# ---- fb_pixel_reader_flat ----
**src/rtl/fb_pkg.sv**
```systemverilog
// Frame-buffer constants and types shared by the display reader and the
// capture writer (1 bpp, 16 pixels per SPRAM word, pixel 0 in bit 0).
package fb_pkg;

  localparam int FB_WIDTH       = 640;
  localparam int FB_HEIGHT      = 480;
  localparam int PIX_PER_WORD   = 16;
  localparam int FB_FRAME_WORDS = FB_WIDTH * FB_HEIGHT / PIX_PER_WORD;

  // SPRAM block select lives in the top two word-address bits.
  localparam int BLK_SEL_MSB = 15;
  localparam int BLK_SEL_LSB = 14;

  typedef enum logic [1:0] {
    ST_IDLE,
    ST_PRELOAD,
    ST_STREAM,
    ST_DRAIN
  } fb_state_e;

endpackage

```
**src/rtl/fb_pixel_reader_if.sv**
```systemverilog
// Shared-SPRAM read port: request/grant handshake plus read data.
interface fb_pixel_reader_if
  import fb_pkg::*;
#(
  parameter int ADDR_W = 16
);
  logic                    mem_req;
  logic [ADDR_W-1:0]       mem_addr;
  logic                    mem_gnt;
  logic [PIX_PER_WORD-1:0] mem_rdata;

  modport master (output mem_req, output mem_addr, input mem_gnt, input mem_rdata);
  modport slave  (input mem_req, input mem_addr, output mem_gnt, output mem_rdata);
endinterface

```
**src/rtl/fb_word_fifo.sv**
```systemverilog
// Two-entry word FIFO holding prefetched frame words ahead of the pixel path.
module fb_word_fifo
  import fb_pkg::*;
(
  input  logic                    clk,
  input  logic                    rst,
  input  logic                    flush_i,
  input  logic                    push_i,
  input  logic [PIX_PER_WORD-1:0] din_i,
  input  logic                    pop_i,
  output logic [1:0]              count_o,
  output logic [PIX_PER_WORD-1:0] head_o
);

  logic [PIX_PER_WORD-1:0] mem_q [2];
  logic                    rd_ptr_q, wr_ptr_q;
  logic [1:0]              count_q;
  logic                    do_push, do_pop;

  // Qualify push/pop: pop needs data, push needs space unless a pop frees it.
  // NOTE: every always_comb output is assigned before any condition so no latch is inferred.
  always_comb begin
    do_pop  = pop_i && (count_q != 2'd0);
    do_push = push_i && ((count_q != 2'd2) || do_pop);
  end

  // Word storage; contents are only meaningful below count_q.
  // NOTE: storage has no reset; the pointers and count alone define what is valid.
  always_ff @(posedge clk) begin
    if (do_push) mem_q[wr_ptr_q] <= din_i;
  end

  // Pointer and occupancy bookkeeping.
  // NOTE: sequential state uses non-blocking assignments so every flop sees pre-edge values.
  always_ff @(posedge clk) begin
    if (rst || flush_i) begin
      rd_ptr_q <= 1'b0;
      wr_ptr_q <= 1'b0;
      count_q  <= 2'd0;
    end else begin
      if (do_push) wr_ptr_q <= ~wr_ptr_q;
      if (do_pop)  rd_ptr_q <= ~rd_ptr_q;
      case ({do_push, do_pop})
        2'b10:   count_q <= count_q + 2'd1;
        2'b01:   count_q <= count_q - 2'd1;
        default: count_q <= count_q;
      endcase
    end
  end

  assign count_o = count_q;
  assign head_o  = mem_q[rd_ptr_q];

endmodule

```
**src/rtl/fb_pixel_reader.sv**
```systemverilog
// Streams 1-bpp frame-buffer words out one pixel per VGA active cycle,
// prefetching up to two words through a shared SPRAM request/grant port.
module fb_pixel_reader
  import fb_pkg::*;
#(
  parameter int FRAME_WORDS = FB_FRAME_WORDS,
  parameter int ADDR_W      = 16,
  parameter int RD_LATENCY  = 1   // 1 or 2
) (
  input  logic              clk,
  input  logic              rst,
  input  logic              enable_i,
  input  logic              frame_sync_i,
  input  logic              pix_req_i,
  fb_pixel_reader_if.master mem,
  output logic              pix_out_o,
  output logic              pix_out_valid_o,
  output logic              underrun_o,
  output logic              frame_done_o
);

  localparam logic [ADDR_W-1:0] LAST_ADDR = ADDR_W'(FRAME_WORDS - 1);

  fb_state_e               state_q, state_d;
  logic                    req_q, req_d;
  logic [ADDR_W-1:0]       addr_q, addr_d;
  logic                    done_q, done_d;
  logic [RD_LATENCY-1:0]   pipe_q, pipe_d;
  logic [3:0]              bit_ptr_q, bit_ptr_d;
  logic                    pix_q, pix_d;
  logic                    pix_vld_q, pix_vld_d;
  logic                    underrun_q, underrun_d;

  logic                    clear, fire, last_fire, push, pop, serve;
  logic [1:0]              fifo_count, inflight;
  logic [2:0]              backlog;
  logic [PIX_PER_WORD-1:0] head_word;

  fb_word_fifo u_fifo (
    .clk     (clk),
    .rst     (rst),
    .flush_i (clear),
    .push_i  (push),
    .din_i   (mem.mem_rdata),
    .pop_i   (pop),
    .count_o (fifo_count),
    .head_o  (head_word)
  );

  // Next state, fetch control and pixel path.
  always_comb begin
    // Disable or a new frame throws away buffered and in-flight words.
    clear     = !enable_i || frame_sync_i;
    fire      = req_q && mem.mem_gnt;
    last_fire = fire && (addr_q == LAST_ADDR);
    push      = pipe_q[RD_LATENCY-1] && !clear;
    serve     = pix_req_i && !clear && ((state_q == ST_STREAM) || (state_q == ST_DRAIN));
    pop       = serve && (bit_ptr_q == 4'd15) && (fifo_count != 2'd0);

    inflight = 2'd0;
    for (int i = 0; i < RD_LATENCY; i++) inflight = inflight + 2'(pipe_q[i]);

    state_d = state_q;
    if (!enable_i) begin
      state_d = ST_IDLE;
    end else if (frame_sync_i) begin
      state_d = ST_PRELOAD;
    end else begin
      case (state_q)
        // Short frames may be fully fetched before two words are buffered.
        ST_PRELOAD: if ((fifo_count == 2'd2) || (done_q && inflight == 2'd0)) state_d = ST_STREAM;
        ST_STREAM:  if (done_q || last_fire) state_d = ST_DRAIN;
        default:    state_d = state_q;
      endcase
    end

    done_d = clear ? 1'b0 : (done_q || last_fire);
    addr_d = clear ? '0 : (fire ? addr_q + ADDR_W'(1) : addr_q);

    pipe_d[0] = fire;
    for (int i = 1; i < RD_LATENCY; i++) pipe_d[i] = pipe_q[i-1];
    if (clear) pipe_d = '0;

    // Words committed after this edge: buffered + returning + requested - popped.
    backlog = 3'(fifo_count) + 3'(inflight) + 3'(req_q) - 3'(pop);
    req_d   = !clear && ((req_q && !fire) ||
              (((state_d == ST_PRELOAD) || (state_d == ST_STREAM)) && !done_d && (backlog < 3'd2)));

    // Pointer advances even when starved so the raster stays aligned.
    pix_d      = 1'b0;
    pix_vld_d  = pix_req_i;
    bit_ptr_d  = clear ? 4'd0 : bit_ptr_q;
    underrun_d = underrun_q;
    if (serve) begin
      bit_ptr_d = bit_ptr_q + 4'd1;
      if (fifo_count != 2'd0) pix_d = head_word[bit_ptr_q];
      else                    underrun_d = 1'b1;
    end
  end

  // State and output registers.
  always_ff @(posedge clk) begin
    if (rst) begin
      state_q    <= ST_IDLE;
      req_q      <= 1'b0;
      addr_q     <= '0;
      done_q     <= 1'b0;
      pipe_q     <= '0;
      bit_ptr_q  <= 4'd0;
      pix_q      <= 1'b0;
      pix_vld_q  <= 1'b0;
      underrun_q <= 1'b0;
    end else begin
      state_q    <= state_d;
      req_q      <= req_d;
      addr_q     <= addr_d;
      done_q     <= done_d;
      pipe_q     <= pipe_d;
      bit_ptr_q  <= bit_ptr_d;
      pix_q      <= pix_d;
      pix_vld_q  <= pix_vld_d;
      underrun_q <= underrun_d;
    end
  end

  assign mem.mem_req     = req_q;
  assign mem.mem_addr    = addr_q;
  assign pix_out_o       = pix_q;
  assign pix_out_valid_o = pix_vld_q;
  assign underrun_o      = underrun_q;
  assign frame_done_o    = done_q;

endmodule
```
**src/flat_wrapper.sv**
```systemverilog
// flat-port wrapper written by rule: the top's interface ports become plain ports
module fb_pixel_reader_flat import fb_pkg::*;
#(
  parameter int FRAME_WORDS = FB_FRAME_WORDS,
  parameter int ADDR_W      = 16,
  parameter int RD_LATENCY  = 1            
)
  (clk, rst, enable_i, frame_sync_i, pix_req_i, pix_out_o, pix_out_valid_o, underrun_o, frame_done_o, mem_mem_req, mem_mem_addr, mem_mem_gnt, mem_mem_rdata);
  fb_pixel_reader_if #(.ADDR_W(ADDR_W)) mem_i ();
  input  logic clk;
  input  logic rst;
  input  logic enable_i;
  input  logic frame_sync_i;
  input  logic pix_req_i;
  output logic pix_out_o;
  output logic pix_out_valid_o;
  output logic underrun_o;
  output logic frame_done_o;
  output wire logic [$bits(mem_i.mem_req)-1:0] mem_mem_req;
  output wire logic [$bits(mem_i.mem_addr)-1:0] mem_mem_addr;
  input wire logic [$bits(mem_i.mem_gnt)-1:0] mem_mem_gnt;
  input wire logic [$bits(mem_i.mem_rdata)-1:0] mem_mem_rdata;
  assign mem_mem_req = mem_i.mem_req;
  assign mem_mem_addr = mem_i.mem_addr;
  assign mem_i.mem_gnt = mem_mem_gnt;
  assign mem_i.mem_rdata = mem_mem_rdata;
  fb_pixel_reader #(.FRAME_WORDS(FRAME_WORDS), .ADDR_W(ADDR_W), .RD_LATENCY(RD_LATENCY)) u_core (.clk(clk), .rst(rst), .enable_i(enable_i), .frame_sync_i(frame_sync_i), .pix_req_i(pix_req_i), .mem(mem_i), .pix_out_o(pix_out_o), .pix_out_valid_o(pix_out_valid_o), .underrun_o(underrun_o), .frame_done_o(frame_done_o));
endmodule
```
**config.mk**
```make
export PLATFORM = sky130hd
export DESIGN_NAME = fb_pixel_reader_flat
export DESIGN_NICKNAME = d
export VERILOG_FILES = /design/src/rtl/fb_pkg.sv /design/src/rtl/fb_pixel_reader_if.sv /design/src/rtl/fb_word_fifo.sv /design/src/rtl/fb_pixel_reader.sv /design/src/flat_wrapper.sv
export SDC_FILE = /design/constraint.sdc
export NUM_CORES = 1
export LEC_CHECK = 0
export CAP_MARGIN = 0
export CORE_UTILIZATION = 48
export DETAILED_ROUTE_END_ITERATION = 8
export GPL_TIMING_DRIVEN = 0
export PLACE_DENSITY_LB_ADDON = 0.2
export SYNTH_ARGS = -nofsm -noshare
export SYNTH_HDL_FRONTEND = slang
export SYNTH_SLANG_ARGS = --single-unit
```
**constraint.sdc**
```tcl
create_clock -name clk -period 3.2 [get_ports clk]
set_input_delay 0.32 -clock clk [delete_from_list [all_inputs] [get_ports clk]]
set_output_delay 0.32 -clock clk [all_outputs]
set_load 0.01 [all_outputs]
```
# ---- cn_min2_stream_flat ----
`src/rtl/ldpc_pkg.sv`:
```
// Shared types and helpers for the LDPC check-node datapath.
//  BITS      message width (two's complement)
//  P_DEFAULT default lane count per beat
//  DEG_MAX   maximum row degree (elements per frame)
//  IDXW      width of an element index within a row
//  mag_t     saturated magnitude, BITS-1 bits
//  min2_t    check-node summary: min1, min2, index of min1, sign parity
package ldpc_pkg;

  localparam int BITS      = 8;
  localparam int P_DEFAULT = 4;
  localparam int DEG_MAX   = 32;
  localparam int IDXW      = $clog2(DEG_MAX);

  typedef logic [BITS-2:0] mag_t;

  localparam mag_t MAG_MAX = '1;

  typedef struct packed {
    mag_t            min1;
    mag_t            min2;
    logic [IDXW-1:0] idx1;
    logic            sign;
  } min2_t;

  localparam min2_t MIN2_INIT = '{min1: MAG_MAX, min2: MAG_MAX, idx1: '0, sign: 1'b0};

  // |x| folded into BITS-1 bits; the most negative code has no positive
  // counterpart and is clamped to MAG_MAX.
  function automatic mag_t sat_abs(input logic [BITS-1:0] x);
    logic [BITS-1:0] neg;
    neg = -x;
    if (!x[BITS-1]) begin
      return x[BITS-2:0];
    end else if (neg[BITS-1]) begin
      return MAG_MAX;
    end else begin
      return neg[BITS-2:0];
    end
  endfunction

  function automatic mag_t mag_min(input mag_t a, input mag_t b);
    return (b < a) ? b : a;
  endfunction

endpackage

```
`src/rtl/cn_min2_stream_if.sv`:
```
// Beat-in / result-out bundle of the streaming check-node kernel.
//  in_valid/in_ready/in_data/in_mask/in_last : one beat of P messages
//  out_valid/out_ready                        : result handshake
//  out_min1/out_min2/out_idx1/out_sign/out_ovf: per-frame result
//  master = producer of beats and consumer of results, slave = the kernel.
interface cn_min2_stream_if
  import ldpc_pkg::*;
#(
  parameter int P = P_DEFAULT
) ();

  logic                     in_valid;
  logic                     in_ready;
  logic [P-1:0][BITS-1:0]   in_data;
  logic [P-1:0]             in_mask;
  logic                     in_last;

  logic                     out_valid;
  logic                     out_ready;
  mag_t                     out_min1;
  mag_t                     out_min2;
  logic [IDXW-1:0]          out_idx1;
  logic                     out_sign;
  logic                     out_ovf;

  modport master (
    output in_valid, in_data, in_mask, in_last, out_ready,
    input  in_ready, out_valid, out_min1, out_min2, out_idx1, out_sign, out_ovf
  );

  modport slave (
    input  in_valid, in_data, in_mask, in_last, out_ready,
    output in_ready, out_valid, out_min1, out_min2, out_idx1, out_sign, out_ovf
  );

endinterface

```
`src/rtl/cn_min2_tree.sv`:
```
// Combinational min1/min2/argmin over N masked lanes.
//  data  in  N signed messages
//  mask  in  1 = lane carries an element
//  min1  out smallest magnitude (MAG_MAX if no lane is unmasked)
//  min2  out second-smallest magnitude
//  idx   out lane of min1 (lower lane wins ties)
//  sign  out XOR of the signs of unmasked lanes
// Recursive: N splits into the largest power of two below N plus the rest,
// so any N >= 1 is handled.
module cn_min2_tree
  import ldpc_pkg::*;
#(
  parameter int N  = 4,
  parameter int LW = 2
) (
  input  logic [N-1:0][BITS-1:0] data,
  input  logic [N-1:0]           mask,
  output mag_t                   min1,
  output mag_t                   min2,
  output logic [LW-1:0]          idx,
  output logic                   sign
);

  generate
    if (N == 1) begin : g_leaf
      // A masked lane looks like an empty slot: MAG_MAX never beats anything.
      assign min1 = mask[0] ? sat_abs(data[0]) : MAG_MAX;
      assign min2 = MAG_MAX;
      assign idx  = '0;
      assign sign = mask[0] & data[0][BITS-1];
    end else begin : g_node
      localparam int L = 1 << ($clog2(N) - 1);
      localparam int R = N - L;

      mag_t          l_min1, l_min2, r_min1, r_min2;
      logic [LW-1:0] l_idx, r_idx;
      logic          l_sign, r_sign;

      cn_min2_tree #(.N(L), .LW(LW)) u_left (
        .data (data[L-1:0]),
        .mask (mask[L-1:0]),
        .min1 (l_min1),
        .min2 (l_min2),
        .idx  (l_idx),
        .sign (l_sign)
      );

      cn_min2_tree #(.N(R), .LW(LW)) u_right (
        .data (data[N-1:L]),
        .mask (mask[N-1:L]),
        .min1 (r_min1),
        .min2 (r_min2),
        .idx  (r_idx),
        .sign (r_sign)
      );

      // Right side must be strictly smaller to win, which keeps the lower lane on ties.
      always_comb begin
        if (r_min1 < l_min1) begin
          min1 = r_min1;
          idx  = r_idx + LW'(L);
          min2 = mag_min(l_min1, mag_min(l_min2, r_min2));
        end else begin
          min1 = l_min1;
          idx  = l_idx;
          min2 = mag_min(r_min1, mag_min(l_min2, r_min2));
        end
      end

      assign sign = l_sign ^ r_sign;
    end
  endgenerate

endmodule

```
`src/rtl/cn_min2_stream.sv`:
```
// Streaming min-sum check-node kernel.
//  clk, rst : clock and synchronous active-high reset
//  bus      : cn_min2_stream_if.slave -- beats of P messages in, one
//             {min1, min2, idx1, sign, ovf} result per frame out.
// Each accepted beat is reduced by cn_min2_tree and merged into the running
// accumulator in the same cycle. The beat carrying in_last loads the merged
// value into a single-entry output register and re-initialises the
// accumulator, so consecutive frames stream without a bubble.
module cn_min2_stream
  import ldpc_pkg::*;
#(
  parameter int P = P_DEFAULT
) (
  input  logic            clk,
  input  logic            rst,
  cn_min2_stream_if.slave bus
);

  localparam int LW        = (P > 1) ? $clog2(P) : 1;
  localparam int BEATS_MAX = (DEG_MAX + P - 1) / P;   // first beat lying wholly past DEG_MAX
  localparam int CW        = $clog2(BEATS_MAX + 1);
  localparam int EW        = CW + LW + 1;             // holds beat*P + lane without wrap

  mag_t            b_min1, b_min2;
  logic [LW-1:0]   b_lane;
  logic            b_sign;

  logic [CW-1:0]   beat_cnt_reg, beat_cnt_next;
  min2_t           acc_reg, merged, out_reg;
  logic            acc_ovf_reg, merged_ovf, out_ovf_reg, out_valid_reg;
  logic [EW-1:0]   beat_base, b_elem;
  logic [P-1:0]    lane_over;
  logic [IDXW-1:0] b_idx;
  mag_t            loser;
  logic            in_ready_int, accept;

  cn_min2_tree #(.N(P), .LW(LW)) u_tree (
    .data (bus.in_data),
    .mask (bus.in_mask),
    .min1 (b_min1),
    .min2 (b_min2),
    .idx  (b_lane),
    .sign (b_sign)
  );

  assign beat_base = EW'(beat_cnt_reg) * EW'(P);

  // Any unmasked lane whose element number reaches DEG_MAX flags overflow.
  generate
    for (genvar gi = 0; gi < P; gi++) begin : g_lane
      assign lane_over[gi] = bus.in_mask[gi] && ((beat_base + EW'(gi)) >= EW'(DEG_MAX));
    end
  endgenerate

  // Out-of-range elements still compete, but report the last legal index.
  assign b_elem = beat_base + EW'(b_lane);
  assign b_idx  = (b_elem >= EW'(DEG_MAX)) ? IDXW'(DEG_MAX - 1) : b_elem[IDXW-1:0];

  // Accumulator holds earlier elements, so it keeps min1 on a tie.
  always_comb begin
    merged = acc_reg;
    loser  = b_min1;
    if (b_min1 < acc_reg.min1) begin
      merged.min1 = b_min1;
      merged.idx1 = b_idx;
      loser       = acc_reg.min1;
    end
    merged.min2 = mag_min(loser, mag_min(acc_reg.min2, b_min2));
    merged.sign = acc_reg.sign ^ b_sign;
  end

  assign merged_ovf    = acc_ovf_reg | (|lane_over);
  assign beat_cnt_next = (beat_cnt_reg == CW'(BEATS_MAX)) ? beat_cnt_reg : beat_cnt_reg + CW'(1);

  assign in_ready_int = !out_valid_reg || bus.out_ready;
  assign accept       = bus.in_valid && in_ready_int;

  always_ff @(posedge clk) begin
    if (rst) begin
      acc_reg       <= MIN2_INIT;
      acc_ovf_reg   <= 1'b0;
      beat_cnt_reg  <= '0;
      out_reg       <= '0;
      out_ovf_reg   <= 1'b0;
      out_valid_reg <= 1'b0;
    end else begin
      if (out_valid_reg && bus.out_ready) begin
        out_valid_reg <= 1'b0;
      end
      if (accept) begin
        if (bus.in_last) begin
          // Retire-and-load in one cycle: this overrides the clear above.
          out_reg       <= merged;
          out_ovf_reg   <= merged_ovf;
          out_valid_reg <= 1'b1;
          acc_reg       <= MIN2_INIT;
          acc_ovf_reg   <= 1'b0;
          beat_cnt_reg  <= '0;
        end else begin
          acc_reg       <= merged;
          acc_ovf_reg   <= merged_ovf;
          beat_cnt_reg  <= beat_cnt_next;
        end
      end
    end
  end

  assign bus.in_ready  = in_ready_int;
  assign bus.out_valid = out_valid_reg;
  assign bus.out_min1  = out_reg.min1;
  assign bus.out_min2  = out_reg.min2;
  assign bus.out_idx1  = out_reg.idx1;
  assign bus.out_sign  = out_reg.sign;
  assign bus.out_ovf   = out_ovf_reg;

endmodule

```
`src/flat_wrapper.sv`:
```
// flat-port wrapper written by rule: the top's interface ports become plain ports
module cn_min2_stream_flat import ldpc_pkg::*;
#(
  parameter int P = P_DEFAULT
)
  (clk, rst, bus_in_valid, bus_in_data, bus_in_mask, bus_in_last, bus_out_ready, bus_in_ready, bus_out_valid, bus_out_min1, bus_out_min2, bus_out_idx1, bus_out_sign, bus_out_ovf);
  cn_min2_stream_if #(.P(P)) bus_i ();
  input  logic clk;
  input  logic rst;
  input wire logic [$bits(bus_i.in_valid)-1:0] bus_in_valid;
  input wire logic [$bits(bus_i.in_data)-1:0] bus_in_data;
  input wire logic [$bits(bus_i.in_mask)-1:0] bus_in_mask;
  input wire logic [$bits(bus_i.in_last)-1:0] bus_in_last;
  input wire logic [$bits(bus_i.out_ready)-1:0] bus_out_ready;
  output wire logic [$bits(bus_i.in_ready)-1:0] bus_in_ready;
  output wire logic [$bits(bus_i.out_valid)-1:0] bus_out_valid;
  output wire logic [$bits(bus_i.out_min1)-1:0] bus_out_min1;
  output wire logic [$bits(bus_i.out_min2)-1:0] bus_out_min2;
  output wire logic [$bits(bus_i.out_idx1)-1:0] bus_out_idx1;
  output wire logic [$bits(bus_i.out_sign)-1:0] bus_out_sign;
  output wire logic [$bits(bus_i.out_ovf)-1:0] bus_out_ovf;
  assign bus_i.in_valid = bus_in_valid;
  assign bus_i.in_data = bus_in_data;
  assign bus_i.in_mask = bus_in_mask;
  assign bus_i.in_last = bus_in_last;
  assign bus_i.out_ready = bus_out_ready;
  assign bus_in_ready = bus_i.in_ready;
  assign bus_out_valid = bus_i.out_valid;
  assign bus_out_min1 = bus_i.out_min1;
  assign bus_out_min2 = bus_i.out_min2;
  assign bus_out_idx1 = bus_i.out_idx1;
  assign bus_out_sign = bus_i.out_sign;
  assign bus_out_ovf = bus_i.out_ovf;
  cn_min2_stream #(.P(P)) u_core (.clk(clk), .rst(rst), .bus(bus_i));
endmodule
```
`config.mk`:
```
export PLATFORM = sky130hd
export DESIGN_NAME = cn_min2_stream_flat
export DESIGN_NICKNAME = d
export VERILOG_FILES = /design/src/rtl/ldpc_pkg.sv /design/src/rtl/cn_min2_stream_if.sv /design/src/rtl/cn_min2_tree.sv /design/src/rtl/cn_min2_stream.sv /design/src/flat_wrapper.sv
export SDC_FILE = /design/constraint.sdc
export NUM_CORES = 1
export LEC_CHECK = 0
export ABC_CLOCK_PERIOD_IN_PS = 12680
export CAP_MARGIN = 20
export CORE_UTILIZATION = 52
export CTS_BUF_LIST = sky130_fd_sc_hd__clkbuf_16
export DETAILED_ROUTE_END_ITERATION = 8
export HOLD_SLACK_MARGIN = 0.06
export PLACE_DENSITY = 0.78
export SLEW_MARGIN = 15
export SYNTH_ARGS = -nofsm -noshare
export SYNTH_HDL_FRONTEND = slang
export SYNTH_SLANG_ARGS = --single-unit
```
`constraint.sdc`:
```
create_clock -name clk -period 12.68 [get_ports clk]
set_input_delay 1.902 -clock clk [delete_from_list [all_inputs] [get_ports clk]]
set_output_delay 1.902 -clock clk [all_outputs]
set_load 0.05 [all_outputs]
```
# ---- seg7_scan_driver ----
<file path="config.mk">
export PLATFORM = sky130hd
export DESIGN_NAME = seg7_scan_driver
export DESIGN_NICKNAME = d
export VERILOG_FILES = /design/src/rtl/seg7_scan_driver.sv
export SDC_FILE = /design/constraint.sdc
export NUM_CORES = 1
export LEC_CHECK = 0
export CORE_MARGIN = 1
export CORE_UTILIZATION = 56
export DETAILED_ROUTE_END_ITERATION = 10
export GPL_TIMING_DRIVEN = 0
export PLACE_DENSITY = 0.8
export SYNTH_ARGS = -nofsm -noshare
export SYNTH_HDL_FRONTEND = slang
export SYNTH_SLANG_ARGS = --single-unit
</file>
<file path="constraint.sdc">
create_clock -name clk -period 3.67 [get_ports clk]
set_clock_uncertainty 0.1 [all_clocks]
set_input_delay 0.367 -clock clk [delete_from_list [all_inputs] [get_ports clk]]
set_output_delay 0.367 -clock clk [all_outputs]
set_load 0.01 [all_outputs]
</file>
<file path="src/rtl/seg7_scan_driver.sv">
// Time-multiplexed 8-digit seven-segment scan driver with frame-boundary shadow updates.
// Optional anti-ghosting dead time at the start of each digit slot: define SEG7_GHOST_BLANK_EN.

module seg7_scan_driver #(
    parameter int REFRESH_DIV  = 100000,
    parameter int BLANK_CYCLES = 1000
) (
    input  logic        clk,
    input  logic        rst,
    input  logic [31:0] digit_data,
    input  logic [7:0]  digit_en,
    input  logic [7:0]  dp,
    input  logic        load,
    output logic        load_pending,
    output logic [7:0]  Enable,
    output logic [7:0]  SevenSeg,
    output logic        frame_done
);

    localparam int            PW         = $clog2(REFRESH_DIV);
    localparam logic [PW-1:0] PRESC_LAST = PW'(REFRESH_DIV - 1);

    logic [PW-1:0] prescaler_r;
    logic [2:0]    idx_r;

    logic [31:0]   stage_data_r;
    logic [7:0]    stage_en_r;
    logic [7:0]    stage_dp_r;
    logic [31:0]   shadow_data_r;
    logic [7:0]    shadow_en_r;
    logic [7:0]    shadow_dp_r;
    logic          load_pending_r;

    logic          frame_done_r;
    logic [7:0]    enable_r;
    logic [7:0]    seg_r;

    logic          tick_s;
    logic          boundary_s;
    logic          blank_s;
    logic          lit_s;
    logic [3:0]    nib_s;
    logic [7:0]    enable_nxt_s;
    logic [7:0]    seg_nxt_s;

    // Hex nibble to active-high gfedcba segment pattern.
    function automatic logic [6:0] seg_decode(input logic [3:0] nib);
        logic [6:0] pat;
        case (nib)
            4'h0:    pat = 7'h3F;
            4'h1:    pat = 7'h06;
            4'h2:    pat = 7'h5B;
            4'h3:    pat = 7'h4F;
            4'h4:    pat = 7'h66;
            4'h5:    pat = 7'h6D;
            4'h6:    pat = 7'h7D;
            4'h7:    pat = 7'h27;
            4'h8:    pat = 7'h7F;
            4'h9:    pat = 7'h6F;
            4'hA:    pat = 7'h77;
            4'hB:    pat = 7'h7C;
            4'hC:    pat = 7'h39;
            4'hD:    pat = 7'h5E;
            4'hE:    pat = 7'h79;
            4'hF:    pat = 7'h71;
            default: pat = 7'h00;
        endcase
        return pat;
    endfunction

    // Slot tick and frame boundary decode.
    always_comb begin
        tick_s     = (prescaler_r == PRESC_LAST);
        boundary_s = tick_s && (idx_r == 3'd7);
    end

    // Prescaler and digit index; scanning never stops, lit or not.
    always_ff @(posedge clk) begin
        if (rst) begin
            prescaler_r <= {PW{1'b0}};
            idx_r       <= 3'd0;
        end else if (tick_s) begin
            prescaler_r <= {PW{1'b0}};
            idx_r       <= idx_r + 3'd1;
        end else begin
            prescaler_r <= prescaler_r + PW'(1);
        end
    end

    // Staging capture and boundary-only shadow update; a load landing on the
    // boundary bypasses staging so it reaches the very next frame.
    always_ff @(posedge clk) begin
        if (rst) begin
            stage_data_r   <= 32'h0000_0000;
            stage_en_r     <= 8'h00;
            stage_dp_r     <= 8'h00;
            shadow_data_r  <= 32'h0000_0000;
            shadow_en_r    <= 8'h00;
            shadow_dp_r    <= 8'h00;
            load_pending_r <= 1'b0;
        end else if (boundary_s) begin
            if (load) begin
                shadow_data_r <= digit_data;
                shadow_en_r   <= digit_en;
                shadow_dp_r   <= dp;
            end else if (load_pending_r) begin
                shadow_data_r <= stage_data_r;
                shadow_en_r   <= stage_en_r;
                shadow_dp_r   <= stage_dp_r;
            end
            load_pending_r <= 1'b0;
        end else if (load) begin
            stage_data_r   <= digit_data;
            stage_en_r     <= digit_en;
            stage_dp_r     <= dp;
            load_pending_r <= 1'b1;
        end
    end

    // One-cycle pulse marking the frame boundary.
    always_ff @(posedge clk) begin
        if (rst) begin
            frame_done_r <= 1'b0;
        end else begin
            frame_done_r <= boundary_s;
        end
    end

`ifdef SEG7_GHOST_BLANK_EN
    // Dead time at the head of each slot lets the previous digit's drivers discharge.
    always_comb begin
        blank_s = (prescaler_r < PW'(BLANK_CYCLES));
    end
`else
    // No dead time in this build.
    always_comb begin
        blank_s = 1'b0;
    end
`endif

    // Next digit-select and segment pattern for the slot currently being scanned.
    always_comb begin
        enable_nxt_s = 8'h00;
        seg_nxt_s    = 8'h00;
        nib_s        = shadow_data_r[{idx_r, 2'b00} +: 4];
        lit_s        = shadow_en_r[idx_r] & ~blank_s;
        if (lit_s) begin
            enable_nxt_s = 8'h01 << idx_r;
            seg_nxt_s    = {shadow_dp_r[idx_r], seg_decode(nib_s)};
        end else begin
            enable_nxt_s = 8'h00;
            seg_nxt_s    = 8'h00;
        end
    end

    // Registered display outputs.
    always_ff @(posedge clk) begin
        if (rst) begin
            enable_r <= 8'h00;
            seg_r    <= 8'h00;
        end else begin
            enable_r <= enable_nxt_s;
            seg_r    <= seg_nxt_s;
        end
    end

    assign load_pending = load_pending_r;
    assign Enable       = enable_r;
    assign SevenSeg     = seg_r;
    assign frame_done   = frame_done_r;

    seg7_scan_checker #(
        .REFRESH_DIV  (REFRESH_DIV),
        .BLANK_CYCLES (BLANK_CYCLES)
    ) u_checker (
        .clk        (clk),
        .rst        (rst),
        .enable     (enable_r),
        .seven_seg  (seg_r),
        .frame_done (frame_done_r)
    );

endmodule

// Runtime invariants of the scan driver outputs.
module seg7_scan_checker #(
    parameter int REFRESH_DIV  = 100000,
    parameter int BLANK_CYCLES = 1000
) (
    input logic       clk,
    input logic       rst,
    input logic [7:0] enable,
    input logic [7:0] seven_seg,
    input logic       frame_done
);

    a_onehot_enable: assert property (@(posedge clk) disable iff (rst)
        $onehot0(enable));

    a_dark_segments: assert property (@(posedge clk) disable iff (rst)
        (enable == 8'h00) |-> (seven_seg == 8'h00));

    a_single_pulse: assert property (@(posedge clk) disable iff (rst)
        frame_done |=> !frame_done);

    a_config: assert property (@(posedge clk)
        (REFRESH_DIV >= 2) && (BLANK_CYCLES < REFRESH_DIV));

endmodule

</file>
==> cn_min2_stream_flat/clock_nets.png <==
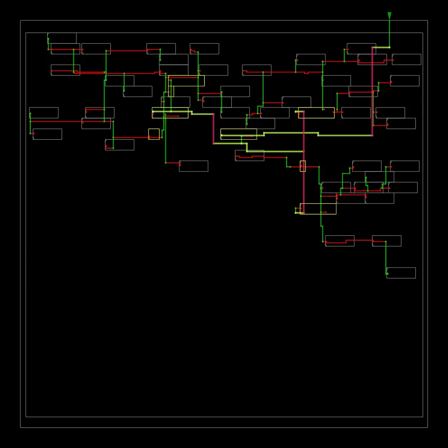
Clk power: 0.000131 W
Inserted Clock Buffers: 5
Flops: 47

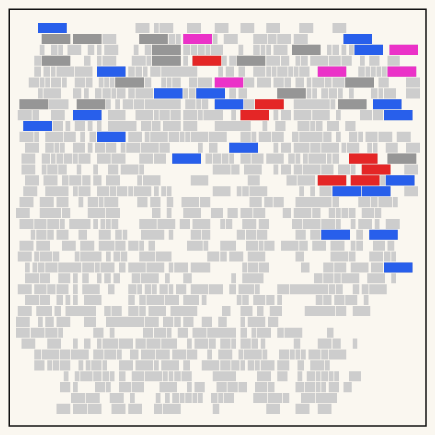
(cn_min2_stream_flat/ff_map.png)
(4 px per µm)
- u_core.acc_reg: blue (placed flops 20)
- u_core.bus.out_min2: red (placed flops 7)
- u_core.bus.out_idx1: magenta (placed flops 5)

==> deck_impl_summary.md, cn_min2_stream_flat <==
Synthesis and Place & Route Summary

Run status
  • Status: completed

Job
  • Tool warnings: 27

Critical path
  • Kind of critical path: primary input to register
  • Crit path capture type: register

Clock network
  • Sink Count: 47
  • Clock root buffer master: clkbuf_16
  • Post-CTS Setup Bufs: 0

STA
  • Min Tclk post-route: 12,190 ps
  • Slack of the critical path: 490.0 ps
  • Period utilization: 96.14%

GRT
  • Met2 usage: 47.62%

Drt
  • DR top layer: met4

Synth
  • XORs/XNORs by Area: 3.576%
  • Top logic family: AND-OR/OR-AND gates
  • Synth Area per Inst: 7.677 µm²
  • Main flop type: dfxtp_1
  • Post-synth net total: 798
  • Flip-flops with a built-in enable: 0

Place
  • Final weighted congestion in routability-driven placement: 0.9662

Floorplan
  • Tap cells: 133
  • Die Span Y: 103.8 µm

Final layout
  • Most frequent logic cells in the routed design: 79 x nand2_1, 63 x clkdlybuf4s50_1, 58 x inv_1
  • Gate Area: 0.004184 mm²
  • Logic Gate Count: 571
  • Clock buf/inv share: 2.158%
  • Non-clock buffers, area share: 13.02%

Power and ir drop
  • Design Power: 0.001653 W
  • Sw Ratio: 53.05%
  • Leakage Power: 2.807 nW

Hold path
  • Hold WC Path Type: register to register
-- cn_min2_stream_flat: final timing paths --
kind | from | endpoint | slack [ps] | depth (start not counted)
worst max-delay path | bus_in_data[11] | u_core.acc_reg[12] | 490 | 48
worst min-delay path | u_core.bus.out_min1[0] | u_core.bus.out_min1[0] | 460 | 2
worst max register to register | u_core.acc_reg[18] | u_core.acc_reg[10] | 8080 | 18
worst min register to register | u_core.bus.out_min1[0] | u_core.bus.out_min1[0] | 460 | 2
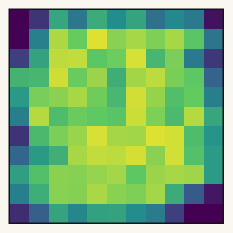
(seg7_scan_driver/util_map.png)
(2 px per µm) The die is cut into 11 by 11 equal tiles; dark purple is low, yellow is high, 0 to 100% covered.
- nearly empty tiles: 3.3%
- tiles over 75% full: 46%
- mean over tiles: 65%
- densest ninth of the die: middle

==> deck_impl_summary.md, seg7_scan_driver <==
Synthesis and Place & Route Summary

Critical path
  • R2R depth: 9
  • Critical Path AT: 3610 ps

Floorplan
  • Tap cells: 136

STA
  • Final slew viol count: 0
  • Hold Fails Final Rpt: 0

Final layout
  • Inverters, non-clock: 10
  • Antenna diodes: 0
  • Gate Area: 0.003097 mm²

Synth
  • XORs/XNORs by Area: 2.301%
  • Dominant cell type by area after synthesis: dfxtp_1
  • Post-synth net total: 694
  • Area figure in the yosys stat output: 0.006091 mm²

Power and ir drop
  • Top power group: clock
  • Clk power: 0.00163 W
  • Internal power: 0.002588 W

Run status
  • Status: completed

Clock network
  • # hold bufs at CTS: 0

Drt
  • Post-Route WL: 14.33 mm

Place
  • DPL Wire Length: 10.08 mm
seg7_scan_driver: cell usage after synthesis (2+ instances only):
cell,instances
a211oi_2,48
a21oi_1,51
a221oi_1,5
a22o_1,2
and2_1,8
and3_1,3
buf_2,9
buf_6,10
clkbuf_1,25
dfxtp_1,134
dlygate4sd1_1,2
ha_1,12
inv_1,10
mux2_2,3
mux2i_1,57
mux4_2,10
nand2_1,104
nand3_1,9
nand4_1,4
nor2_1,76
nor2_2,2
o211ai_1,2
o21ai_0,4
or2_2,2
or3_1,2
xnor2_1,7
xor2_1,9
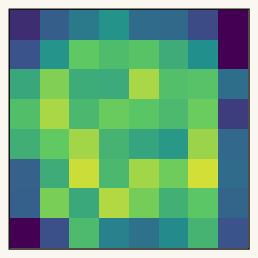
(fb_pixel_reader_flat/util_map.png)
(3 px per µm) The die is cut into 8 by 8 equal tiles; dark purple is low, yellow is high, 0 to 100% covered.
- tiles over 75% full: 25%
- emptiest ninth of the die: top right
- mean over tiles: 56%
- fullest tile: 93%

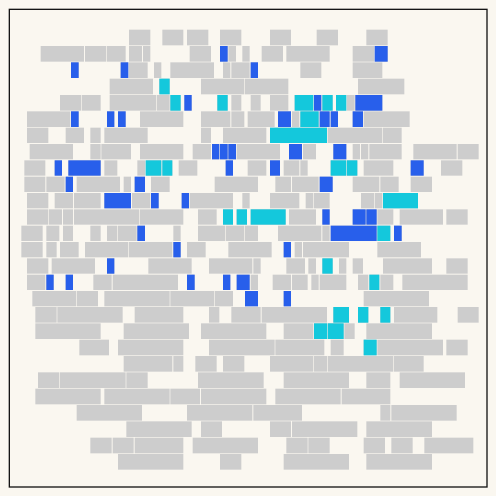
(fb_pixel_reader_flat/gates.png)
(6 px per µm)
- aoi and oai cells: cyan (cells 25)
- nor cells: blue (cells 47)

==> deck_impl_summary.md, fb_pixel_reader_flat <==
Synthesis and Place & Route Summary

Drt
  • Antenna violation net count after detailed routing: 0
  • Post-Route WL: 5.261 mm

GRT
  • Largest net degree at the start of global routing: 17
  • First-pass GRT wire length: 8.963 mm

STA
  • Hold Fails Final Rpt: 0
  • Slew headroom: 44.10%
  • Final setup fails: 0

Synth
  • Seq share, synth: 56.42%
  • Fa+ha+maj area frac: 4.179%
  • Mux share: 7.009%
  • Netlist Area Pre-Place: 0.002874 mm²

Floorplan
  • Die Span Y: 79.38 µm

Hold path
  • Min-Delay Path Depth: 2
  • Hold endpoint: u_core.underrun_o

Critical path
  • Worst R2R End: u_core.mem.mem_req
  • Crit path max-delay family: adder cells
  • Critical Path RT: 3450 ps
  • Setup crit start kind: register

Place
  • Post-DP Area: 0.003385 mm²
  • Final weighted congestion in routability-driven placement: 0.7684
  • I/O Buffers: 42

Final layout
  • Sequential share of cell area: 44.98%
  • Dominant logic cell type in the layout: clkdlybuf4s50_1
  • Most frequent logic cells in the routed design: 42 x clkdlybuf4s50_1, 32 x edfxtp_1, 30 x dfxtp_1
  • Core Util, Final: 64.05%

Run status
  • Status: completed
[fb_pixel_reader_flat: worst reg2reg max path, cell delays in order (launching register included)]
cell	delay (ps)
dfxtp_2	350
inv_2	100
ha_4	180
o21ai_4	80
nor4_4	280
ha_1	270
inv_1	60
ha_1	210
a21o_1	200
fa_1	410
xnor2_1	130
nor3_1	140
o21a_1	150
o221ai_1	110
a311oi_1	220
[fb_pixel_reader_flat: layer usage]
layer  vias up  global-route usage, %  share of wire, %
met3         7                  7.086               4.7
met2        39                  30.78                47
met1       900                  23.24                47
met4         0                  7.455               1.4
li1        962                      -                 -
met5         -                      0                 0

# ---- mdu_seq ----
==> mdu_seq/util_map.png <==
(1 px per µm) The die is cut into 22 by 22 equal tiles; dark purple is low, yellow is high, 0 to 100% covered.
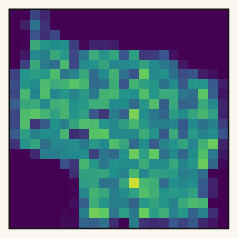

File: src/rtl/mdu_seq.sv
// Sequential 32-bit multiply/divide unit: shift-add multiply, restoring divide, signed via magnitudes.
// Latency: start accepted at edge N -> done and HI/LO updated at edge N+33 (disabled divide: N+1).
// Backpressure: start is ignored while busy=1; accepted again in the done cycle (busy=0).
// Build option: define MDU_DIV_EN to compile in the divide datapath (ops 10/11).
module mdu_seq (
    input  logic        clk_Regs,
    input  logic        rst_n,
    input  logic        start,
    input  logic [1:0]  op,
    input  logic [31:0] A,
    input  logic [31:0] B,
    output logic        busy,
    output logic        done,
    output logic [31:0] HI,
    output logic [31:0] LO
);

    typedef enum logic [1:0] {
        S_IDLE = 2'd0,
        S_RUN  = 2'd1,
        S_FIN  = 2'd2
    } state_t;

    localparam logic [4:0] LAST_ITER = 5'd31;

    state_t      state_q;
    logic [4:0]  cnt_q;
    // Shared 64-bit work register: {partial product} for multiply,
    // {remainder, dividend/quotient shift} for divide.
    logic [63:0] prod_q;
    // Operand held constant during RUN: multiplicand magnitude or divisor magnitude.
    logic [31:0] opnd_q;
    // Negate product (multiply) or quotient (divide) in FIN.
    logic        neg_res_q;
    logic        busy_q;
    logic        done_q;
    logic [31:0] hi_q;
    logic [31:0] lo_q;

`ifdef MDU_DIV_EN
    logic        is_div_q;
    logic        div0_q;
    logic        neg_rem_q;
    logic [31:0] a_raw_q;
`else
    // Divide ops are accepted but produce no result in this build.
    logic        skip_q;
`endif

    // Operand magnitudes, formed only for the signed ops (op[0]=1).
    logic [31:0] mag_a;
    logic [31:0] mag_b;

    // One shift-add multiply step.
    logic [32:0] mul_sum;
    logic [63:0] mul_next;
    logic [63:0] mul_fix;

    logic [63:0] step_d;
    logic [31:0] res_hi;
    logic [31:0] res_lo;

`ifdef MDU_DIV_EN
    logic [32:0] div_shift;
    logic [32:0] div_trial;
    logic        div_ok;
    logic [31:0] div_rem;
    logic [63:0] div_next;
    logic [31:0] quo_fix;
    logic [31:0] rem_fix;
`endif

    // Operand magnitudes and the per-iteration datapath step.
    always_comb begin
        mag_a    = (op[0] && A[31]) ? (~A + 32'd1) : A;
        mag_b    = (op[0] && B[31]) ? (~B + 32'd1) : B;

        // Add multiplicand when the current multiplier bit is set, then shift right,
        // so the multiplier drains out of the low half as the product fills in.
        mul_sum  = {1'b0, prod_q[63:32]} + (prod_q[0] ? {1'b0, opnd_q} : 33'd0);
        mul_next = {mul_sum, prod_q[31:1]};
        mul_fix  = neg_res_q ? (~prod_q + 64'd1) : prod_q;

`ifdef MDU_DIV_EN
        // Restoring step: shift next dividend bit into the remainder, keep the
        // difference if it did not borrow, and shift the quotient bit in at the bottom.
        div_shift = {prod_q[63:32], prod_q[31]};
        div_trial = div_shift - {1'b0, opnd_q};
        div_ok    = ~div_trial[32];
        div_rem   = div_ok ? div_trial[31:0] : div_shift[31:0];
        div_next  = {div_rem, prod_q[30:0], div_ok};
        quo_fix   = neg_res_q ? (~prod_q[31:0] + 32'd1) : prod_q[31:0];
        rem_fix   = neg_rem_q ? (~prod_q[63:32] + 32'd1) : prod_q[63:32];

        step_d = is_div_q ? div_next : mul_next;
        if (!is_div_q) begin
            res_hi = mul_fix[63:32];
            res_lo = mul_fix[31:0];
        end else if (div0_q) begin
            // Divide by zero returns the raw dividend and an all-ones quotient.
            res_hi = a_raw_q;
            res_lo = 32'hFFFF_FFFF;
        end else begin
            res_hi = rem_fix;
            res_lo = quo_fix;
        end
`else
        step_d = mul_next;
        res_hi = mul_fix[63:32];
        res_lo = mul_fix[31:0];
`endif
    end

    // Control FSM IDLE -> RUN -> FIN -> IDLE with registered busy/done/HI/LO.
    always_ff @(posedge clk_Regs or negedge rst_n) begin
        if (!rst_n) begin
            state_q   <= S_IDLE;
            cnt_q     <= 5'd0;
            prod_q    <= 64'd0;
            opnd_q    <= 32'd0;
            neg_res_q <= 1'b0;
            busy_q    <= 1'b0;
            done_q    <= 1'b0;
            hi_q      <= 32'd0;
            lo_q      <= 32'd0;
`ifdef MDU_DIV_EN
            is_div_q  <= 1'b0;
            div0_q    <= 1'b0;
            neg_rem_q <= 1'b0;
            a_raw_q   <= 32'd0;
`else
            skip_q    <= 1'b0;
`endif
        end else begin
            done_q <= 1'b0;
            unique case (state_q)
                S_IDLE: begin
                    if (start) begin
                        cnt_q     <= 5'd0;
                        busy_q    <= 1'b1;
                        neg_res_q <= op[0] & (A[31] ^ B[31]);
`ifdef MDU_DIV_EN
                        is_div_q  <= op[1];
                        div0_q    <= op[1] & (B == 32'd0);
                        neg_rem_q <= op[1] & op[0] & A[31];
                        a_raw_q   <= A;
                        if (op[1]) begin
                            opnd_q <= mag_b;
                            prod_q <= {32'd0, mag_a};
                        end else begin
                            opnd_q <= mag_a;
                            prod_q <= {32'd0, mag_b};
                        end
                        state_q <= S_RUN;
`else
                        skip_q <= op[1];
                        opnd_q <= mag_a;
                        prod_q <= {32'd0, mag_b};
                        if (op[1]) begin
                            state_q <= S_FIN;
                        end else begin
                            state_q <= S_RUN;
                        end
`endif
                    end
                end
                S_RUN: begin
                    prod_q <= step_d;
                    cnt_q  <= cnt_q + 5'd1;
                    if (cnt_q == LAST_ITER) begin
                        state_q <= S_FIN;
                    end
                end
                S_FIN: begin
                    state_q <= S_IDLE;
                    busy_q  <= 1'b0;
                    done_q  <= 1'b1;
`ifdef MDU_DIV_EN
                    hi_q    <= res_hi;
                    lo_q    <= res_lo;
`else
                    if (!skip_q) begin
                        hi_q <= res_hi;
                        lo_q <= res_lo;
                    end
`endif
                end
                default: begin
                    state_q <= S_IDLE;
                    busy_q  <= 1'b0;
                end
            endcase
        end
    end

    assign busy = busy_q;
    assign done = done_q;
    assign HI   = hi_q;
    assign LO   = lo_q;

endmodule

File: config.mk
export PLATFORM = sky130hd
export DESIGN_NAME = mdu_seq
export DESIGN_NICKNAME = d
export VERILOG_FILES = /design/src/rtl/mdu_seq.sv
export SDC_FILE = /design/constraint.sdc
export NUM_CORES = 1
export LEC_CHECK = 0
export ABC_AREA = 1
export CORE_MARGIN = 4
export CORE_UTILIZATION = 30
export DETAILED_ROUTE_END_ITERATION = 7
export GPL_ROUTABILITY_DRIVEN = 0
export MAX_ROUTING_LAYER = met4
export PLACE_DENSITY = 0.58
export RECOVER_POWER = 100
export SLEW_MARGIN = 5
export SYNTH_ARGS = -nofsm -noshare
export SYNTH_HDL_FRONTEND = slang
export SYNTH_SLANG_ARGS = --single-unit
File: constraint.sdc
create_clock -name clk_Regs -period 2.9 [get_ports clk_Regs]
set_input_delay 0.725 -clock clk_Regs [delete_from_list [all_inputs] [get_ports clk_Regs]]
set_output_delay 0.725 -clock clk_Regs [all_outputs]
set_load 0.02 [all_outputs]
# ---- soma_multibyte ----
**config.mk**
```make
export PLATFORM = sky130hd
export DESIGN_NAME = soma_multibyte
export DESIGN_NICKNAME = d
export VERILOG_FILES = /design/src/rtl/soma_multibyte.sv
export SDC_FILE = /design/constraint.sdc
export NUM_CORES = 1
export LEC_CHECK = 0
export CORE_MARGIN = 3
export CORE_UTILIZATION = 42
export CTS_CLUSTER_DIAMETER = 50
export DETAILED_ROUTE_END_ITERATION = 10
export GPL_TIMING_DRIVEN = 0
export PLACE_DENSITY = 0.87
export SLEW_MARGIN = 20
export SYNTH_ARGS = -nofsm -noshare
export SYNTH_HDL_FRONTEND = slang
export SYNTH_SLANG_ARGS = --single-unit
```
**constraint.sdc**
```tcl
create_clock -name clk -period 4.6 [get_ports clk]
set_input_delay 0.46 -clock clk [delete_from_list [all_inputs] [get_ports clk]]
set_output_delay 0.46 -clock clk [all_outputs]
set_load 0.05 [all_outputs]
```
**src/rtl/soma_multibyte.sv**
```systemverilog
// soma_multibyte: streams a multi-byte addition through an external 8-bit full
// adder. Operand byte pairs arrive LSB first. The block chains the carry between
// bytes and registers each sum byte into a one-entry output stage. On the last
// byte it also reports the final carry, whether the whole sum is zero, and the
// packet length.
module soma_multibyte (
   input  logic       clk,
   input  logic       rst,
   input  logic       in_valid,
   output logic       in_ready,
   input  logic [7:0] x_in,
   input  logic [7:0] y_in,
   input  logic       in_last,
   input  logic       cin_init,
   output logic [7:0] add_x,
   output logic [7:0] add_y,
   output logic       add_cin,
   input  logic [7:0] add_s,
   input  logic       add_cout,
   output logic       out_valid,
   input  logic       out_ready,
   output logic [7:0] out_data,
   output logic       out_last,
   output logic       out_cout,
   output logic       out_zero,
   output logic [7:0] out_nbytes
);

   typedef enum logic {
      ST_FIRST = 1'b0,
      ST_MID   = 1'b1
   } state_t;

   state_t     r_state;
   logic       r_carry;
   logic [7:0] r_count;
   logic       r_zero;
   logic       r_out_valid;
   logic [7:0] r_out_data;
   logic       r_out_last;
   logic       r_out_cout;
   logic       r_out_zero;
   logic [7:0] r_out_nbytes;

   logic       w_first;
   logic       w_accept;
   logic       w_sum_zero;
   logic       w_zero_next;
   logic [7:0] w_count_next;

   assign w_first = (r_state == ST_FIRST);

   // Operands go straight to the external adder.
   // The carry-in switches from the packet carry to the chained carry after the first byte.
   assign add_x   = x_in;
   assign add_y   = y_in;
   assign add_cin = w_first ? cin_init : r_carry;

   // The output stage may refill in the same cycle it drains, so the stream runs at full rate.
   assign in_ready = !rst && (!r_out_valid || out_ready);
   assign w_accept = in_valid && in_ready;

   // Running packet facts, including the byte being accepted now.
   assign w_sum_zero   = (add_s == 8'd0);
   assign w_zero_next  = w_first ? w_sum_zero : (r_zero && w_sum_zero);
   assign w_count_next = w_first ? 8'd1
                       : ((r_count == 8'hFF) ? 8'hFF : r_count + 8'd1);

   // Packet state machine, carry chain and registered output stage.
   always_ff @(posedge clk) begin
      if (rst) begin
         r_state      <= ST_FIRST;
         r_carry      <= 1'b0;
         r_count      <= 8'd0;
         r_zero       <= 1'b1;
         r_out_valid  <= 1'b0;
         r_out_data   <= 8'd0;
         r_out_last   <= 1'b0;
         r_out_cout   <= 1'b0;
         r_out_zero   <= 1'b0;
         r_out_nbytes <= 8'd0;
      end else if (w_accept) begin
         r_state      <= in_last ? ST_FIRST : ST_MID;
         r_carry      <= add_cout;
         r_count      <= w_count_next;
         r_zero       <= w_zero_next;
         r_out_valid  <= 1'b1;
         r_out_data   <= add_s;
         r_out_last   <= in_last;
         r_out_cout   <= in_last & add_cout;
         r_out_zero   <= in_last & w_zero_next;
         r_out_nbytes <= in_last ? w_count_next : 8'd0;
      end else if (out_ready) begin
         r_out_valid  <= 1'b0;
      end
   end

   assign out_valid  = r_out_valid;
   assign out_data   = r_out_data;
   assign out_last   = r_out_last;
   assign out_cout   = r_out_cout;
   assign out_zero   = r_out_zero;
   assign out_nbytes = r_out_nbytes;

endmodule

```
==> mdu_seq/port_trees.png <==
(1.5 px per µm)
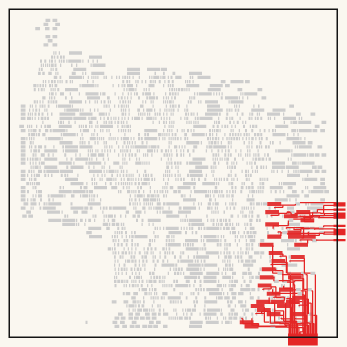
- LO: red (direction output; edge 21 bottom, 11 right; end cells 32; buffers 32; wire 1,360 µm)

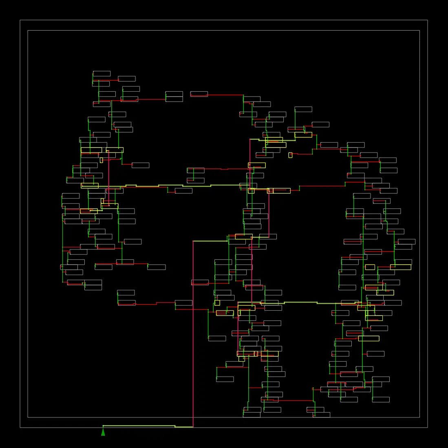
(mdu_seq/clock_nets.png)
Clock Latency Late Sink: 450 ps
Sink Count: 171
Flops: 171
final-layout clock buffer total: 22
skew final: 14.10 ps

Notes on mdu_seq/util_map.png above:
- emptiest ninth of the die: bottom left
- tiles over 75% full: 1.9%
- fullest tile: 93%
- mean over tiles: 32%
- nearly empty tiles: 28%

==> deck_impl_summary.md, mdu_seq <==
Synthesis and Place & Route Summary

Power and ir drop
  • Comb. pwr: 0.00894 W
  • Leakage Power: 8.201 nW
  • Clock share of power: 15.6%
  • Flop pwr share: 28.2%

GRT
  • Grt ovf: 0
  • Vias in the first global route: 12,910
  • GRT Total Usage: 18.83%

Critical path
  • Kind of critical path: register to register
  • Critical Path RT: 3230 ps

Synth
  • Post-synth net total: 2,188
  • Syn. warnings: 0
  • Top cells by count: 719 x nand2_1, 273 x inv_1, 198 x nor2_1, 189 x nand3_1, 171 x dfrtp_1
  • Main flop type: dfrtp_1
  • Dominant cell type by area after synthesis: dfrtp_1

Drt
  • Antenna violation net count after detailed routing: 0
  • Vias: 13,535

Run status
  • Status: finished with violations
  • Failing checks: max-capacitance violations, max-slew violations

STA
  • Final slew viol count: 95
  • RSZ-0062 raised after global routing: no

Floorplan
  • FP Util: 30.49%
  • Tap cells: 585
  • Die X: 217.7 µm

Final layout
  • Non-clk bufs: 159
  • Gate Area: 0.007540 mm²
  • Sequential share of cell area: 27.22%

Hold path
  • Min-Delay Path Depth: 2

Job
  • Max cap viols: 1

Clock network
  • Clock Path Buffers: 2

Place
  • Post-DP Area: 0.01518 mm²
mdu_seq: registers in the layout, summed over array words and instances (netlist names):
signal and count:
LO 32, done 1, prod_q 64, opnd_q 32, busy 1, cnt_q 5
skip_q 1, HI 32, neg_res_q 1, state_q 2
mdu_seq: worst max-delay path, stage by stage (launching register included):
cell and delay (ps):
dfrtp_1 390, buf_4 320, inv_2 140, nor2_4 110, clkbuf_1 1060, nand2_1 160, a22oi_1 300
mdu_seq: metal layers:
metal	GRT usage, %	vias up	part of all wire, %
li1	-	6863	-
met1	27.88	6183	50
met2	27.18	432	42
met3	2.633	57	6.2
met4	4.410	0	1.9
met5	-	-	0
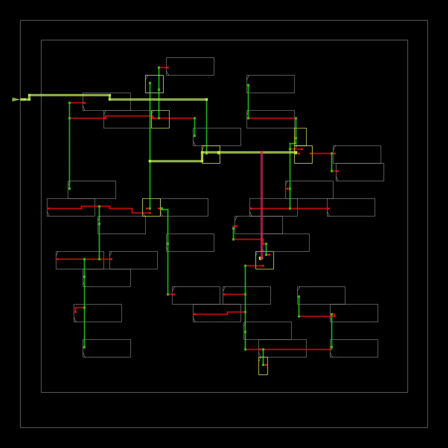
(soma_multibyte/clock_nets.png)
Flops: 31
skew final: 9.425 ps
final-layout clock buffer total: 6
Clock Latency Late Sink: 320 ps
Clk power: 0.000147 W

==> deck_impl_summary.md, soma_multibyte <==
Synthesis and Place & Route Summary

Run status
  • Status: completed

Critical path
  • R2R depth: 5
  • Crit path max-delay family: buffers and inverters

STA
  • Least-Margin Pin Slew: 513.0 ps
  • RSZ-0062 raised after global routing: no
  • Setup TNS: 0 ps
  • Fin Hold WS: 457.1 ps
  • Max Clock Freq: 408.9 MHz

GRT
  • Global Route met3 Usage: 5.755%
  • Vias in the first global route: 1,220

Synth
  • Area figure in the yosys stat output: 0.001359 mm²
  • Main flop type: dfxtp_1
  • Seq share, synth: 45.67%
  • Flip-flops with a built-in enable: 0
  • Post-Syn Instances: 147

Floorplan
  • Row cnt: 20
  • I/O pin count: 69

Drt
  • Post-Route WL: 3.116 mm

Power and ir drop
  • Flop pwr share: 50.5%
  • Comb. pwr: 0.000131 W
  • Internal power: 0.0003884 W
  • Net Switching: 0.0001723 W
  • Design Power: 0.0005607 W

Hold path
  • Min-Delay Path Depth: 2
  • Hold WC Path Type: register to register

Final layout
  • Layout Cells excl Fill: 250

Place
  • DPL Wire Length: 2.397 mm
  • Dpl ws: 2172 ps

Clock network
  • Post-CTS Setup Bufs: 0
  • Clock Path Buffers: 2
soma_multibyte: area by class of cell:
type	count	area (µm²)
Tap cell	44	55.05
Buffer	22	150.1
Fill cell	254	1100
Clock inverter	2	12.51
Inverter	3	11.26
Clock buffer	6	41.29
Timing Repair Buffer	51	510.5
Sequential cell	31	620.6
Multi-Input combinational cell	91	576.8
soma_multibyte: registers in the layout, summed over array words and instances, names as in the netlist:
signal / flops
out_valid: 1
out_nbytes: 8
r_carry: 1
out_data: 8
out_cout: 1
r_count: 8
out_zero: 1
out_last: 1
r_zero: 1
r_state: 1

# ---- uart_receiver_flat ----
==> uart_receiver_flat/gates.png <==
(8 px per µm)
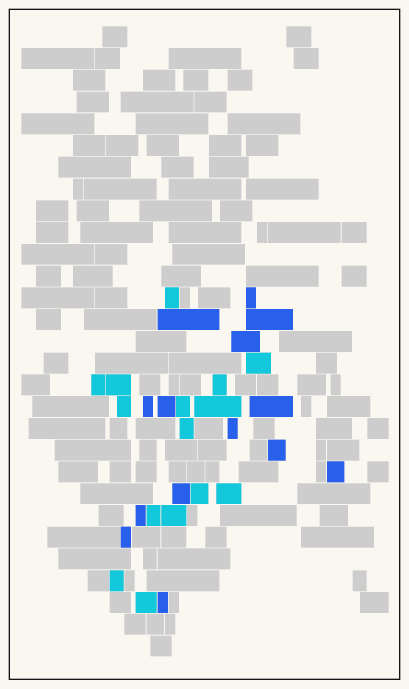

File: src/rtl/uart_pkg.sv
// UART shared definitions: receiver FSM states, default frame
// parameters and serial line levels, common to the RX and TX sides.
package uart_pkg;

  typedef enum logic [2:0] {
    IDLE  = 3'd0,
    START = 3'd1,
    DATA  = 3'd2,
    STOP  = 3'd3,
    BREAK = 3'd4
  } rx_state_t;

  localparam int CLKS_PER_BIT_DEF = 16;
  localparam int DATA_BITS_DEF    = 8;

  localparam logic IDLE_LVL  = 1'b1;
  localparam logic START_LVL = 1'b0;
  localparam logic STOP_LVL  = 1'b1;

endpackage

File: src/rtl/uart_receiver_if.sv
// UART RX output bundle: data, valid strobe, frame_err strobe, busy.
// master = receiver side, slave = downstream consumer.
interface uart_receiver_if
  import uart_pkg::*;
#(
  parameter int DATA_BITS = DATA_BITS_DEF
) ();

  logic [DATA_BITS-1:0] data;
  logic                 valid;
  logic                 frame_err;
  logic                 busy;

  modport master (
    output data,
    output valid,
    output frame_err,
    output busy
  );

  modport slave (
    input data,
    input valid,
    input frame_err,
    input busy
  );

endinterface

File: src/rtl/uart_rx_sync.sv
// Two-flop synchroniser for the raw rxd line, resets to idle (1).
// Ports: clk, rst (async active-low), d (async in), q (synced out).
module uart_rx_sync (
  input  logic clk,
  input  logic rst,
  input  logic d,
  output logic q
);

  logic meta;

  always_ff @(posedge clk or negedge rst) begin
    if (!rst) begin
      meta <= 1'b1;
      q    <= 1'b1;
    end else begin
      meta <= d;
      q    <= meta;
    end
  end

endmodule

File: src/rtl/uart_receiver.sv
// UART receive stage: start detect, mid-bit sampling, stop check.
// Ports: clk, rst (async active-low), rxd (serial in), rx (out bundle).
module uart_receiver
  import uart_pkg::*;
#(
  parameter int CLKS_PER_BIT = CLKS_PER_BIT_DEF,
  parameter int DATA_BITS    = DATA_BITS_DEF
) (
  input  logic             clk,
  input  logic             rst,
  input  logic             rxd,
  uart_receiver_if.master  rx
);

  localparam int CW = $clog2(CLKS_PER_BIT);

  localparam logic [CW-1:0] HALF_CNT =
    CW'(CLKS_PER_BIT / 2 - 1);
  localparam logic [CW-1:0] LAST_CNT =
    CW'(CLKS_PER_BIT - 1);
  localparam logic [2:0] LAST_BIT =
    3'(DATA_BITS - 1);

  rx_state_t            state;
  logic [CW-1:0]        clk_cnt;
  logic [2:0]           bit_cnt;
  logic [DATA_BITS-1:0] shreg;
  logic [DATA_BITS-1:0] data_q;
  logic                 valid_q;
  logic                 ferr_q;
  logic                 busy_q;
  logic                 rxd_s;
  logic                 rxd_prev;

  uart_rx_sync u_sync (
    .clk (clk),
    .rst (rst),
    .d   (rxd),
    .q   (rxd_s)
  );

  always_ff @(posedge clk or negedge rst) begin
    if (!rst) begin
      state    <= IDLE;
      clk_cnt  <= '0;
      bit_cnt  <= '0;
      shreg    <= '0;
      data_q   <= '0;
      valid_q  <= 1'b0;
      ferr_q   <= 1'b0;
      busy_q   <= 1'b0;
      rxd_prev <= IDLE_LVL;
    end else begin
      valid_q  <= 1'b0;
      ferr_q   <= 1'b0;
      rxd_prev <= rxd_s;
      unique case (state)
        IDLE: begin
          if (rxd_prev == IDLE_LVL &&
              rxd_s == START_LVL) begin
            state   <= START;
            clk_cnt <= '0;
            busy_q  <= 1'b1;
          end
        end
        START: begin
          if (clk_cnt == HALF_CNT) begin
            clk_cnt <= '0;
            // a line back high at mid-start was a glitch
            if (rxd_s == START_LVL) begin
              state   <= DATA;
              bit_cnt <= '0;
            end else begin
              state  <= IDLE;
              busy_q <= 1'b0;
            end
          end else begin
            clk_cnt <= clk_cnt + CW'(1);
          end
        end
        DATA: begin
          if (clk_cnt == LAST_CNT) begin
            clk_cnt <= '0;
            // LSB arrives first, so shift in from the top
            shreg <= {rxd_s, shreg[DATA_BITS-1:1]};
            if (bit_cnt == LAST_BIT) begin
              state <= STOP;
            end else begin
              bit_cnt <= bit_cnt + 3'd1;
            end
          end else begin
            clk_cnt <= clk_cnt + CW'(1);
          end
        end
        STOP: begin
          if (clk_cnt == LAST_CNT) begin
            clk_cnt <= '0;
            if (rxd_s == STOP_LVL) begin
              data_q  <= shreg;
              valid_q <= 1'b1;
              state   <= IDLE;
              busy_q  <= 1'b0;
            end else begin
              ferr_q <= 1'b1;
              state  <= BREAK;
            end
          end else begin
            clk_cnt <= clk_cnt + CW'(1);
          end
        end
        BREAK: begin
          // hold off until the line idles so a stuck-low
          // line cannot look like a stream of start bits
          if (rxd_s == IDLE_LVL) begin
            state  <= IDLE;
            busy_q <= 1'b0;
          end
        end
        default: begin
          state  <= IDLE;
          busy_q <= 1'b0;
        end
      endcase
    end
  end

  assign rx.data      = data_q;
  assign rx.valid     = valid_q;
  assign rx.frame_err = ferr_q;
  assign rx.busy      = busy_q;

endmodule

File: src/flat_wrapper.sv
// flat-port wrapper written by rule: the top's interface ports become plain ports
module uart_receiver_flat import uart_pkg::*;
#(
  parameter int CLKS_PER_BIT = CLKS_PER_BIT_DEF,
  parameter int DATA_BITS    = DATA_BITS_DEF
)
  (clk, rst, rxd, rx_data, rx_valid, rx_frame_err, rx_busy);
  uart_receiver_if #(.DATA_BITS(DATA_BITS)) rx_i ();
  input  logic clk;
  input  logic rst;
  input  logic rxd;
  output wire logic [$bits(rx_i.data)-1:0] rx_data;
  output wire logic [$bits(rx_i.valid)-1:0] rx_valid;
  output wire logic [$bits(rx_i.frame_err)-1:0] rx_frame_err;
  output wire logic [$bits(rx_i.busy)-1:0] rx_busy;
  assign rx_data = rx_i.data;
  assign rx_valid = rx_i.valid;
  assign rx_frame_err = rx_i.frame_err;
  assign rx_busy = rx_i.busy;
  uart_receiver #(.CLKS_PER_BIT(CLKS_PER_BIT), .DATA_BITS(DATA_BITS)) u_core (.clk(clk), .rst(rst), .rxd(rxd), .rx(rx_i));
endmodule
File: config.mk
export PLATFORM = sky130hd
export DESIGN_NAME = uart_receiver_flat
export DESIGN_NICKNAME = d
export VERILOG_FILES = /design/src/rtl/uart_pkg.sv /design/src/rtl/uart_receiver_if.sv /design/src/rtl/uart_rx_sync.sv /design/src/rtl/uart_receiver.sv /design/src/flat_wrapper.sv
export SDC_FILE = /design/constraint.sdc
export NUM_CORES = 1
export LEC_CHECK = 0
export CORE_ASPECT_RATIO = 1.75
export CORE_UTILIZATION = 38
export DETAILED_ROUTE_END_ITERATION = 16
export RECOVER_POWER = 25
export SETUP_SLACK_MARGIN = 0.3
export SLEW_MARGIN = 5
export SYNTH_ARGS = -nofsm -noshare
export SYNTH_HDL_FRONTEND = slang
export SYNTH_SLANG_ARGS = --single-unit
File: constraint.sdc
create_clock -name clk -period 1.8 [get_ports clk]
set_input_delay 0.36 -clock clk [delete_from_list [all_inputs] [get_ports clk]]
set_output_delay 0.36 -clock clk [all_outputs]
set_load 0.02 [all_outputs]
# ---- mealy_stream_decoder ----
File: config.mk
export PLATFORM = sky130hd
export DESIGN_NAME = mealy_stream_decoder
export DESIGN_NICKNAME = d
export VERILOG_FILES = /design/src/rtl/mealy_pkg.sv /design/src/rtl/mealy_word_packer.sv /design/src/rtl/mealy_stream_decoder.sv
export SDC_FILE = /design/constraint.sdc
export NUM_CORES = 1
export LEC_CHECK = 0
export ABC_AREA = 1
export CAP_MARGIN = 0
export CORE_MARGIN = 4
export CORE_UTILIZATION = 43
export CTS_CLUSTER_DIAMETER = 50
export DETAILED_ROUTE_END_ITERATION = 8
export PLACE_DENSITY = 0.81
export SYNTH_ARGS = -nofsm -noshare
export SYNTH_HDL_FRONTEND = slang
export SYNTH_HIERARCHICAL = 1
export SYNTH_SLANG_ARGS = --single-unit
File: constraint.sdc
create_clock -name clk_i -period 1.83 [get_ports clk_i]
set_input_delay 0.366 -clock clk_i [delete_from_list [all_inputs] [get_ports clk_i]]
set_output_delay 0.366 -clock clk_i [all_outputs]
set_load 0.02 [all_outputs]
File: src/rtl/mealy_pkg.sv
// Shared definitions for the 3-state Mealy code generator and its stream decoder:
// state encoding, code constants and the legal-transition table.
package mealy_pkg;

  typedef enum logic [1:0] {
    T_START = 2'd0,
    T_S1    = 2'd1,
    T_S2    = 2'd2
  } mealy_state_e;

  localparam logic [2:0] CODE_START   = 3'b100;
  localparam logic [2:0] CODE_S1_ONE  = 3'b011;
  localparam logic [2:0] CODE_S1_ZERO = 3'b001;
  localparam logic [2:0] CODE_S2_ONE  = 3'b000;
  localparam logic [2:0] CODE_S2_ZERO = 3'b010;

  typedef struct packed {
    logic         legal;
    logic         has_bit;
    logic         bit_val;
    mealy_state_e next;
  } dec_result_t;

  // Legal-code table for the receive side; illegal codes report legal = 0.
  function automatic dec_result_t decode_code(input mealy_state_e st, input logic [2:0] code);
    dec_result_t r;
    r.legal   = 1'b0;
    r.has_bit = 1'b0;
    r.bit_val = 1'b0;
    r.next    = T_START;
    unique case (st)
      T_START: begin
        if (code == CODE_START) begin
          r.legal = 1'b1;
          r.next  = T_S1;
        end
      end
      T_S1: begin
        if (code == CODE_S1_ONE) begin
          r.legal   = 1'b1;
          r.has_bit = 1'b1;
          r.bit_val = 1'b1;
          r.next    = T_S2;
        end else if (code == CODE_S1_ZERO) begin
          r.legal   = 1'b1;
          r.has_bit = 1'b1;
          r.bit_val = 1'b0;
          r.next    = T_START;
        end
      end
      T_S2: begin
        if (code == CODE_S2_ONE) begin
          r.legal   = 1'b1;
          r.has_bit = 1'b1;
          r.bit_val = 1'b1;
          r.next    = T_S2;
        end else if (code == CODE_S2_ZERO) begin
          r.legal   = 1'b1;
          r.has_bit = 1'b1;
          r.bit_val = 1'b0;
          r.next    = T_START;
        end
      end
      default: r.legal = 1'b0;
    endcase
    return r;
  endfunction

endpackage

File: src/rtl/mealy_word_packer.sv
// Packs recovered bits LSB-first into WORD_W-bit words and presents them through
// a single holding register with a valid/ready handshake and sticky overflow.
module mealy_word_packer #(
  parameter int WORD_W = 8
) (
  input  logic              clk_i,
  input  logic              reset_i,
  input  logic              push_i,
  input  logic              bit_i,
  input  logic              flush_i,
  input  logic              word_ready_i,
  output logic [WORD_W-1:0] word_o,
  output logic              word_valid_o,
  output logic              ovf_o
);

  localparam int CNT_W = $clog2(WORD_W);
  localparam logic [CNT_W-1:0] LAST_IDX = CNT_W'(WORD_W - 1);

  logic [CNT_W-1:0]  bit_cnt_q, bit_cnt_d;
  logic [WORD_W-1:0] shift_q, shift_d;
  logic [WORD_W-1:0] hold_q, hold_d;
  logic              hold_valid_q, hold_valid_d;
  logic              ovf_q, ovf_d;
  logic              consume;
  logic [WORD_W-1:0] full_word;

  always_comb begin
    bit_cnt_d    = bit_cnt_q;
    shift_d      = shift_q;
    hold_d       = hold_q;
    hold_valid_d = hold_valid_q;
    ovf_d        = ovf_q;
    consume      = hold_valid_q && word_ready_i;
    full_word    = shift_q;
    full_word[bit_cnt_q] = bit_i;

    if (consume) begin
      hold_valid_d = 1'b0;
    end

    if (flush_i) begin
      bit_cnt_d = '0;
    end else if (push_i) begin
      shift_d = full_word;
      if (bit_cnt_q == LAST_IDX) begin
        bit_cnt_d = '0;
        // A consume in this same cycle frees the holding register for the new word.
        if (!hold_valid_q || consume) begin
          hold_d       = full_word;
          hold_valid_d = 1'b1;
        end else begin
          ovf_d = 1'b1;
        end
      end else begin
        bit_cnt_d = bit_cnt_q + CNT_W'(1);
      end
    end
  end

  always_ff @(posedge clk_i or posedge reset_i) begin
    if (reset_i) begin
      bit_cnt_q    <= '0;
      shift_q      <= '0;
      hold_q       <= '0;
      hold_valid_q <= 1'b0;
      ovf_q        <= 1'b0;
    end else begin
      bit_cnt_q    <= bit_cnt_d;
      shift_q      <= shift_d;
      hold_q       <= hold_d;
      hold_valid_q <= hold_valid_d;
      ovf_q        <= ovf_d;
    end
  end

  assign word_o       = hold_q;
  assign word_valid_o = hold_valid_q;
  assign ovf_o        = ovf_q;

endmodule

File: src/rtl/mealy_stream_decoder.sv
// Tracks the Mealy generator state from its output codes, recovers the input bits
// and flags illegal codes. Define MEALY_DEC_ERRCNT_EN to build the saturating error counter.
module mealy_stream_decoder
  import mealy_pkg::*;
#(
  parameter int WORD_W   = 8,
  parameter int ERRCNT_W = 8
) (
  input  logic                clk_i,
  input  logic                reset_i,
  input  logic                valid_i,
  input  logic [2:0]          code_i,
  output logic                bit_o,
  output logic                bit_valid_o,
  output logic [WORD_W-1:0]   word_o,
  output logic                word_valid_o,
  input  logic                word_ready_i,
  output logic                err_o,
  output logic                ovf_o,
  output logic [ERRCNT_W-1:0] err_cnt_o
);

  mealy_state_e state_q, state_d;
  logic         bit_q, bit_d;
  logic         bit_valid_q, bit_valid_d;
  logic         err_q, err_d;
  logic         push;
  logic         flush;
  dec_result_t  dec;

  always_comb begin
    state_d     = state_q;
    bit_d       = bit_q;
    bit_valid_d = 1'b0;
    err_d       = 1'b0;
    push        = 1'b0;
    flush       = 1'b0;
    dec         = decode_code(state_q, code_i);

    if (valid_i) begin
      if (dec.legal) begin
        state_d = dec.next;
        if (dec.has_bit) begin
          push        = 1'b1;
          bit_d       = dec.bit_val;
          bit_valid_d = 1'b1;
        end
      end else begin
        // An illegal start code still marks a frame start, so resync into T_S1.
        err_d   = 1'b1;
        flush   = 1'b1;
        state_d = (code_i == CODE_START) ? T_S1 : T_START;
      end
    end
  end

  always_ff @(posedge clk_i or posedge reset_i) begin
    if (reset_i) begin
      state_q     <= T_START;
      bit_q       <= 1'b0;
      bit_valid_q <= 1'b0;
      err_q       <= 1'b0;
    end else begin
      state_q     <= state_d;
      bit_q       <= bit_d;
      bit_valid_q <= bit_valid_d;
      err_q       <= err_d;
    end
  end

  assign bit_o       = bit_q;
  assign bit_valid_o = bit_valid_q;
  assign err_o       = err_q;

`ifdef MEALY_DEC_ERRCNT_EN
  logic [ERRCNT_W-1:0] err_cnt_q, err_cnt_d;

  always_comb begin
    err_cnt_d = err_cnt_q;
    if (err_d && (err_cnt_q != '1)) begin
      err_cnt_d = err_cnt_q + ERRCNT_W'(1);
    end
  end

  always_ff @(posedge clk_i or posedge reset_i) begin
    if (reset_i) begin
      err_cnt_q <= '0;
    end else begin
      err_cnt_q <= err_cnt_d;
    end
  end

  assign err_cnt_o = err_cnt_q;
`else
  assign err_cnt_o = '0;
`endif

  mealy_word_packer #(
    .WORD_W(WORD_W)
  ) u_packer (
    .clk_i        (clk_i),
    .reset_i      (reset_i),
    .push_i       (push),
    .bit_i        (bit_d),
    .flush_i      (flush),
    .word_ready_i (word_ready_i),
    .word_o       (word_o),
    .word_valid_o (word_valid_o),
    .ovf_o        (ovf_o)
  );

endmodule

# ---- i2s_rx_flat ----
===== config.mk =====
export PLATFORM = sky130hd
export DESIGN_NAME = i2s_rx_flat
export DESIGN_NICKNAME = d
export VERILOG_FILES = /design/src/rtl/i2s_rx_if.sv /design/src/rtl/i2s_rx.sv /design/src/flat_wrapper.sv
export SDC_FILE = /design/constraint.sdc
export NUM_CORES = 1
export LEC_CHECK = 0
export ABC_AREA = 1
export CAP_MARGIN = 20
export CORE_UTILIZATION = 59
export CTS_CLUSTER_SIZE = 10
export DETAILED_ROUTE_END_ITERATION = 16
export PLACE_DENSITY_LB_ADDON = 0.3
export SLEW_MARGIN = 20
export SYNTH_ARGS = -nofsm -noshare
export SYNTH_HDL_FRONTEND = slang
export SYNTH_SLANG_ARGS = --single-unit

===== constraint.sdc =====
create_clock -name clk -period 2.2 [get_ports clk]
set_clock_uncertainty 0.2 [all_clocks]
set_input_delay 0.33 -clock clk [delete_from_list [all_inputs] [get_ports clk]]
set_output_delay 0.33 -clock clk [all_outputs]
set_load 0.005 [all_outputs]

===== src/rtl/i2s_rx_if.sv =====
// Bundle between an I2S source (bclk/lrclk/sdata) and the receiver's parallel sample outputs.
interface i2s_rx_if #(
  parameter int unsigned SAMPLE_W = 16
);
  logic                bclk;
  logic                lrclk;
  logic                sdata;
  logic [SAMPLE_W-1:0] left_data;
  logic [SAMPLE_W-1:0] right_data;
  logic                sample_valid;
  logic                slot_err;

  modport master (
    output bclk, lrclk, sdata,
    input  left_data, right_data, sample_valid, slot_err
  );

  modport slave (
    input  bclk, lrclk, sdata,
    output left_data, right_data, sample_valid, slot_err
  );
endinterface


===== src/rtl/i2s_rx.sv =====
// I2S slave receiver: oversamples bclk/lrclk/sdata in the clk domain and delivers
// MSB-aligned left/right samples with a one-cycle valid pulse per complete pair.
module i2s_rx #(
  parameter int unsigned SAMPLE_W = 16,
  parameter int unsigned CNT_W    = 6
) (
  input  logic    clk,
  input  logic    rst,
  i2s_rx_if.slave bus
);

  typedef enum logic [0:0] {SYNC = 1'b0, RUN = 1'b1} state_t;

  localparam logic [CNT_W-1:0] CNT_MAX = {CNT_W{1'b1}};

  state_t              state, state_nxt;
  logic [1:0]          bclk_sr, lr_sr, sd_sr;
  logic                bclk_prev;
  logic                lr_prev;
  logic                primed;
  logic [CNT_W-1:0]    bit_cnt;
  logic [SAMPLE_W-1:0] shreg;
  logic [SAMPLE_W-1:0] word_cap;
  logic                brise, lr_change, take_bit, close_nxt;
  logic                pend, pend_lr, pend_short;
  logic [SAMPLE_W-1:0] pend_word;
  logic [SAMPLE_W-1:0] left_q, right_q;
  logic                valid_q, err_q, left_ok;

  // 2-FF synchronizers plus the bclk edge-detect register
  always_ff @(posedge clk) begin
    if (rst) begin
      bclk_sr   <= '0;
      lr_sr     <= '0;
      sd_sr     <= '0;
      bclk_prev <= 1'b0;
    end else begin
      bclk_sr   <= {bclk_sr[0], bus.bclk};
      lr_sr     <= {lr_sr[0], bus.lrclk};
      sd_sr     <= {sd_sr[0], bus.sdata};
      bclk_prev <= bclk_sr[1];
    end
  end

  // The first brise after reset only learns the current lrclk level, so a
  // slot already in progress at reset can never look like a fresh slot.
  always_comb begin
    brise     = bclk_sr[1] & ~bclk_prev;
    lr_change = brise & primed & (lr_sr[1] != lr_prev);
    take_bit  = bit_cnt < CNT_W'(SAMPLE_W);
    word_cap  = take_bit ? {shreg[SAMPLE_W-2:0], sd_sr[1]} : shreg;
  end

  always_ff @(posedge clk) begin
    if (rst) state <= SYNC;
    else     state <= state_nxt;
  end

  always_comb begin
    state_nxt = state;
    close_nxt = 1'b0;
    if (lr_change) begin
      if (state == SYNC) state_nxt = RUN;
      else               close_nxt = 1'b1;
    end
  end

  // Slot capture on each bclk rise; a closing slot is handed to the commit stage
  always_ff @(posedge clk) begin
    if (rst) begin
      primed     <= 1'b0;
      lr_prev    <= 1'b0;
      bit_cnt    <= '0;
      shreg      <= '0;
      pend       <= 1'b0;
      pend_lr    <= 1'b0;
      pend_short <= 1'b0;
      pend_word  <= '0;
    end else begin
      pend <= close_nxt;
      if (brise) begin
        primed  <= 1'b1;
        lr_prev <= lr_sr[1];
        if (lr_change) begin
          pend_word  <= word_cap;
          pend_lr    <= lr_prev;
          pend_short <= bit_cnt < CNT_W'(SAMPLE_W - 1);
          shreg      <= '0;
          bit_cnt    <= '0;
        end else begin
          shreg   <= word_cap;
          bit_cnt <= (bit_cnt == CNT_MAX) ? bit_cnt : bit_cnt + CNT_W'(1);
        end
      end
    end
  end

  // Commit: update the channel register and pulse valid/error
  always_ff @(posedge clk) begin
    if (rst) begin
      left_q  <= '0;
      right_q <= '0;
      valid_q <= 1'b0;
      err_q   <= 1'b0;
      left_ok <= 1'b0;
    end else begin
      valid_q <= 1'b0;
      err_q   <= 1'b0;
      if (pend) begin
        if (pend_short) begin
          err_q   <= 1'b1;
          left_ok <= 1'b0;
        end else if (!pend_lr) begin
          left_q  <= pend_word;
          left_ok <= 1'b1;
        end else begin
          right_q <= pend_word;
          valid_q <= left_ok;
          left_ok <= 1'b0;
        end
      end
    end
  end

  assign bus.left_data    = left_q;
  assign bus.right_data   = right_q;
  assign bus.sample_valid = valid_q;
  assign bus.slot_err     = err_q;

endmodule

===== src/flat_wrapper.sv =====
// flat-port wrapper written by rule: the top's interface ports become plain ports
module i2s_rx_flat 
#(
  parameter int unsigned SAMPLE_W = 16,
  parameter int unsigned CNT_W    = 6
)
  (clk, rst, bus_bclk, bus_lrclk, bus_sdata, bus_left_data, bus_right_data, bus_sample_valid, bus_slot_err);
  i2s_rx_if #(.SAMPLE_W(SAMPLE_W)) bus_i ();
  input  logic clk;
  input  logic rst;
  input wire logic [$bits(bus_i.bclk)-1:0] bus_bclk;
  input wire logic [$bits(bus_i.lrclk)-1:0] bus_lrclk;
  input wire logic [$bits(bus_i.sdata)-1:0] bus_sdata;
  output wire logic [$bits(bus_i.left_data)-1:0] bus_left_data;
  output wire logic [$bits(bus_i.right_data)-1:0] bus_right_data;
  output wire logic [$bits(bus_i.sample_valid)-1:0] bus_sample_valid;
  output wire logic [$bits(bus_i.slot_err)-1:0] bus_slot_err;
  assign bus_i.bclk = bus_bclk;
  assign bus_i.lrclk = bus_lrclk;
  assign bus_i.sdata = bus_sdata;
  assign bus_left_data = bus_i.left_data;
  assign bus_right_data = bus_i.right_data;
  assign bus_sample_valid = bus_i.sample_valid;
  assign bus_slot_err = bus_i.slot_err;
  i2s_rx #(.SAMPLE_W(SAMPLE_W), .CNT_W(CNT_W)) u_core (.clk(clk), .rst(rst), .bus(bus_i));
endmodule

# ---- complex_mult_seq_flat ----
[config.mk]
export PLATFORM = sky130hd
export DESIGN_NAME = complex_mult_seq_flat
export DESIGN_NICKNAME = d
export VERILOG_FILES = /design/src/rtl/complex_mult_seq_if.sv /design/src/rtl/complex_mult_seq.sv /design/src/flat_wrapper.sv
export SDC_FILE = /design/constraint.sdc
export NUM_CORES = 1
export LEC_CHECK = 0
export CAP_MARGIN = 20
export CORE_ASPECT_RATIO = 1.25
export CORE_UTILIZATION = 40
export DETAILED_ROUTE_END_ITERATION = 10
export PLACE_DENSITY = 0.64
export SLEW_MARGIN = 20
export SYNTH_ARGS = -nofsm -noshare
export SYNTH_HDL_FRONTEND = slang
export SYNTH_SLANG_ARGS = --single-unit
export TNS_END_PERCENT = 30
[constraint.sdc]
create_clock -name clk -period 12.05 [get_ports clk]
set_input_delay 3.0125 -clock clk [delete_from_list [all_inputs] [get_ports clk]]
set_output_delay 3.0125 -clock clk [all_outputs]
set_load 0.05 [all_outputs]
[src/rtl/complex_mult_seq_if.sv]
// complex_mult_seq_if: operand/result valid-ready bundle for the sequential complex multiplier.
interface complex_mult_seq_if #(parameter int W = 8);
  logic in_valid, in_ready, in_conj, out_valid, out_ready;
  logic signed [W-1:0] a_real, a_imag, b_real, b_imag;
  logic signed [2*W:0] z_real, z_imag;
  modport master(output in_valid, in_conj, a_real, a_imag, b_real, b_imag, out_ready,
                 input in_ready, out_valid, z_real, z_imag);
  modport slave(input in_valid, in_conj, a_real, a_imag, b_real, b_imag, out_ready,
                output in_ready, out_valid, z_real, z_imag);
endinterface

[src/rtl/complex_mult_seq.sv]
// complex_mult_seq: a*b or a*conj(b) via three Gauss products on one shared multiplier.
module complex_mult_seq #(parameter int W = 8) (
  input logic clk,
  input logic rst_n,
  complex_mult_seq_if.slave bus
);
  localparam logic [2:0] IDLE = 3'd0, P1 = 3'd1, P2 = 3'd2, P3 = 3'd3, DONE = 3'd4;
  logic [2:0] state;
  logic signed [W:0] ar, ai, br, bi, bi_in, m_a;
  logic signed [W+1:0] m_b;
  logic signed [2*W+2:0] k1, k2, prod, zr_full, zi_full;
  logic accept;
  assign bus.in_ready = rst_n && (state == IDLE || (state == DONE && bus.out_ready));
  assign bus.out_valid = state == DONE;
  assign accept = bus.in_valid && bus.in_ready;
  assign bi_in = {bus.b_imag[W-1], bus.b_imag};
  assign m_a = state == P1 ? br : state == P2 ? ar : ai;
  assign m_b = state == P1 ? {ar[W], ar} + {ai[W], ai} :
               state == P2 ? {bi[W], bi} - {br[W], br} : {br[W], br} + {bi[W], bi};
  assign prod = (2*W+3)'(m_a) * (2*W+3)'(m_b);
  // k3 is the P3 product itself and goes straight into z_real
  assign zr_full = k1 - prod;
  assign zi_full = k1 + k2;
  always_ff @(posedge clk) begin
    if (!rst_n) begin
      state <= IDLE;
      ar <= '0;
      ai <= '0;
      br <= '0;
      bi <= '0;
      k1 <= '0;
      k2 <= '0;
      bus.z_real <= '0;
      bus.z_imag <= '0;
    end else begin
      state <= state == IDLE ? (accept ? P1 : IDLE) :
               state == P1 ? P2 :
               state == P2 ? P3 :
               state == P3 ? DONE :
               state == DONE ? (accept ? P1 : bus.out_ready ? IDLE : DONE) : IDLE;
      if (accept) begin
        ar <= {bus.a_real[W-1], bus.a_real};
        ai <= {bus.a_imag[W-1], bus.a_imag};
        br <= {bus.b_real[W-1], bus.b_real};
        bi <= bus.in_conj ? -bi_in : bi_in;
      end
      if (state == P1) k1 <= prod;
      if (state == P2) k2 <= prod;
      if (state == P3) begin
        bus.z_real <= zr_full[2*W:0];
        bus.z_imag <= zi_full[2*W:0];
      end
    end
  end
endmodule
[src/flat_wrapper.sv]
// flat-port wrapper written by rule: the top's interface ports become plain ports
module complex_mult_seq_flat 
#(parameter int W = 8)
  (clk, rst_n, bus_in_valid, bus_in_conj, bus_a_real, bus_a_imag, bus_b_real, bus_b_imag, bus_out_ready, bus_in_ready, bus_out_valid, bus_z_real, bus_z_imag);
  complex_mult_seq_if #(.W(W)) bus_i ();
  input logic clk;
  input logic rst_n;
  input wire logic [$bits(bus_i.in_valid)-1:0] bus_in_valid;
  input wire logic [$bits(bus_i.in_conj)-1:0] bus_in_conj;
  input wire logic [$bits(bus_i.a_real)-1:0] bus_a_real;
  input wire logic [$bits(bus_i.a_imag)-1:0] bus_a_imag;
  input wire logic [$bits(bus_i.b_real)-1:0] bus_b_real;
  input wire logic [$bits(bus_i.b_imag)-1:0] bus_b_imag;
  input wire logic [$bits(bus_i.out_ready)-1:0] bus_out_ready;
  output wire logic [$bits(bus_i.in_ready)-1:0] bus_in_ready;
  output wire logic [$bits(bus_i.out_valid)-1:0] bus_out_valid;
  output wire logic [$bits(bus_i.z_real)-1:0] bus_z_real;
  output wire logic [$bits(bus_i.z_imag)-1:0] bus_z_imag;
  assign bus_i.in_valid = bus_in_valid;
  assign bus_i.in_conj = bus_in_conj;
  assign bus_i.a_real = bus_a_real;
  assign bus_i.a_imag = bus_a_imag;
  assign bus_i.b_real = bus_b_real;
  assign bus_i.b_imag = bus_b_imag;
  assign bus_i.out_ready = bus_out_ready;
  assign bus_in_ready = bus_i.in_ready;
  assign bus_out_valid = bus_i.out_valid;
  assign bus_z_real = bus_i.z_real;
  assign bus_z_imag = bus_i.z_imag;
  complex_mult_seq #(.W(W)) u_core (.clk(clk), .rst_n(rst_n), .bus(bus_i));
endmodule
==> mealy_stream_decoder/util_map.png <==
(4 px per µm) The die is cut into 7 by 7 equal tiles; dark purple is low, yellow is high, 0 to 100% covered.
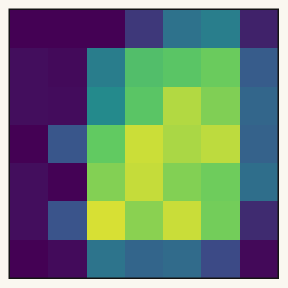
- emptiest ninth of the die: top left
- fullest tile: 94%
- densest ninth of the die: middle
- nearly empty tiles: 12%
- tiles over 75% full: 31%

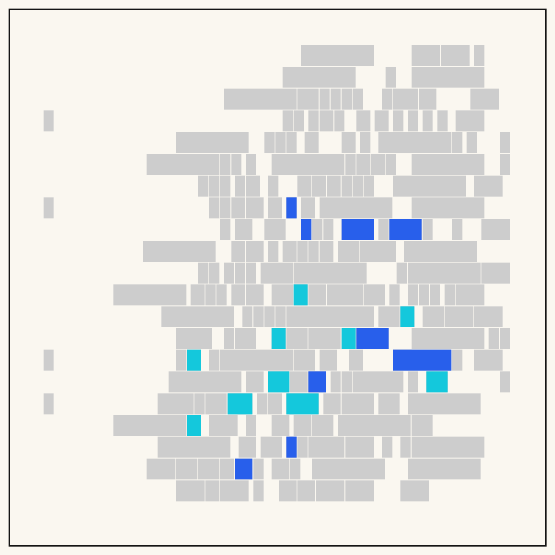
(mealy_stream_decoder/gates.png)
(8 px per µm)
- nor cells: blue (cells 9)
- aoi and oai cells: cyan (cells 10)

==> deck_impl_summary.md, mealy_stream_decoder <==
Synthesis and Place & Route Summary

Run status
  • Status: finished with violations
  • Failing checks: negative setup slack

Floorplan
  • Die Span Y: 66.90 µm
  • Row cnt: 21
  • FP Util: 44.69%
  • Tap cells: 46
  • Total core area: 0.003337 mm²

Place
  • I/O Buffers: 19

Power and ir drop
  • Gate power share: 9.4%
  • Net Switching: 0.0002451 W
  • Internal power: 0.0008379 W
  • Design Power: 0.001083 W

STA
  • Slack of the critical path: -36.47 ps
  • Skew final: 7.781 ps
  • Final setup fails: 14

Final layout
  • Top cell category: logic gates
  • Inverters, non-clock: 24
  • Register Area: 650.6 µm²

Drt
  • WL/cell: 11.86 µm

Critical path
  • Crit path max-delay family: simple AND/OR/NAND/NOR gates

Synth
  • Main area contributors: dfrtp_1 44%, nand2_1 16%, nand3_1 7.7%
  • Seq share, synth: 43.62%

Clock network
  • Inserted Clock Buffers: 3
  • Reg clk slew, reported paths: 140 ps
  • Sink Count: 26

GRT
  • Largest net degree at the start of global routing: 22
## mealy_stream_decoder: path summary, 6_finish.rpt
path / start / cells past startpoint / end
max in group asynchronous: reset_i / 3 / u_packer/shift_q[5]
max: state_q[1] / 10 / u_packer/bit_cnt_q[0]
max reg2reg: state_q[1] / 10 / u_packer/bit_cnt_q[0]
min: reset_i / 2 / bit_o
min reg2reg: u_packer/word_o[6] / 2 / u_packer/word_o[6]
min in group clk_i: u_packer/word_o[6] / 2 / u_packer/word_o[6]
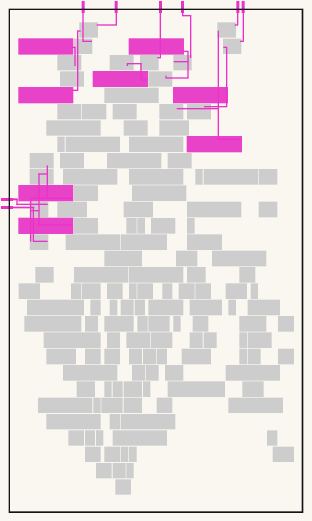
(uart_receiver_flat/port_trees.png)
(6 px per µm)
- rx_data: magenta (direction output; edge 6 top, 2 left; end cells 8; buffers 8; wire 167 µm)

## Picture notes: uart_receiver_flat/gates.png
- aoi and oai cells: cyan (cells 15; where middle)
- nor cells: blue (cells 14)

==> deck_impl_summary.md, uart_receiver_flat <==
Synthesis and Place & Route Summary

Run status
  • Status: completed

Hold path
  • Min-Delay Path Depth: 0
  • Hold WC Path Type: register to register

Drt
  • Vias: 974
  • Met1 wire length: 1.108 mm

Critical path
  • WP buf/inv: 0
  • Critical Path RT: 1960 ps
  • Setup crit start kind: register
  • Crit path max fanout: 10

Synth
  • Main area contributors: dfrtp_1 50%, mux2_2 13%, dfstp_2 5.5%
  • Mux share: 15.32%
  • Dominant cell area share: 50.22%
  • Syn. warnings: 0
  • And-or/or-and share of the synthesized area: 9.264%
  • Count leader, synth: dfrtp_1

Floorplan
  • Total core area: 0.003628 mm²

Final layout
  • Core Util, Final: 50.69%
  • Antenna diodes: 0

Clock network
  • Post-CTS Setup Bufs: 3
  • Inserted Clock Buffers: 5

Place
  • DPL Wire Length: 1.639 mm
  • Final weighted congestion in routability-driven placement: 0.7995

STA
  • Period utilization: 85.18%
  • RSZ-0062 raised after global routing: no

GRT
  • Most crowded layer after global routing: met2
==> uart_receiver_flat: layout make-up <==
class,instances,area share (%)
Sequential cell,32,43.81
Multi-Input combinational cell,76,35.44
Timing Repair Buffer,26,11.70
Clock buffer,7,4.694
Tap cell,46,3.129
Inverter,4,0.8163
Clock inverter,1,0.4082
==> uart_receiver_flat: cells in the final DEF, fill, tap and decap left out, drive strengths merged, types with 4 or more instances in the layout <==
master / instances
nor2: 7
dfrtp: 29
buf: 12
mux2: 17
inv: 4
o21ai: 7
clkbuf: 8
nand2: 9
dlygate4sd2: 11
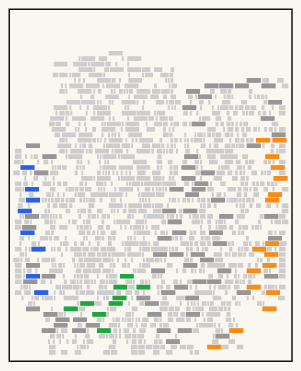
(complex_mult_seq_flat/ff_map.png)
(2 px per µm)
- u_core.bi: green (placed flops 9)
- u_core.bus.z_imag: orange (placed flops 17)
- u_core.ar: blue (placed flops 8)

==> deck_impl_summary.md, complex_mult_seq_flat <==
Synthesis and Place & Route Summary

Final layout
  • Finished Cell Area: 0.01085 mm²
  • Most frequent logic cells in the routed design: 249 x nand2_1, 121 x inv_1, 104 x dfxtp_1
  • Core Util, Final: 45.89%
  • Layout Cells excl Fill: 1,539
  • Fillers: 2,410
  • Nets: 1,437

GRT
  • Global Route met3 Usage: 2.399%
  • Largest net degree at the start of global routing: 109
  • GR Layer Usage met1: 22.93%
  • Met2 usage: 36.19%

Power and ir drop
  • Leakage Power: 4.762 nW

Run status
  • Status: completed

Drt
  • Vias: 7,988

Clock network
  • Post-CTS sizing: 0

Synth
  • XORs/XNORs by Area: 5.794%
  • Dominant cell type by area after synthesis: dfxtp_1
  • Main area contributors: dfxtp_1 22%, fa_1 15%, ha_1 11%
  • Main flop type: dfxtp_1
  • Area figure in the yosys stat output: 0.009610 mm²

STA
  • Slack of the critical path: 2815 ps

Floorplan
  • Chip Area: 0.02465 mm²
  • FP Util: 40.64%
  • I/O pin count: 73
  • Total core area: 0.02365 mm²

Hold path
  • Min-Delay Path Depth: 2

Critical path
  • R2R depth: 35

Place
  • Post-DP Area: 0.01057 mm²
-- complex_mult_seq_flat: report_power, final --
group / switching (W) / leakage, nW / internal, W
clock: 0.000142 / 0.136 / 0.000149
combinational: 0.00117 / 3.78 / 0.000790
sequential: 0.0000371 / 0.843 / 0.000381
total: 0.00134 / 4.76 / 0.00132
-- complex_mult_seq_flat: worst max-delay path: cells and delay by family (launching register included) --
family / cells / cell delay, ps
fa+ha+maj: 9 / 3900
compound gates: 10 / 1970
simple gates: 9 / 1600
mux: 1 / 480
flops: 1 / 470
buf+inv: 4 / 440
xor+xnor: 2 / 250
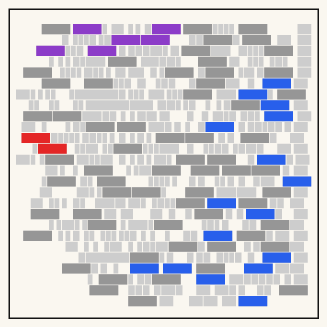
(i2s_rx_flat/ff_map.png)
(4 px per µm)
- u_core.bus.left_data: blue (placed flops 16)
- u_core.sd_sr: red (placed flops 2)
- u_core.bit_cnt: purple (placed flops 6)

==> deck_impl_summary.md, i2s_rx_flat <==
Synthesis and Place & Route Summary

Run status
  • Status: completed

Drt
  • DR top layer: met4

Synth
  • Post-Syn Instances: 410
  • Mux share: 0%
  • Top cells by count: 86 x dfxtp_1, 79 x nand2_1, 56 x o21ai_0, 43 x a21oi_1, 42 x inv_1
  • Yosys cell count: 410
  • Post-synth ARST share: 0%

STA
  • Min Tclk post-route: 1820 ps
  • Least-Margin Pin Slew: 419.2 ps

Critical path
  • CP max stage delay: 330 ps
  • WP buf/inv: 2
  • Worst R2R End: u_core.bit_cnt[4]

Floorplan
  • FP Util: 63.14%
  • Chip Area: 0.005908 mm²
  • Total core area: 0.005238 mm²
  • Row cnt: 26

GRT
  • First-pass GRT wire length: 11.38 mm

Clock network
  • # hold bufs at CTS: 0
  • H-Tree Depth: 3
  • Post-CTS sizing: 0
  • CTS tree: done

Hold path
  • Hold endpoint: u_core.bclk_sr[1]
  • Min-Delay Path Depth: 2

Final layout
  • Register Area: 0.001722 mm²
  • Share of layout cells above drive strength 1: 11.43%

Power and ir drop
  • Internal power: 0.002327 W

Place
  • DPL Wire Length: 4.407 mm
## i2s_rx_flat: how the worst max path moves through the flow
stage	from	endpoint	cells after the start
6_report	u_core.bclk_prev	u_core.bit_cnt[4]	8
3_3_place_gp	rst	u_core.bclk_sr[0]	4
4_1_cts	u_core.bclk_prev	u_core.bit_cnt[4]	8
2_1_floorplan	u_core.bit_cnt[0]	u_core.bit_cnt[3]	6
3_5_place_dp	rst	u_core.bclk_sr[0]	4
5_1_grt	u_core.bclk_prev	u_core.bit_cnt[4]	8

# ---- bin9_to_bcd_seq ----
==> src/rtl/bin9_to_bcd_seq.sv <==
// bin9_to_bcd_seq: sequential double-dabble 9-bit binary to 3-digit BCD; define BIN2BCD_SAT99_EN to saturate results >=100 to 99
module bin9_to_bcd_seq (
  input  logic       clk,
  input  logic       rst_n,
  input  logic       start,
  input  logic [8:0] bin,
  output logic       busy,
  output logic       done,
  output logic [3:0] bcd_hundreds,
  output logic [3:0] bcd_tens,
  output logic [3:0] bcd_ones
);
  typedef enum logic {IDLE, SHIFT} state_t;
  state_t      state;
  logic [8:0]  sr;
  logic [11:0] work;
  logic [3:0]  cnt;
  logic [11:0] fixed;
  logic [11:0] shifted;
  logic [11:0] result;
  // one iteration: add-3 correction of every nibble, then shift in the next binary bit
  always_comb begin
    fixed[11:8] = work[11:8] >= 4'd5 ? work[11:8] + 4'd3 : work[11:8];
    fixed[7:4]  = work[7:4]  >= 4'd5 ? work[7:4]  + 4'd3 : work[7:4];
    fixed[3:0]  = work[3:0]  >= 4'd5 ? work[3:0]  + 4'd3 : work[3:0];
    shifted     = {fixed[10:0], sr[8]};
`ifdef BIN2BCD_SAT99_EN
    result      = |shifted[11:8] ? 12'h099 : shifted;
`else
    result      = shifted;
`endif
  end
  // control FSM, working registers and registered output digits
  always_ff @(posedge clk or negedge rst_n) begin
    if (!rst_n) begin
      state        <= IDLE;
      sr           <= '0;
      work         <= '0;
      cnt          <= '0;
      busy         <= 1'b0;
      done         <= 1'b0;
      bcd_hundreds <= '0;
      bcd_tens     <= '0;
      bcd_ones     <= '0;
    end else begin
      done <= 1'b0;
      if (state == IDLE) begin
        if (start) begin
          state <= SHIFT;
          sr    <= bin;
          work  <= '0;
          cnt   <= 4'd9;
          busy  <= 1'b1;
        end
      end else begin
        sr   <= {sr[7:0], 1'b0};
        work <= shifted;
        cnt  <= cnt - 4'd1;
        if (cnt == 4'd1) begin
          state        <= IDLE;
          busy         <= 1'b0;
          done         <= 1'b1;
          bcd_hundreds <= result[11:8];
          bcd_tens     <= result[7:4];
          bcd_ones     <= result[3:0];
        end
      end
    end
  end
endmodule

==> config.mk <==
export PLATFORM = sky130hd
export DESIGN_NAME = bin9_to_bcd_seq
export DESIGN_NICKNAME = d
export VERILOG_FILES = /design/src/rtl/bin9_to_bcd_seq.sv
export SDC_FILE = /design/constraint.sdc
export NUM_CORES = 1
export LEC_CHECK = 0
export CAP_MARGIN = 20
export CORE_UTILIZATION = 48
export DETAILED_ROUTE_END_ITERATION = 6
export PLACE_DENSITY = 0.74
export SETUP_SLACK_MARGIN = 0.2
export SLEW_MARGIN = 20
export SYNTH_ARGS = -nofsm -noshare
export SYNTH_HDL_FRONTEND = slang
export SYNTH_SLANG_ARGS = --single-unit
export TNS_END_PERCENT = 10
==> constraint.sdc <==
create_clock -name clk -period 1.55 [get_ports clk]
set_input_delay 0.465 -clock clk [delete_from_list [all_inputs] [get_ports clk]]
set_output_delay 0.465 -clock clk [all_outputs]
set_load 0.05 [all_outputs]
# ---- bingo_turn_ctrl ----
### src/rtl/bingo_pkg.sv
// bingo_pkg: shared types and constants for the Bingo turn controller.
package bingo_pkg;
  typedef enum logic [2:0] {ST_ENTRY, ST_SCAN, ST_COUNT, ST_REPORT, ST_WON} state_e;
  localparam logic [3:0] KEY_ENTER = 4'hA;
  localparam logic [3:0] KEY_BACK  = 4'hB;
  localparam logic [3:0] BCD_BLANK = 4'hF;
  localparam int N_CELLS = 25;
  localparam int N_LINES = 12;
  // rows 0-4, columns 0-4, main diagonal, anti-diagonal; bit i = row*5+col
  localparam logic [N_CELLS-1:0] LINE_MASK [N_LINES] = '{
    25'h000001F, 25'h00003E0, 25'h0007C00, 25'h00F8000, 25'h1F00000,
    25'h0108421, 25'h0210842, 25'h0421084, 25'h0842108, 25'h1084210,
    25'h1041041, 25'h0111110
  };
endpackage

### src/rtl/bingo_line_counter.sv
// bingo_line_counter: serial line checker, one of the twelve 5-cell lines per cycle.
module bingo_line_counter
  import bingo_pkg::*;
(
  input  logic               clk_i,
  input  logic               rst_ni,
  input  logic               start_i,
  input  logic [N_CELLS-1:0] map_i,
  output logic               done_o,
  output logic [3:0]         count_o
);
  logic       busy_q;
  logic [3:0] step_q;
  logic [3:0] acc_q;
  logic       full;
  assign full    = (map_i & LINE_MASK[step_q]) == LINE_MASK[step_q];
  assign count_o = acc_q + {3'd0, full};
  assign done_o  = busy_q && step_q == 4'(N_LINES - 1);
  always_ff @(posedge clk_i or negedge rst_ni) begin
    if (!rst_ni) begin
      busy_q <= 1'b0;
      step_q <= 4'd0;
      acc_q  <= 4'd0;
    end else if (start_i) begin
      busy_q <= 1'b1;
      step_q <= 4'd0;
      acc_q  <= 4'd0;
    end else if (busy_q) begin
      acc_q  <= count_o;
      step_q <= step_q + 4'd1;
      busy_q <= !done_o;
    end
  end
endmodule

### src/rtl/bingo_turn_ctrl.sv
// bingo_turn_ctrl: Bingo turn sequencing -- keypad entry, remote calls, serial
// card scan/mark, line recount and turn hand-over.
module bingo_turn_ctrl
  import bingo_pkg::*;
#(
  parameter int unsigned WIN_LINES  = 5,
  parameter bit          FIRST_TURN = 1'b1
) (
  input  logic         clk_i,
  input  logic         rst_ni,
  input  logic         key_valid_i,
  input  logic [3:0]   key_code_i,
  input  logic [124:0] board_vals_i,
  input  logic         remote_valid_i,
  input  logic [4:0]   remote_num_i,
  output logic [24:0]  map_o,
  output logic [15:0]  nums_o,
  output logic         my_turn_o,
  output logic         send_valid_o,
  output logic [4:0]   send_num_o,
  output logic         err_o,
  output logic         win_o
);
  localparam logic [4:0] WIN_L    = 5'(WIN_LINES);
  localparam logic [4:0] LAST_IDX = 5'(N_CELLS - 1);
  state_e             state_q;
  logic [1:0]         cnt_q;
  logic [3:0]         tens_q, ones_q;
  logic [4:0]         target_q, idx_q, hit_idx_q, send_num_q;
  logic               local_q, found_q, hit_marked_q;
  logic [N_CELLS-1:0] map_q;
  logic [3:0]         lines_q;
  logic               my_turn_q, send_valid_q, err_q, win_q;
  logic [6:0]         entry_val, cell_lsb;
  logic               entry_ok, cur_match, found_d, hit_marked_d, scan_last, scan_rej;
  logic [4:0]         hit_idx_d;
  logic               lc_start, lc_done;
  logic [3:0]         lc_count;
  logic [7:0]         buf_bcd, lines_bcd;
  assign entry_val    = cnt_q == 2'd2 ? 7'(tens_q) * 7'd10 + 7'(ones_q) : 7'(ones_q);
  assign entry_ok     = entry_val >= 7'd1 && entry_val <= 7'd25;
  assign cell_lsb     = 7'(idx_q) * 7'd5;
  assign cur_match    = board_vals_i[cell_lsb +: 5] == target_q;
  // first match wins; later duplicates on the card are ignored
  assign found_d      = found_q | cur_match;
  assign hit_idx_d    = found_q ? hit_idx_q : idx_q;
  assign hit_marked_d = found_q ? hit_marked_q : map_q[idx_q];
  assign scan_last    = state_q == ST_SCAN && idx_q == LAST_IDX;
  assign scan_rej     = local_q && (!found_d || hit_marked_d);
  assign lc_start     = scan_last && !scan_rej;
  assign buf_bcd      = cnt_q == 2'd0 ? {BCD_BLANK, BCD_BLANK} :
                        cnt_q == 2'd1 ? {BCD_BLANK, ones_q} : {tens_q, ones_q};
  assign lines_bcd    = lines_q >= 4'd10 ? {4'd1, lines_q - 4'd10} : {4'd0, lines_q};
  assign nums_o       = {buf_bcd, lines_bcd};
  assign map_o        = map_q;
  assign my_turn_o    = my_turn_q;
  assign send_valid_o = send_valid_q;
  assign send_num_o   = send_num_q;
  assign err_o        = err_q;
  assign win_o        = win_q;
  bingo_line_counter u_lines (
    .clk_i   (clk_i),
    .rst_ni  (rst_ni),
    .start_i (lc_start),
    .map_i   (map_q),
    .done_o  (lc_done),
    .count_o (lc_count)
  );
  always_ff @(posedge clk_i or negedge rst_ni) begin
    if (!rst_ni) begin
      state_q      <= ST_ENTRY;
      cnt_q        <= 2'd0;
      tens_q       <= 4'd0;
      ones_q       <= 4'd0;
      target_q     <= 5'd0;
      idx_q        <= 5'd0;
      hit_idx_q    <= 5'd0;
      local_q      <= 1'b0;
      found_q      <= 1'b0;
      hit_marked_q <= 1'b0;
      map_q        <= '0;
      lines_q      <= 4'd0;
      my_turn_q    <= FIRST_TURN;
      send_valid_q <= 1'b0;
      send_num_q   <= 5'd0;
      err_q        <= 1'b0;
      win_q        <= 1'b0;
    end else begin
      err_q        <= 1'b0;
      send_valid_q <= 1'b0;
      case (state_q)
        ST_ENTRY: begin
          if (my_turn_q && key_valid_i) begin
            if (key_code_i < 4'd10 && cnt_q != 2'd2) begin
              tens_q <= ones_q;
              ones_q <= key_code_i;
              cnt_q  <= cnt_q + 2'd1;
            end else if (key_code_i == KEY_BACK && cnt_q != 2'd0) begin
              ones_q <= tens_q;
              cnt_q  <= cnt_q - 2'd1;
            end else if (key_code_i == KEY_ENTER && cnt_q != 2'd0) begin
              if (entry_ok) begin
                target_q <= entry_val[4:0];
                local_q  <= 1'b1;
                idx_q    <= 5'd0;
                found_q  <= 1'b0;
                state_q  <= ST_SCAN;
              end else begin
                err_q <= 1'b1;
                cnt_q <= 2'd0;
              end
            end
          end else if (!my_turn_q && remote_valid_i) begin
            target_q <= remote_num_i;
            local_q  <= 1'b0;
            idx_q    <= 5'd0;
            found_q  <= 1'b0;
            state_q  <= ST_SCAN;
          end
        end
        ST_SCAN: begin
          idx_q        <= idx_q + 5'd1;
          found_q      <= found_d;
          hit_idx_q    <= hit_idx_d;
          hit_marked_q <= hit_marked_d;
          if (scan_last && scan_rej) begin
            err_q   <= 1'b1;
            cnt_q   <= 2'd0;
            state_q <= ST_ENTRY;
          end else if (scan_last) begin
            if (found_d && !hit_marked_d) map_q[hit_idx_d] <= 1'b1;
            state_q <= ST_COUNT;
          end
        end
        ST_COUNT: begin
          if (lc_done) begin
            lines_q <= lc_count;
            state_q <= ST_REPORT;
          end
        end
        ST_REPORT: begin
          send_valid_q <= local_q;
          if (local_q) send_num_q <= target_q;
          cnt_q     <= 2'd0;
          my_turn_q <= !my_turn_q;
          if ({1'b0, lines_q} >= WIN_L) begin
            win_q   <= 1'b1;
            state_q <= ST_WON;
          end else begin
            state_q <= ST_ENTRY;
          end
        end
        ST_WON: ;
        default: state_q <= ST_ENTRY;
      endcase
    end
  end
endmodule

### config.mk
export PLATFORM = sky130hd
export DESIGN_NAME = bingo_turn_ctrl
export DESIGN_NICKNAME = d
export VERILOG_FILES = /design/src/rtl/bingo_pkg.sv /design/src/rtl/bingo_line_counter.sv /design/src/rtl/bingo_turn_ctrl.sv
export SDC_FILE = /design/constraint.sdc
export NUM_CORES = 1
export LEC_CHECK = 0
export CAP_MARGIN = 10
export CORE_UTILIZATION = 49
export DETAILED_ROUTE_END_ITERATION = 10
export MAX_ROUTING_LAYER = met4
export PLACE_DENSITY = 0.78
export SKIP_LAST_GASP = 1
export SYNTH_ARGS = -nofsm -noshare
export SYNTH_HDL_FRONTEND = slang
export SYNTH_HIERARCHICAL = 1
export SYNTH_SLANG_ARGS = --single-unit
### constraint.sdc
create_clock -name clk_i -period 4.6 [get_ports clk_i]
set_clock_uncertainty 0.15 [all_clocks]
set_input_delay 0.92 -clock clk_i [delete_from_list [all_inputs] [get_ports clk_i]]
set_output_delay 0.92 -clock clk_i [all_outputs]
set_load 0.1 [all_outputs]
==> bingo_turn_ctrl/gates.png <==
(3 px per µm)
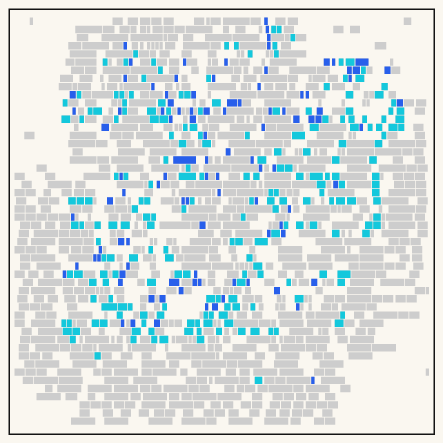
- aoi and oai cells: cyan (cells 213)
- nor cells: blue (cells 102)

==> deck_impl_summary.md, bingo_turn_ctrl <==
Synthesis and Place & Route Summary

Run status
  • Status: completed

Drt
  • Initial DRC count: 1,081
  • Post-Route WL: 31.51 mm
  • WL/cell: 22.41 µm
  • Metal3 WL: 3.527 mm

Synth
  • Seq share, synth: 20.59%
  • Area figure in the yosys stat output: 0.009484 mm²
  • XORs/XNORs by Area: 1.755%
  • Top logic family: multiplexers
  • Yosys simple share: 13.94%
  • Netlist Area Pre-Place: 0.009484 mm²

Floorplan
  • FP Util: 50.37%
  • Die X: 141.1 µm

Hold path
  • Hold WC Path Type: register to register
  • Hold endpoint: win_o

STA
  • Final slew viol count: 0
  • Fin Hold WS: 316.8 ps

Clock network
  • Sink Count: 78
  • Clock Path Buffers: 2
## bingo_turn_ctrl: flip-flops by register name, summed over array words and instances (netlist names), 2 cells and up
register,count
send_num_o,5
cnt_q,2
u_lines/acc_q,4
u_lines/step_q,4
ones_q,4
lines_q,4
tens_q,4
target_q,5
state_q,3
map_o,25
hit_idx_q,5
idx_q,5
## bingo_turn_ctrl: cell type report
class                      count  area, µm²
multi-input combinational    772       7012
fill                        1512       6771
timing repair buffer         233       2263
sequential                    78       1959
tap                          260      325.3
clock buffer                  10      239.0
inverter                      46      172.7
clock inverter                 6      85.08
antenna                        1      2.502
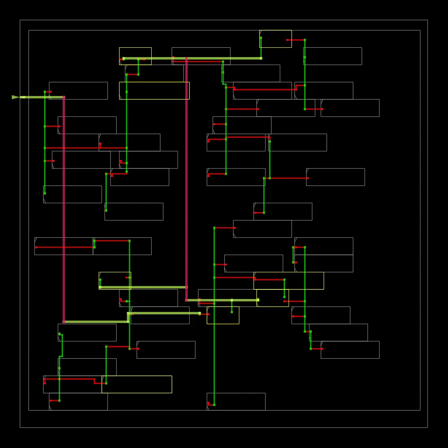
(bin9_to_bcd_seq/clock_nets.png)
skew final: 7.348 ps
Flops: 40
final-layout clock buffer total: 5

==> deck_impl_summary.md, bin9_to_bcd_seq <==
Synthesis and Place & Route Summary

Critical path
  • WP depth: 5
  • Kind of critical path: register to register

Synth
  • Netlist Area Pre-Place: 0.001856 mm²
  • Main flop type: dfrtp_1
  • Seq share, synth: 53.94%

GRT
  • GRT Total Usage: 23.19%

Final layout
  • Clock buf/inv share: 5.665%
  • Fillers: 241

Power and ir drop
  • Clk power: 0.00118 W
  • Internal power: 0.004258 W
  • Power per cell area: 2524 mW/mm²

STA
  • Slew headroom: 69.23%
  • Setup TNS: -172.8 ps
  • Slack of the critical path: -46.51 ps
  • Final setup fails: 6

Run status
  • Failing checks: negative setup slack
  • Status: finished with violations

Hold path
  • Hold WC Path Type: primary input to async pin

Drt
  • Vias: 1,448
  • Antenna violation net count after detailed routing: 0

Clock network
  • H-Tree Depth: 2
bin9_to_bcd_seq: sequential cells by signal, indices dropped and copies added, names as in the netlist:
signal,cells
bcd_hundreds,4
bcd_ones,4
bcd_tens,4
busy,1
cnt,4
done,1
sr,9
state,1
work,12
bin9_to_bcd_seq: layer usage:
layer	vias to the layer above	part of all wire [%]	track usage, %
met3	15	3.4	6.071
met1	691	40	25.12
met5	-	0	0
met2	37	52	41.49
li1	705	-	-
met4	0	4.6	11.67

# ---- tx_port_arbiter ----
==> tx_port_arbiter/util_map.png <==
(1 px per µm) The die is cut into 28 by 28 equal tiles; dark purple is low, yellow is high, 0 to 100% covered.
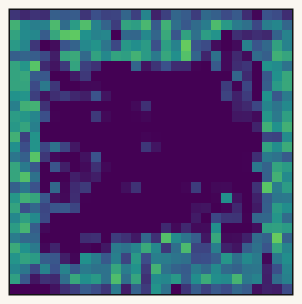
==> tx_port_arbiter/clock_nets.png <==
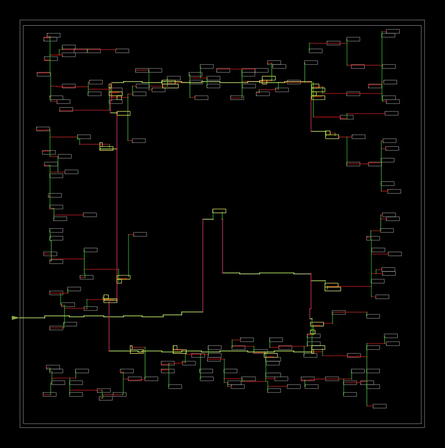
--- src/rtl/tx_port_arbiter.sv ---
`default_nettype none
//==============================================================================
// Module   : tx_port_arbiter
// Brief    : Packet-granular arbiter for one transmit port. Four requesters
//            each present a show-ahead valid FIFO (forward/discard flag per
//            packet) and a show-ahead packet FIFO. The winner's packet is
//            either streamed word-for-word into the shared downstream packet
//            FIFO (followed by one valid write) or drained silently.
// Options  : ARB_PRIO_EN - when defined, requester 0 has strict priority and
//            requesters 1..3 round-robin among themselves; when undefined,
//            plain four-way round-robin.
// Revision : 1.0 - initial release
//==============================================================================
module tx_port_arbiter #(
  parameter logic [8:0] FIFO_THRESH = 9'd350
) (
  input  logic         clk,
  input  logic         reset,
  input  logic [3:0]   in_valid_empty,
  input  logic [3:0]   in_valid_q,
  output logic [3:0]   in_valid_rdreq,
  input  logic [138:0] in0_pkt_q,
  input  logic [138:0] in1_pkt_q,
  input  logic [138:0] in2_pkt_q,
  input  logic [138:0] in3_pkt_q,
  output logic [3:0]   in_pkt_rdreq,
  output logic         out_pkt_wrreq,
  output logic [138:0] out_pkt,
  input  logic [8:0]   out_pkt_usedw,
  output logic         out_valid_wrreq,
  output logic         out_valid,
  output logic [1:0]   grant_id,
  output logic         busy
);

  // Word-type code carried in bits [138:136]; only the tail ends a packet.
  localparam logic [2:0] C_TYPE_TAIL = 3'b110;

  typedef enum logic [1:0] {
    S_IDLE     = 2'd0,
    S_TRANSMIT = 2'd1,
    S_DISCARD  = 2'd2
  } state_t;

  // Round-robin search: first requester with a pending packet, starting one
  // past the previous winner and wrapping. Returns {found, index}.
  function automatic logic [2:0] f_rr_pick(input logic [3:0] req,
                                           input logic [1:0] last);
    logic [2:0] res;
    logic [1:0] idx;
    res = 3'b000;
    for (int k = 1; k <= 4; k++) begin
      idx = last + 2'(k);
      if (!res[2] && req[idx]) begin
        res = {1'b1, idx};
      end
    end
    return res;
  endfunction

  function automatic logic [3:0] f_onehot(input logic [1:0] idx);
    return 4'b0001 << idx;
  endfunction

  // Registered state and outputs
  state_t         r_state;
  logic [1:0]     r_last_grant;
  logic [1:0]     r_grant;
  logic [3:0]     r_valid_rdreq;
  logic [3:0]     r_pkt_rdreq;
  logic           r_out_wrreq;
  logic [138:0]   r_out_pkt;
  logic           r_out_valid_wrreq;
  logic           r_out_valid;

  // Next-state values
  state_t         w_state_nxt;
  logic [1:0]     w_last_grant_nxt;
  logic [1:0]     w_grant_nxt;
  logic [3:0]     w_valid_rdreq_nxt;
  logic [3:0]     w_pkt_rdreq_nxt;
  logic           w_out_wrreq_nxt;
  logic [138:0]   w_out_pkt_nxt;
  logic           w_out_valid_wrreq_nxt;
  logic           w_out_valid_nxt;

  // Arbitration and datapath helpers
  logic [3:0]     w_req;
  logic [2:0]     w_pick;
  logic           w_pick_found;
  logic [1:0]     w_pick_idx;
  logic           w_room_ok;
  logic [138:0]   w_pkt_q [4];
  logic [138:0]   w_cur_pkt;
  logic           w_cur_is_tail;

  assign w_pkt_q[0] = in0_pkt_q;
  assign w_pkt_q[1] = in1_pkt_q;
  assign w_pkt_q[2] = in2_pkt_q;
  assign w_pkt_q[3] = in3_pkt_q;

  // A requester is pending whenever its valid FIFO holds a packet flag.
  assign w_req     = ~in_valid_empty;
  // Admission leaves room for a maximum-size packet in the downstream FIFO.
  assign w_room_ok = (out_pkt_usedw < FIFO_THRESH);

`ifdef ARB_PRIO_EN
  // Requester 0 wins outright; otherwise rotate over requesters 1..3 only.
  assign w_pick = w_req[0] ? 3'b100 : f_rr_pick(w_req & 4'b1110, r_last_grant);
`else
  assign w_pick = f_rr_pick(w_req, r_last_grant);
`endif

  assign w_pick_found  = w_pick[2];
  assign w_pick_idx    = w_pick[1:0];

  // The granted requester's FIFO head is the word being moved this cycle.
  assign w_cur_pkt     = w_pkt_q[r_grant];
  assign w_cur_is_tail = (w_cur_pkt[138:136] == C_TYPE_TAIL);

  // Next-state and next-output decode; every strobe defaults low.
  always_comb begin
    w_state_nxt           = S_IDLE;
    w_last_grant_nxt      = r_last_grant;
    w_grant_nxt           = r_grant;
    w_valid_rdreq_nxt     = 4'b0000;
    w_pkt_rdreq_nxt       = 4'b0000;
    w_out_wrreq_nxt       = 1'b0;
    w_out_pkt_nxt         = r_out_pkt;
    w_out_valid_wrreq_nxt = 1'b0;
    w_out_valid_nxt       = 1'b0;

    case (r_state)
      S_IDLE: begin
        // Grant only with downstream room and a pending requester. The
        // valid flag is consumed here; the packet FIFO read starts now and
        // is held until the tail word.
        if (w_room_ok && w_pick_found) begin
          w_last_grant_nxt  = w_pick_idx;
          w_grant_nxt       = w_pick_idx;
          w_valid_rdreq_nxt = f_onehot(w_pick_idx);
          w_pkt_rdreq_nxt   = f_onehot(w_pick_idx);
          w_state_nxt       = in_valid_q[w_pick_idx] ? S_TRANSMIT : S_DISCARD;
        end
      end

      S_TRANSMIT: begin
        // Every word, including mid-packet header/middle codes, is copied
        // verbatim; the threshold is deliberately not rechecked here.
        w_out_pkt_nxt   = w_cur_pkt;
        w_out_wrreq_nxt = 1'b1;
        if (w_cur_is_tail) begin
          w_out_valid_wrreq_nxt = 1'b1;
          w_out_valid_nxt       = 1'b1;
          w_state_nxt           = S_IDLE;
        end else begin
          w_pkt_rdreq_nxt = f_onehot(r_grant);
          w_state_nxt     = S_TRANSMIT;
        end
      end

      S_DISCARD: begin
        // Drain the packet without touching the downstream FIFOs.
        if (!w_cur_is_tail) begin
          w_pkt_rdreq_nxt = f_onehot(r_grant);
          w_state_nxt     = S_DISCARD;
        end
      end

      default: begin
        // Unused encoding: fall back to IDLE with all strobes low.
        w_state_nxt = S_IDLE;
      end
    endcase
  end

  // State register and registered outputs; reset aborts a packet in flight.
  always_ff @(posedge clk or negedge reset) begin
    if (!reset) begin
      r_state           <= S_IDLE;
      r_last_grant      <= 2'd3;
      r_grant           <= 2'd0;
      r_valid_rdreq     <= 4'b0000;
      r_pkt_rdreq       <= 4'b0000;
      r_out_wrreq       <= 1'b0;
      r_out_pkt         <= '0;
      r_out_valid_wrreq <= 1'b0;
      r_out_valid       <= 1'b0;
    end else begin
      r_state           <= w_state_nxt;
      r_last_grant      <= w_last_grant_nxt;
      r_grant           <= w_grant_nxt;
      r_valid_rdreq     <= w_valid_rdreq_nxt;
      r_pkt_rdreq       <= w_pkt_rdreq_nxt;
      r_out_wrreq       <= w_out_wrreq_nxt;
      r_out_pkt         <= w_out_pkt_nxt;
      r_out_valid_wrreq <= w_out_valid_wrreq_nxt;
      r_out_valid       <= w_out_valid_nxt;
    end
  end

  assign in_valid_rdreq  = r_valid_rdreq;
  assign in_pkt_rdreq    = r_pkt_rdreq;
  assign out_pkt_wrreq   = r_out_wrreq;
  assign out_pkt         = r_out_pkt;
  assign out_valid_wrreq = r_out_valid_wrreq;
  assign out_valid       = r_out_valid;
  assign grant_id        = r_grant;
  assign busy            = (r_state == S_TRANSMIT) || (r_state == S_DISCARD);

endmodule
`default_nettype wire

--- config.mk ---
export PLATFORM = sky130hd
export DESIGN_NAME = tx_port_arbiter
export DESIGN_NICKNAME = d
export VERILOG_FILES = /design/src/rtl/tx_port_arbiter.sv
export SDC_FILE = /design/constraint.sdc
export NUM_CORES = 1
export LEC_CHECK = 0
export CAP_MARGIN = 10
export CORE_AREA = 2 2 280 282
export CTS_CLUSTER_DIAMETER = 50
export CTS_CLUSTER_SIZE = 25
export DETAILED_ROUTE_END_ITERATION = 7
export DIE_AREA = 0 0 282 284
export PLACE_DENSITY = 0.44
export SKIP_LAST_GASP = 1
export SLEW_MARGIN = 20
export SYNTH_ARGS = -nofsm -noshare
export SYNTH_HDL_FRONTEND = slang
export SYNTH_SLANG_ARGS = --single-unit
export TNS_END_PERCENT = 10
--- constraint.sdc ---
create_clock -name clk -period 4.5 [get_ports clk]
set_input_delay 0.9 -clock clk [delete_from_list [all_inputs] [get_ports clk]]
set_output_delay 0.9 -clock clk [all_outputs]
set_load 0.02 [all_outputs]
==> deck_impl_summary.md <==
Synthesis and Place & Route Summary

Final layout
  • Dominant logic cell type in the layout: clkdlybuf4s50_1
  • Share of layout cells above drive strength 1: 26.35%
  • Final-layout clock buffer total: 21
  • Top cell category: non-clock buffers

Job
  • Max cap viols: 0

Critical path
  • Crit path max fanout: 36

STA
  • Hold Fails Final Rpt: 0

Drt
  • Met1 wire length: 16.12 mm
  • Metal3 WL: 4.419 mm
  • Pre-Repair DR Iteration Count: 4
  • Initial DRC count: 209

Synth
  • Seq share, synth: 42.11%
  • Yosys cell count: 539

Run status
  • Status: completed

Floorplan
  • Tap cells: 1,040

Power and ir drop
  • Net Switching: 0.004093 W
  • Sw Ratio: 38.11%
## Picture notes: tx_port_arbiter/util_map.png
- emptiest ninth of the die: middle
- tiles over 75% full: 0.30%
- densest ninth of the die: top left
- mean over tiles: 21%
- nearly empty tiles: 37%
- fullest tile: 76%

## Picture notes: tx_port_arbiter/clock_nets.png
Clock Latency Late Sink: 480 ps
skew final: 17.51 ps

[metrics by stage]
step / power (W) / cells / area (µm²)
6_report: 0.01074 / 2300 / 18320
4_1_cts: 0.01106 / 2300 / 18320
3_5_place_dp: 0.009423 / 2268 / 17740
2_1_floorplan: 0.006383 / 539 / 9216
3_3_place_gp: 0.009423 / 2268 / 17740
5_1_grt: 0.01143 / 2300 / 18320
[state kept, by name, summed over array words and instances (netlist names)]
signal          flops
in_pkt_rdreq        4
r_last_grant        2
grant_id            2
in_valid_rdreq      4
out_valid           1
out_pkt_wrreq       1
out_pkt           139
r_state             2


==> layout pictures side by side <==
Sequential cells grouped by signal name.
picture 1
(6 px per µm)
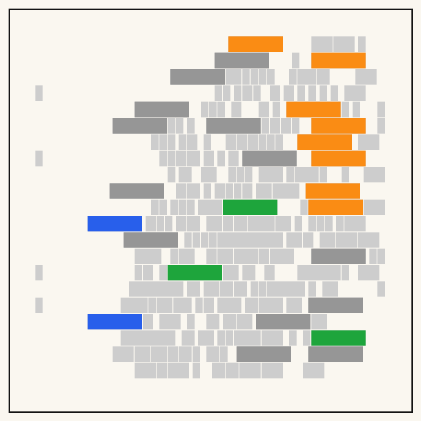
picture 2
(1.5 px per µm)
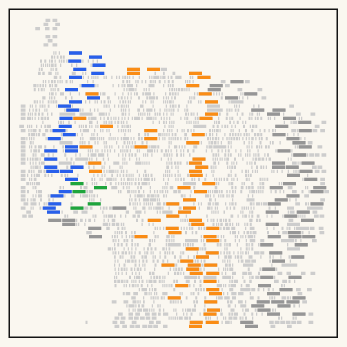
picture 3
(6 px per µm)
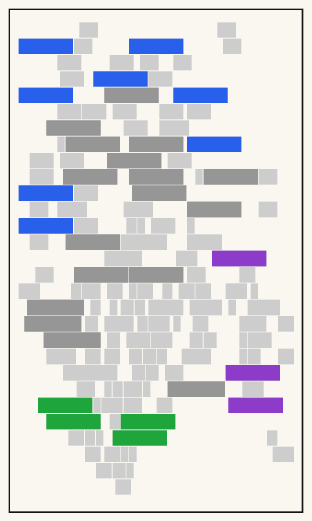
picture 4
(4 px per µm)
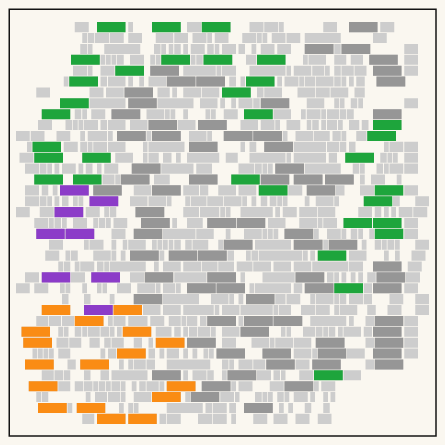
picture 5
(1.5 px per µm)
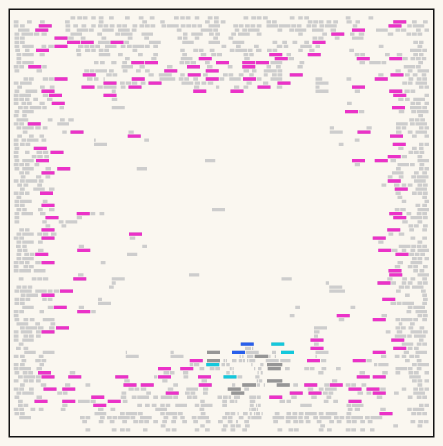
picture 6
(4 px per µm)
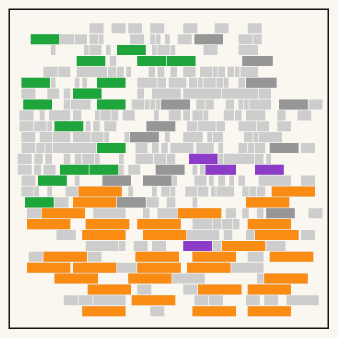
picture 4: seg7_scan_driver
picture 1: mealy_stream_decoder
picture 6: fb_pixel_reader_flat
picture 2: mdu_seq
picture 3: uart_receiver_flat
picture 5: tx_port_arbiter
Of these, fewest sequential cells: picture 1


==> notes/layouts.md <==
Pictures saved along the way, in no particular order.

Clock routing.
image #1
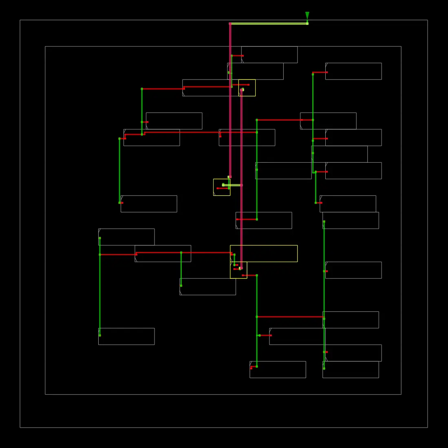
image #2
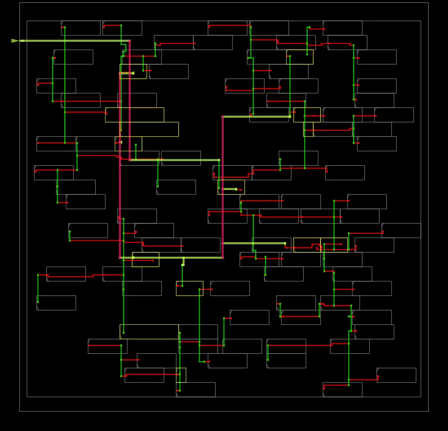
image #3
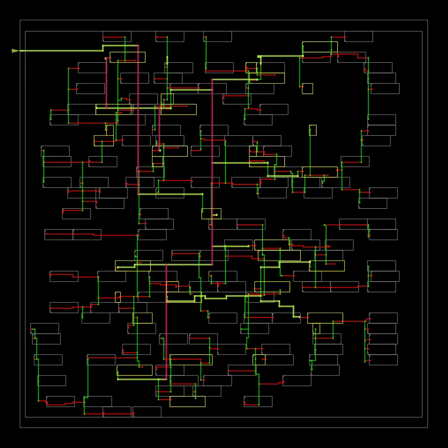
image #4
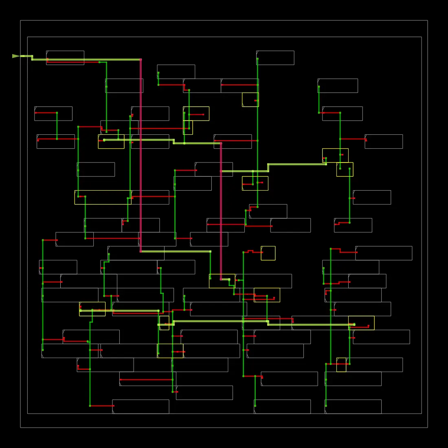
image #5
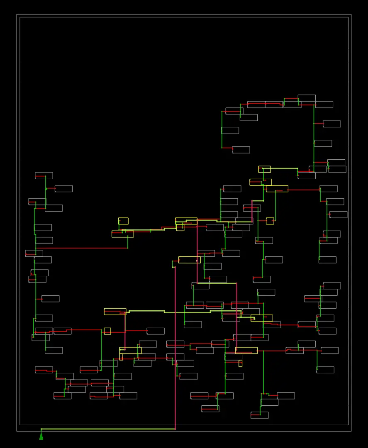
image #6
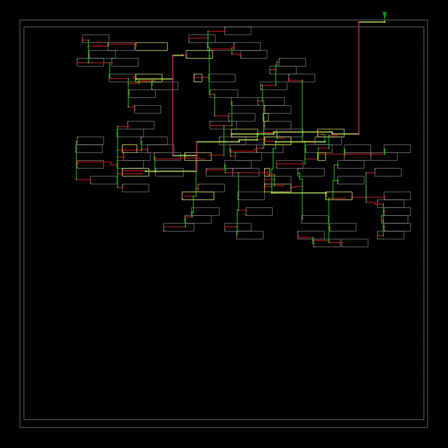
image #6: bingo_turn_ctrl
image #3: seg7_scan_driver
image #4: fb_pixel_reader_flat
image #5: complex_mult_seq_flat
image #2: i2s_rx_flat
image #1: mealy_stream_decoder
The one with the fewest clock buffers is image #1.
The one with the most clock buffers is image #3.

Power figures rest on the tool's default switching activity, not on a simulated workload.
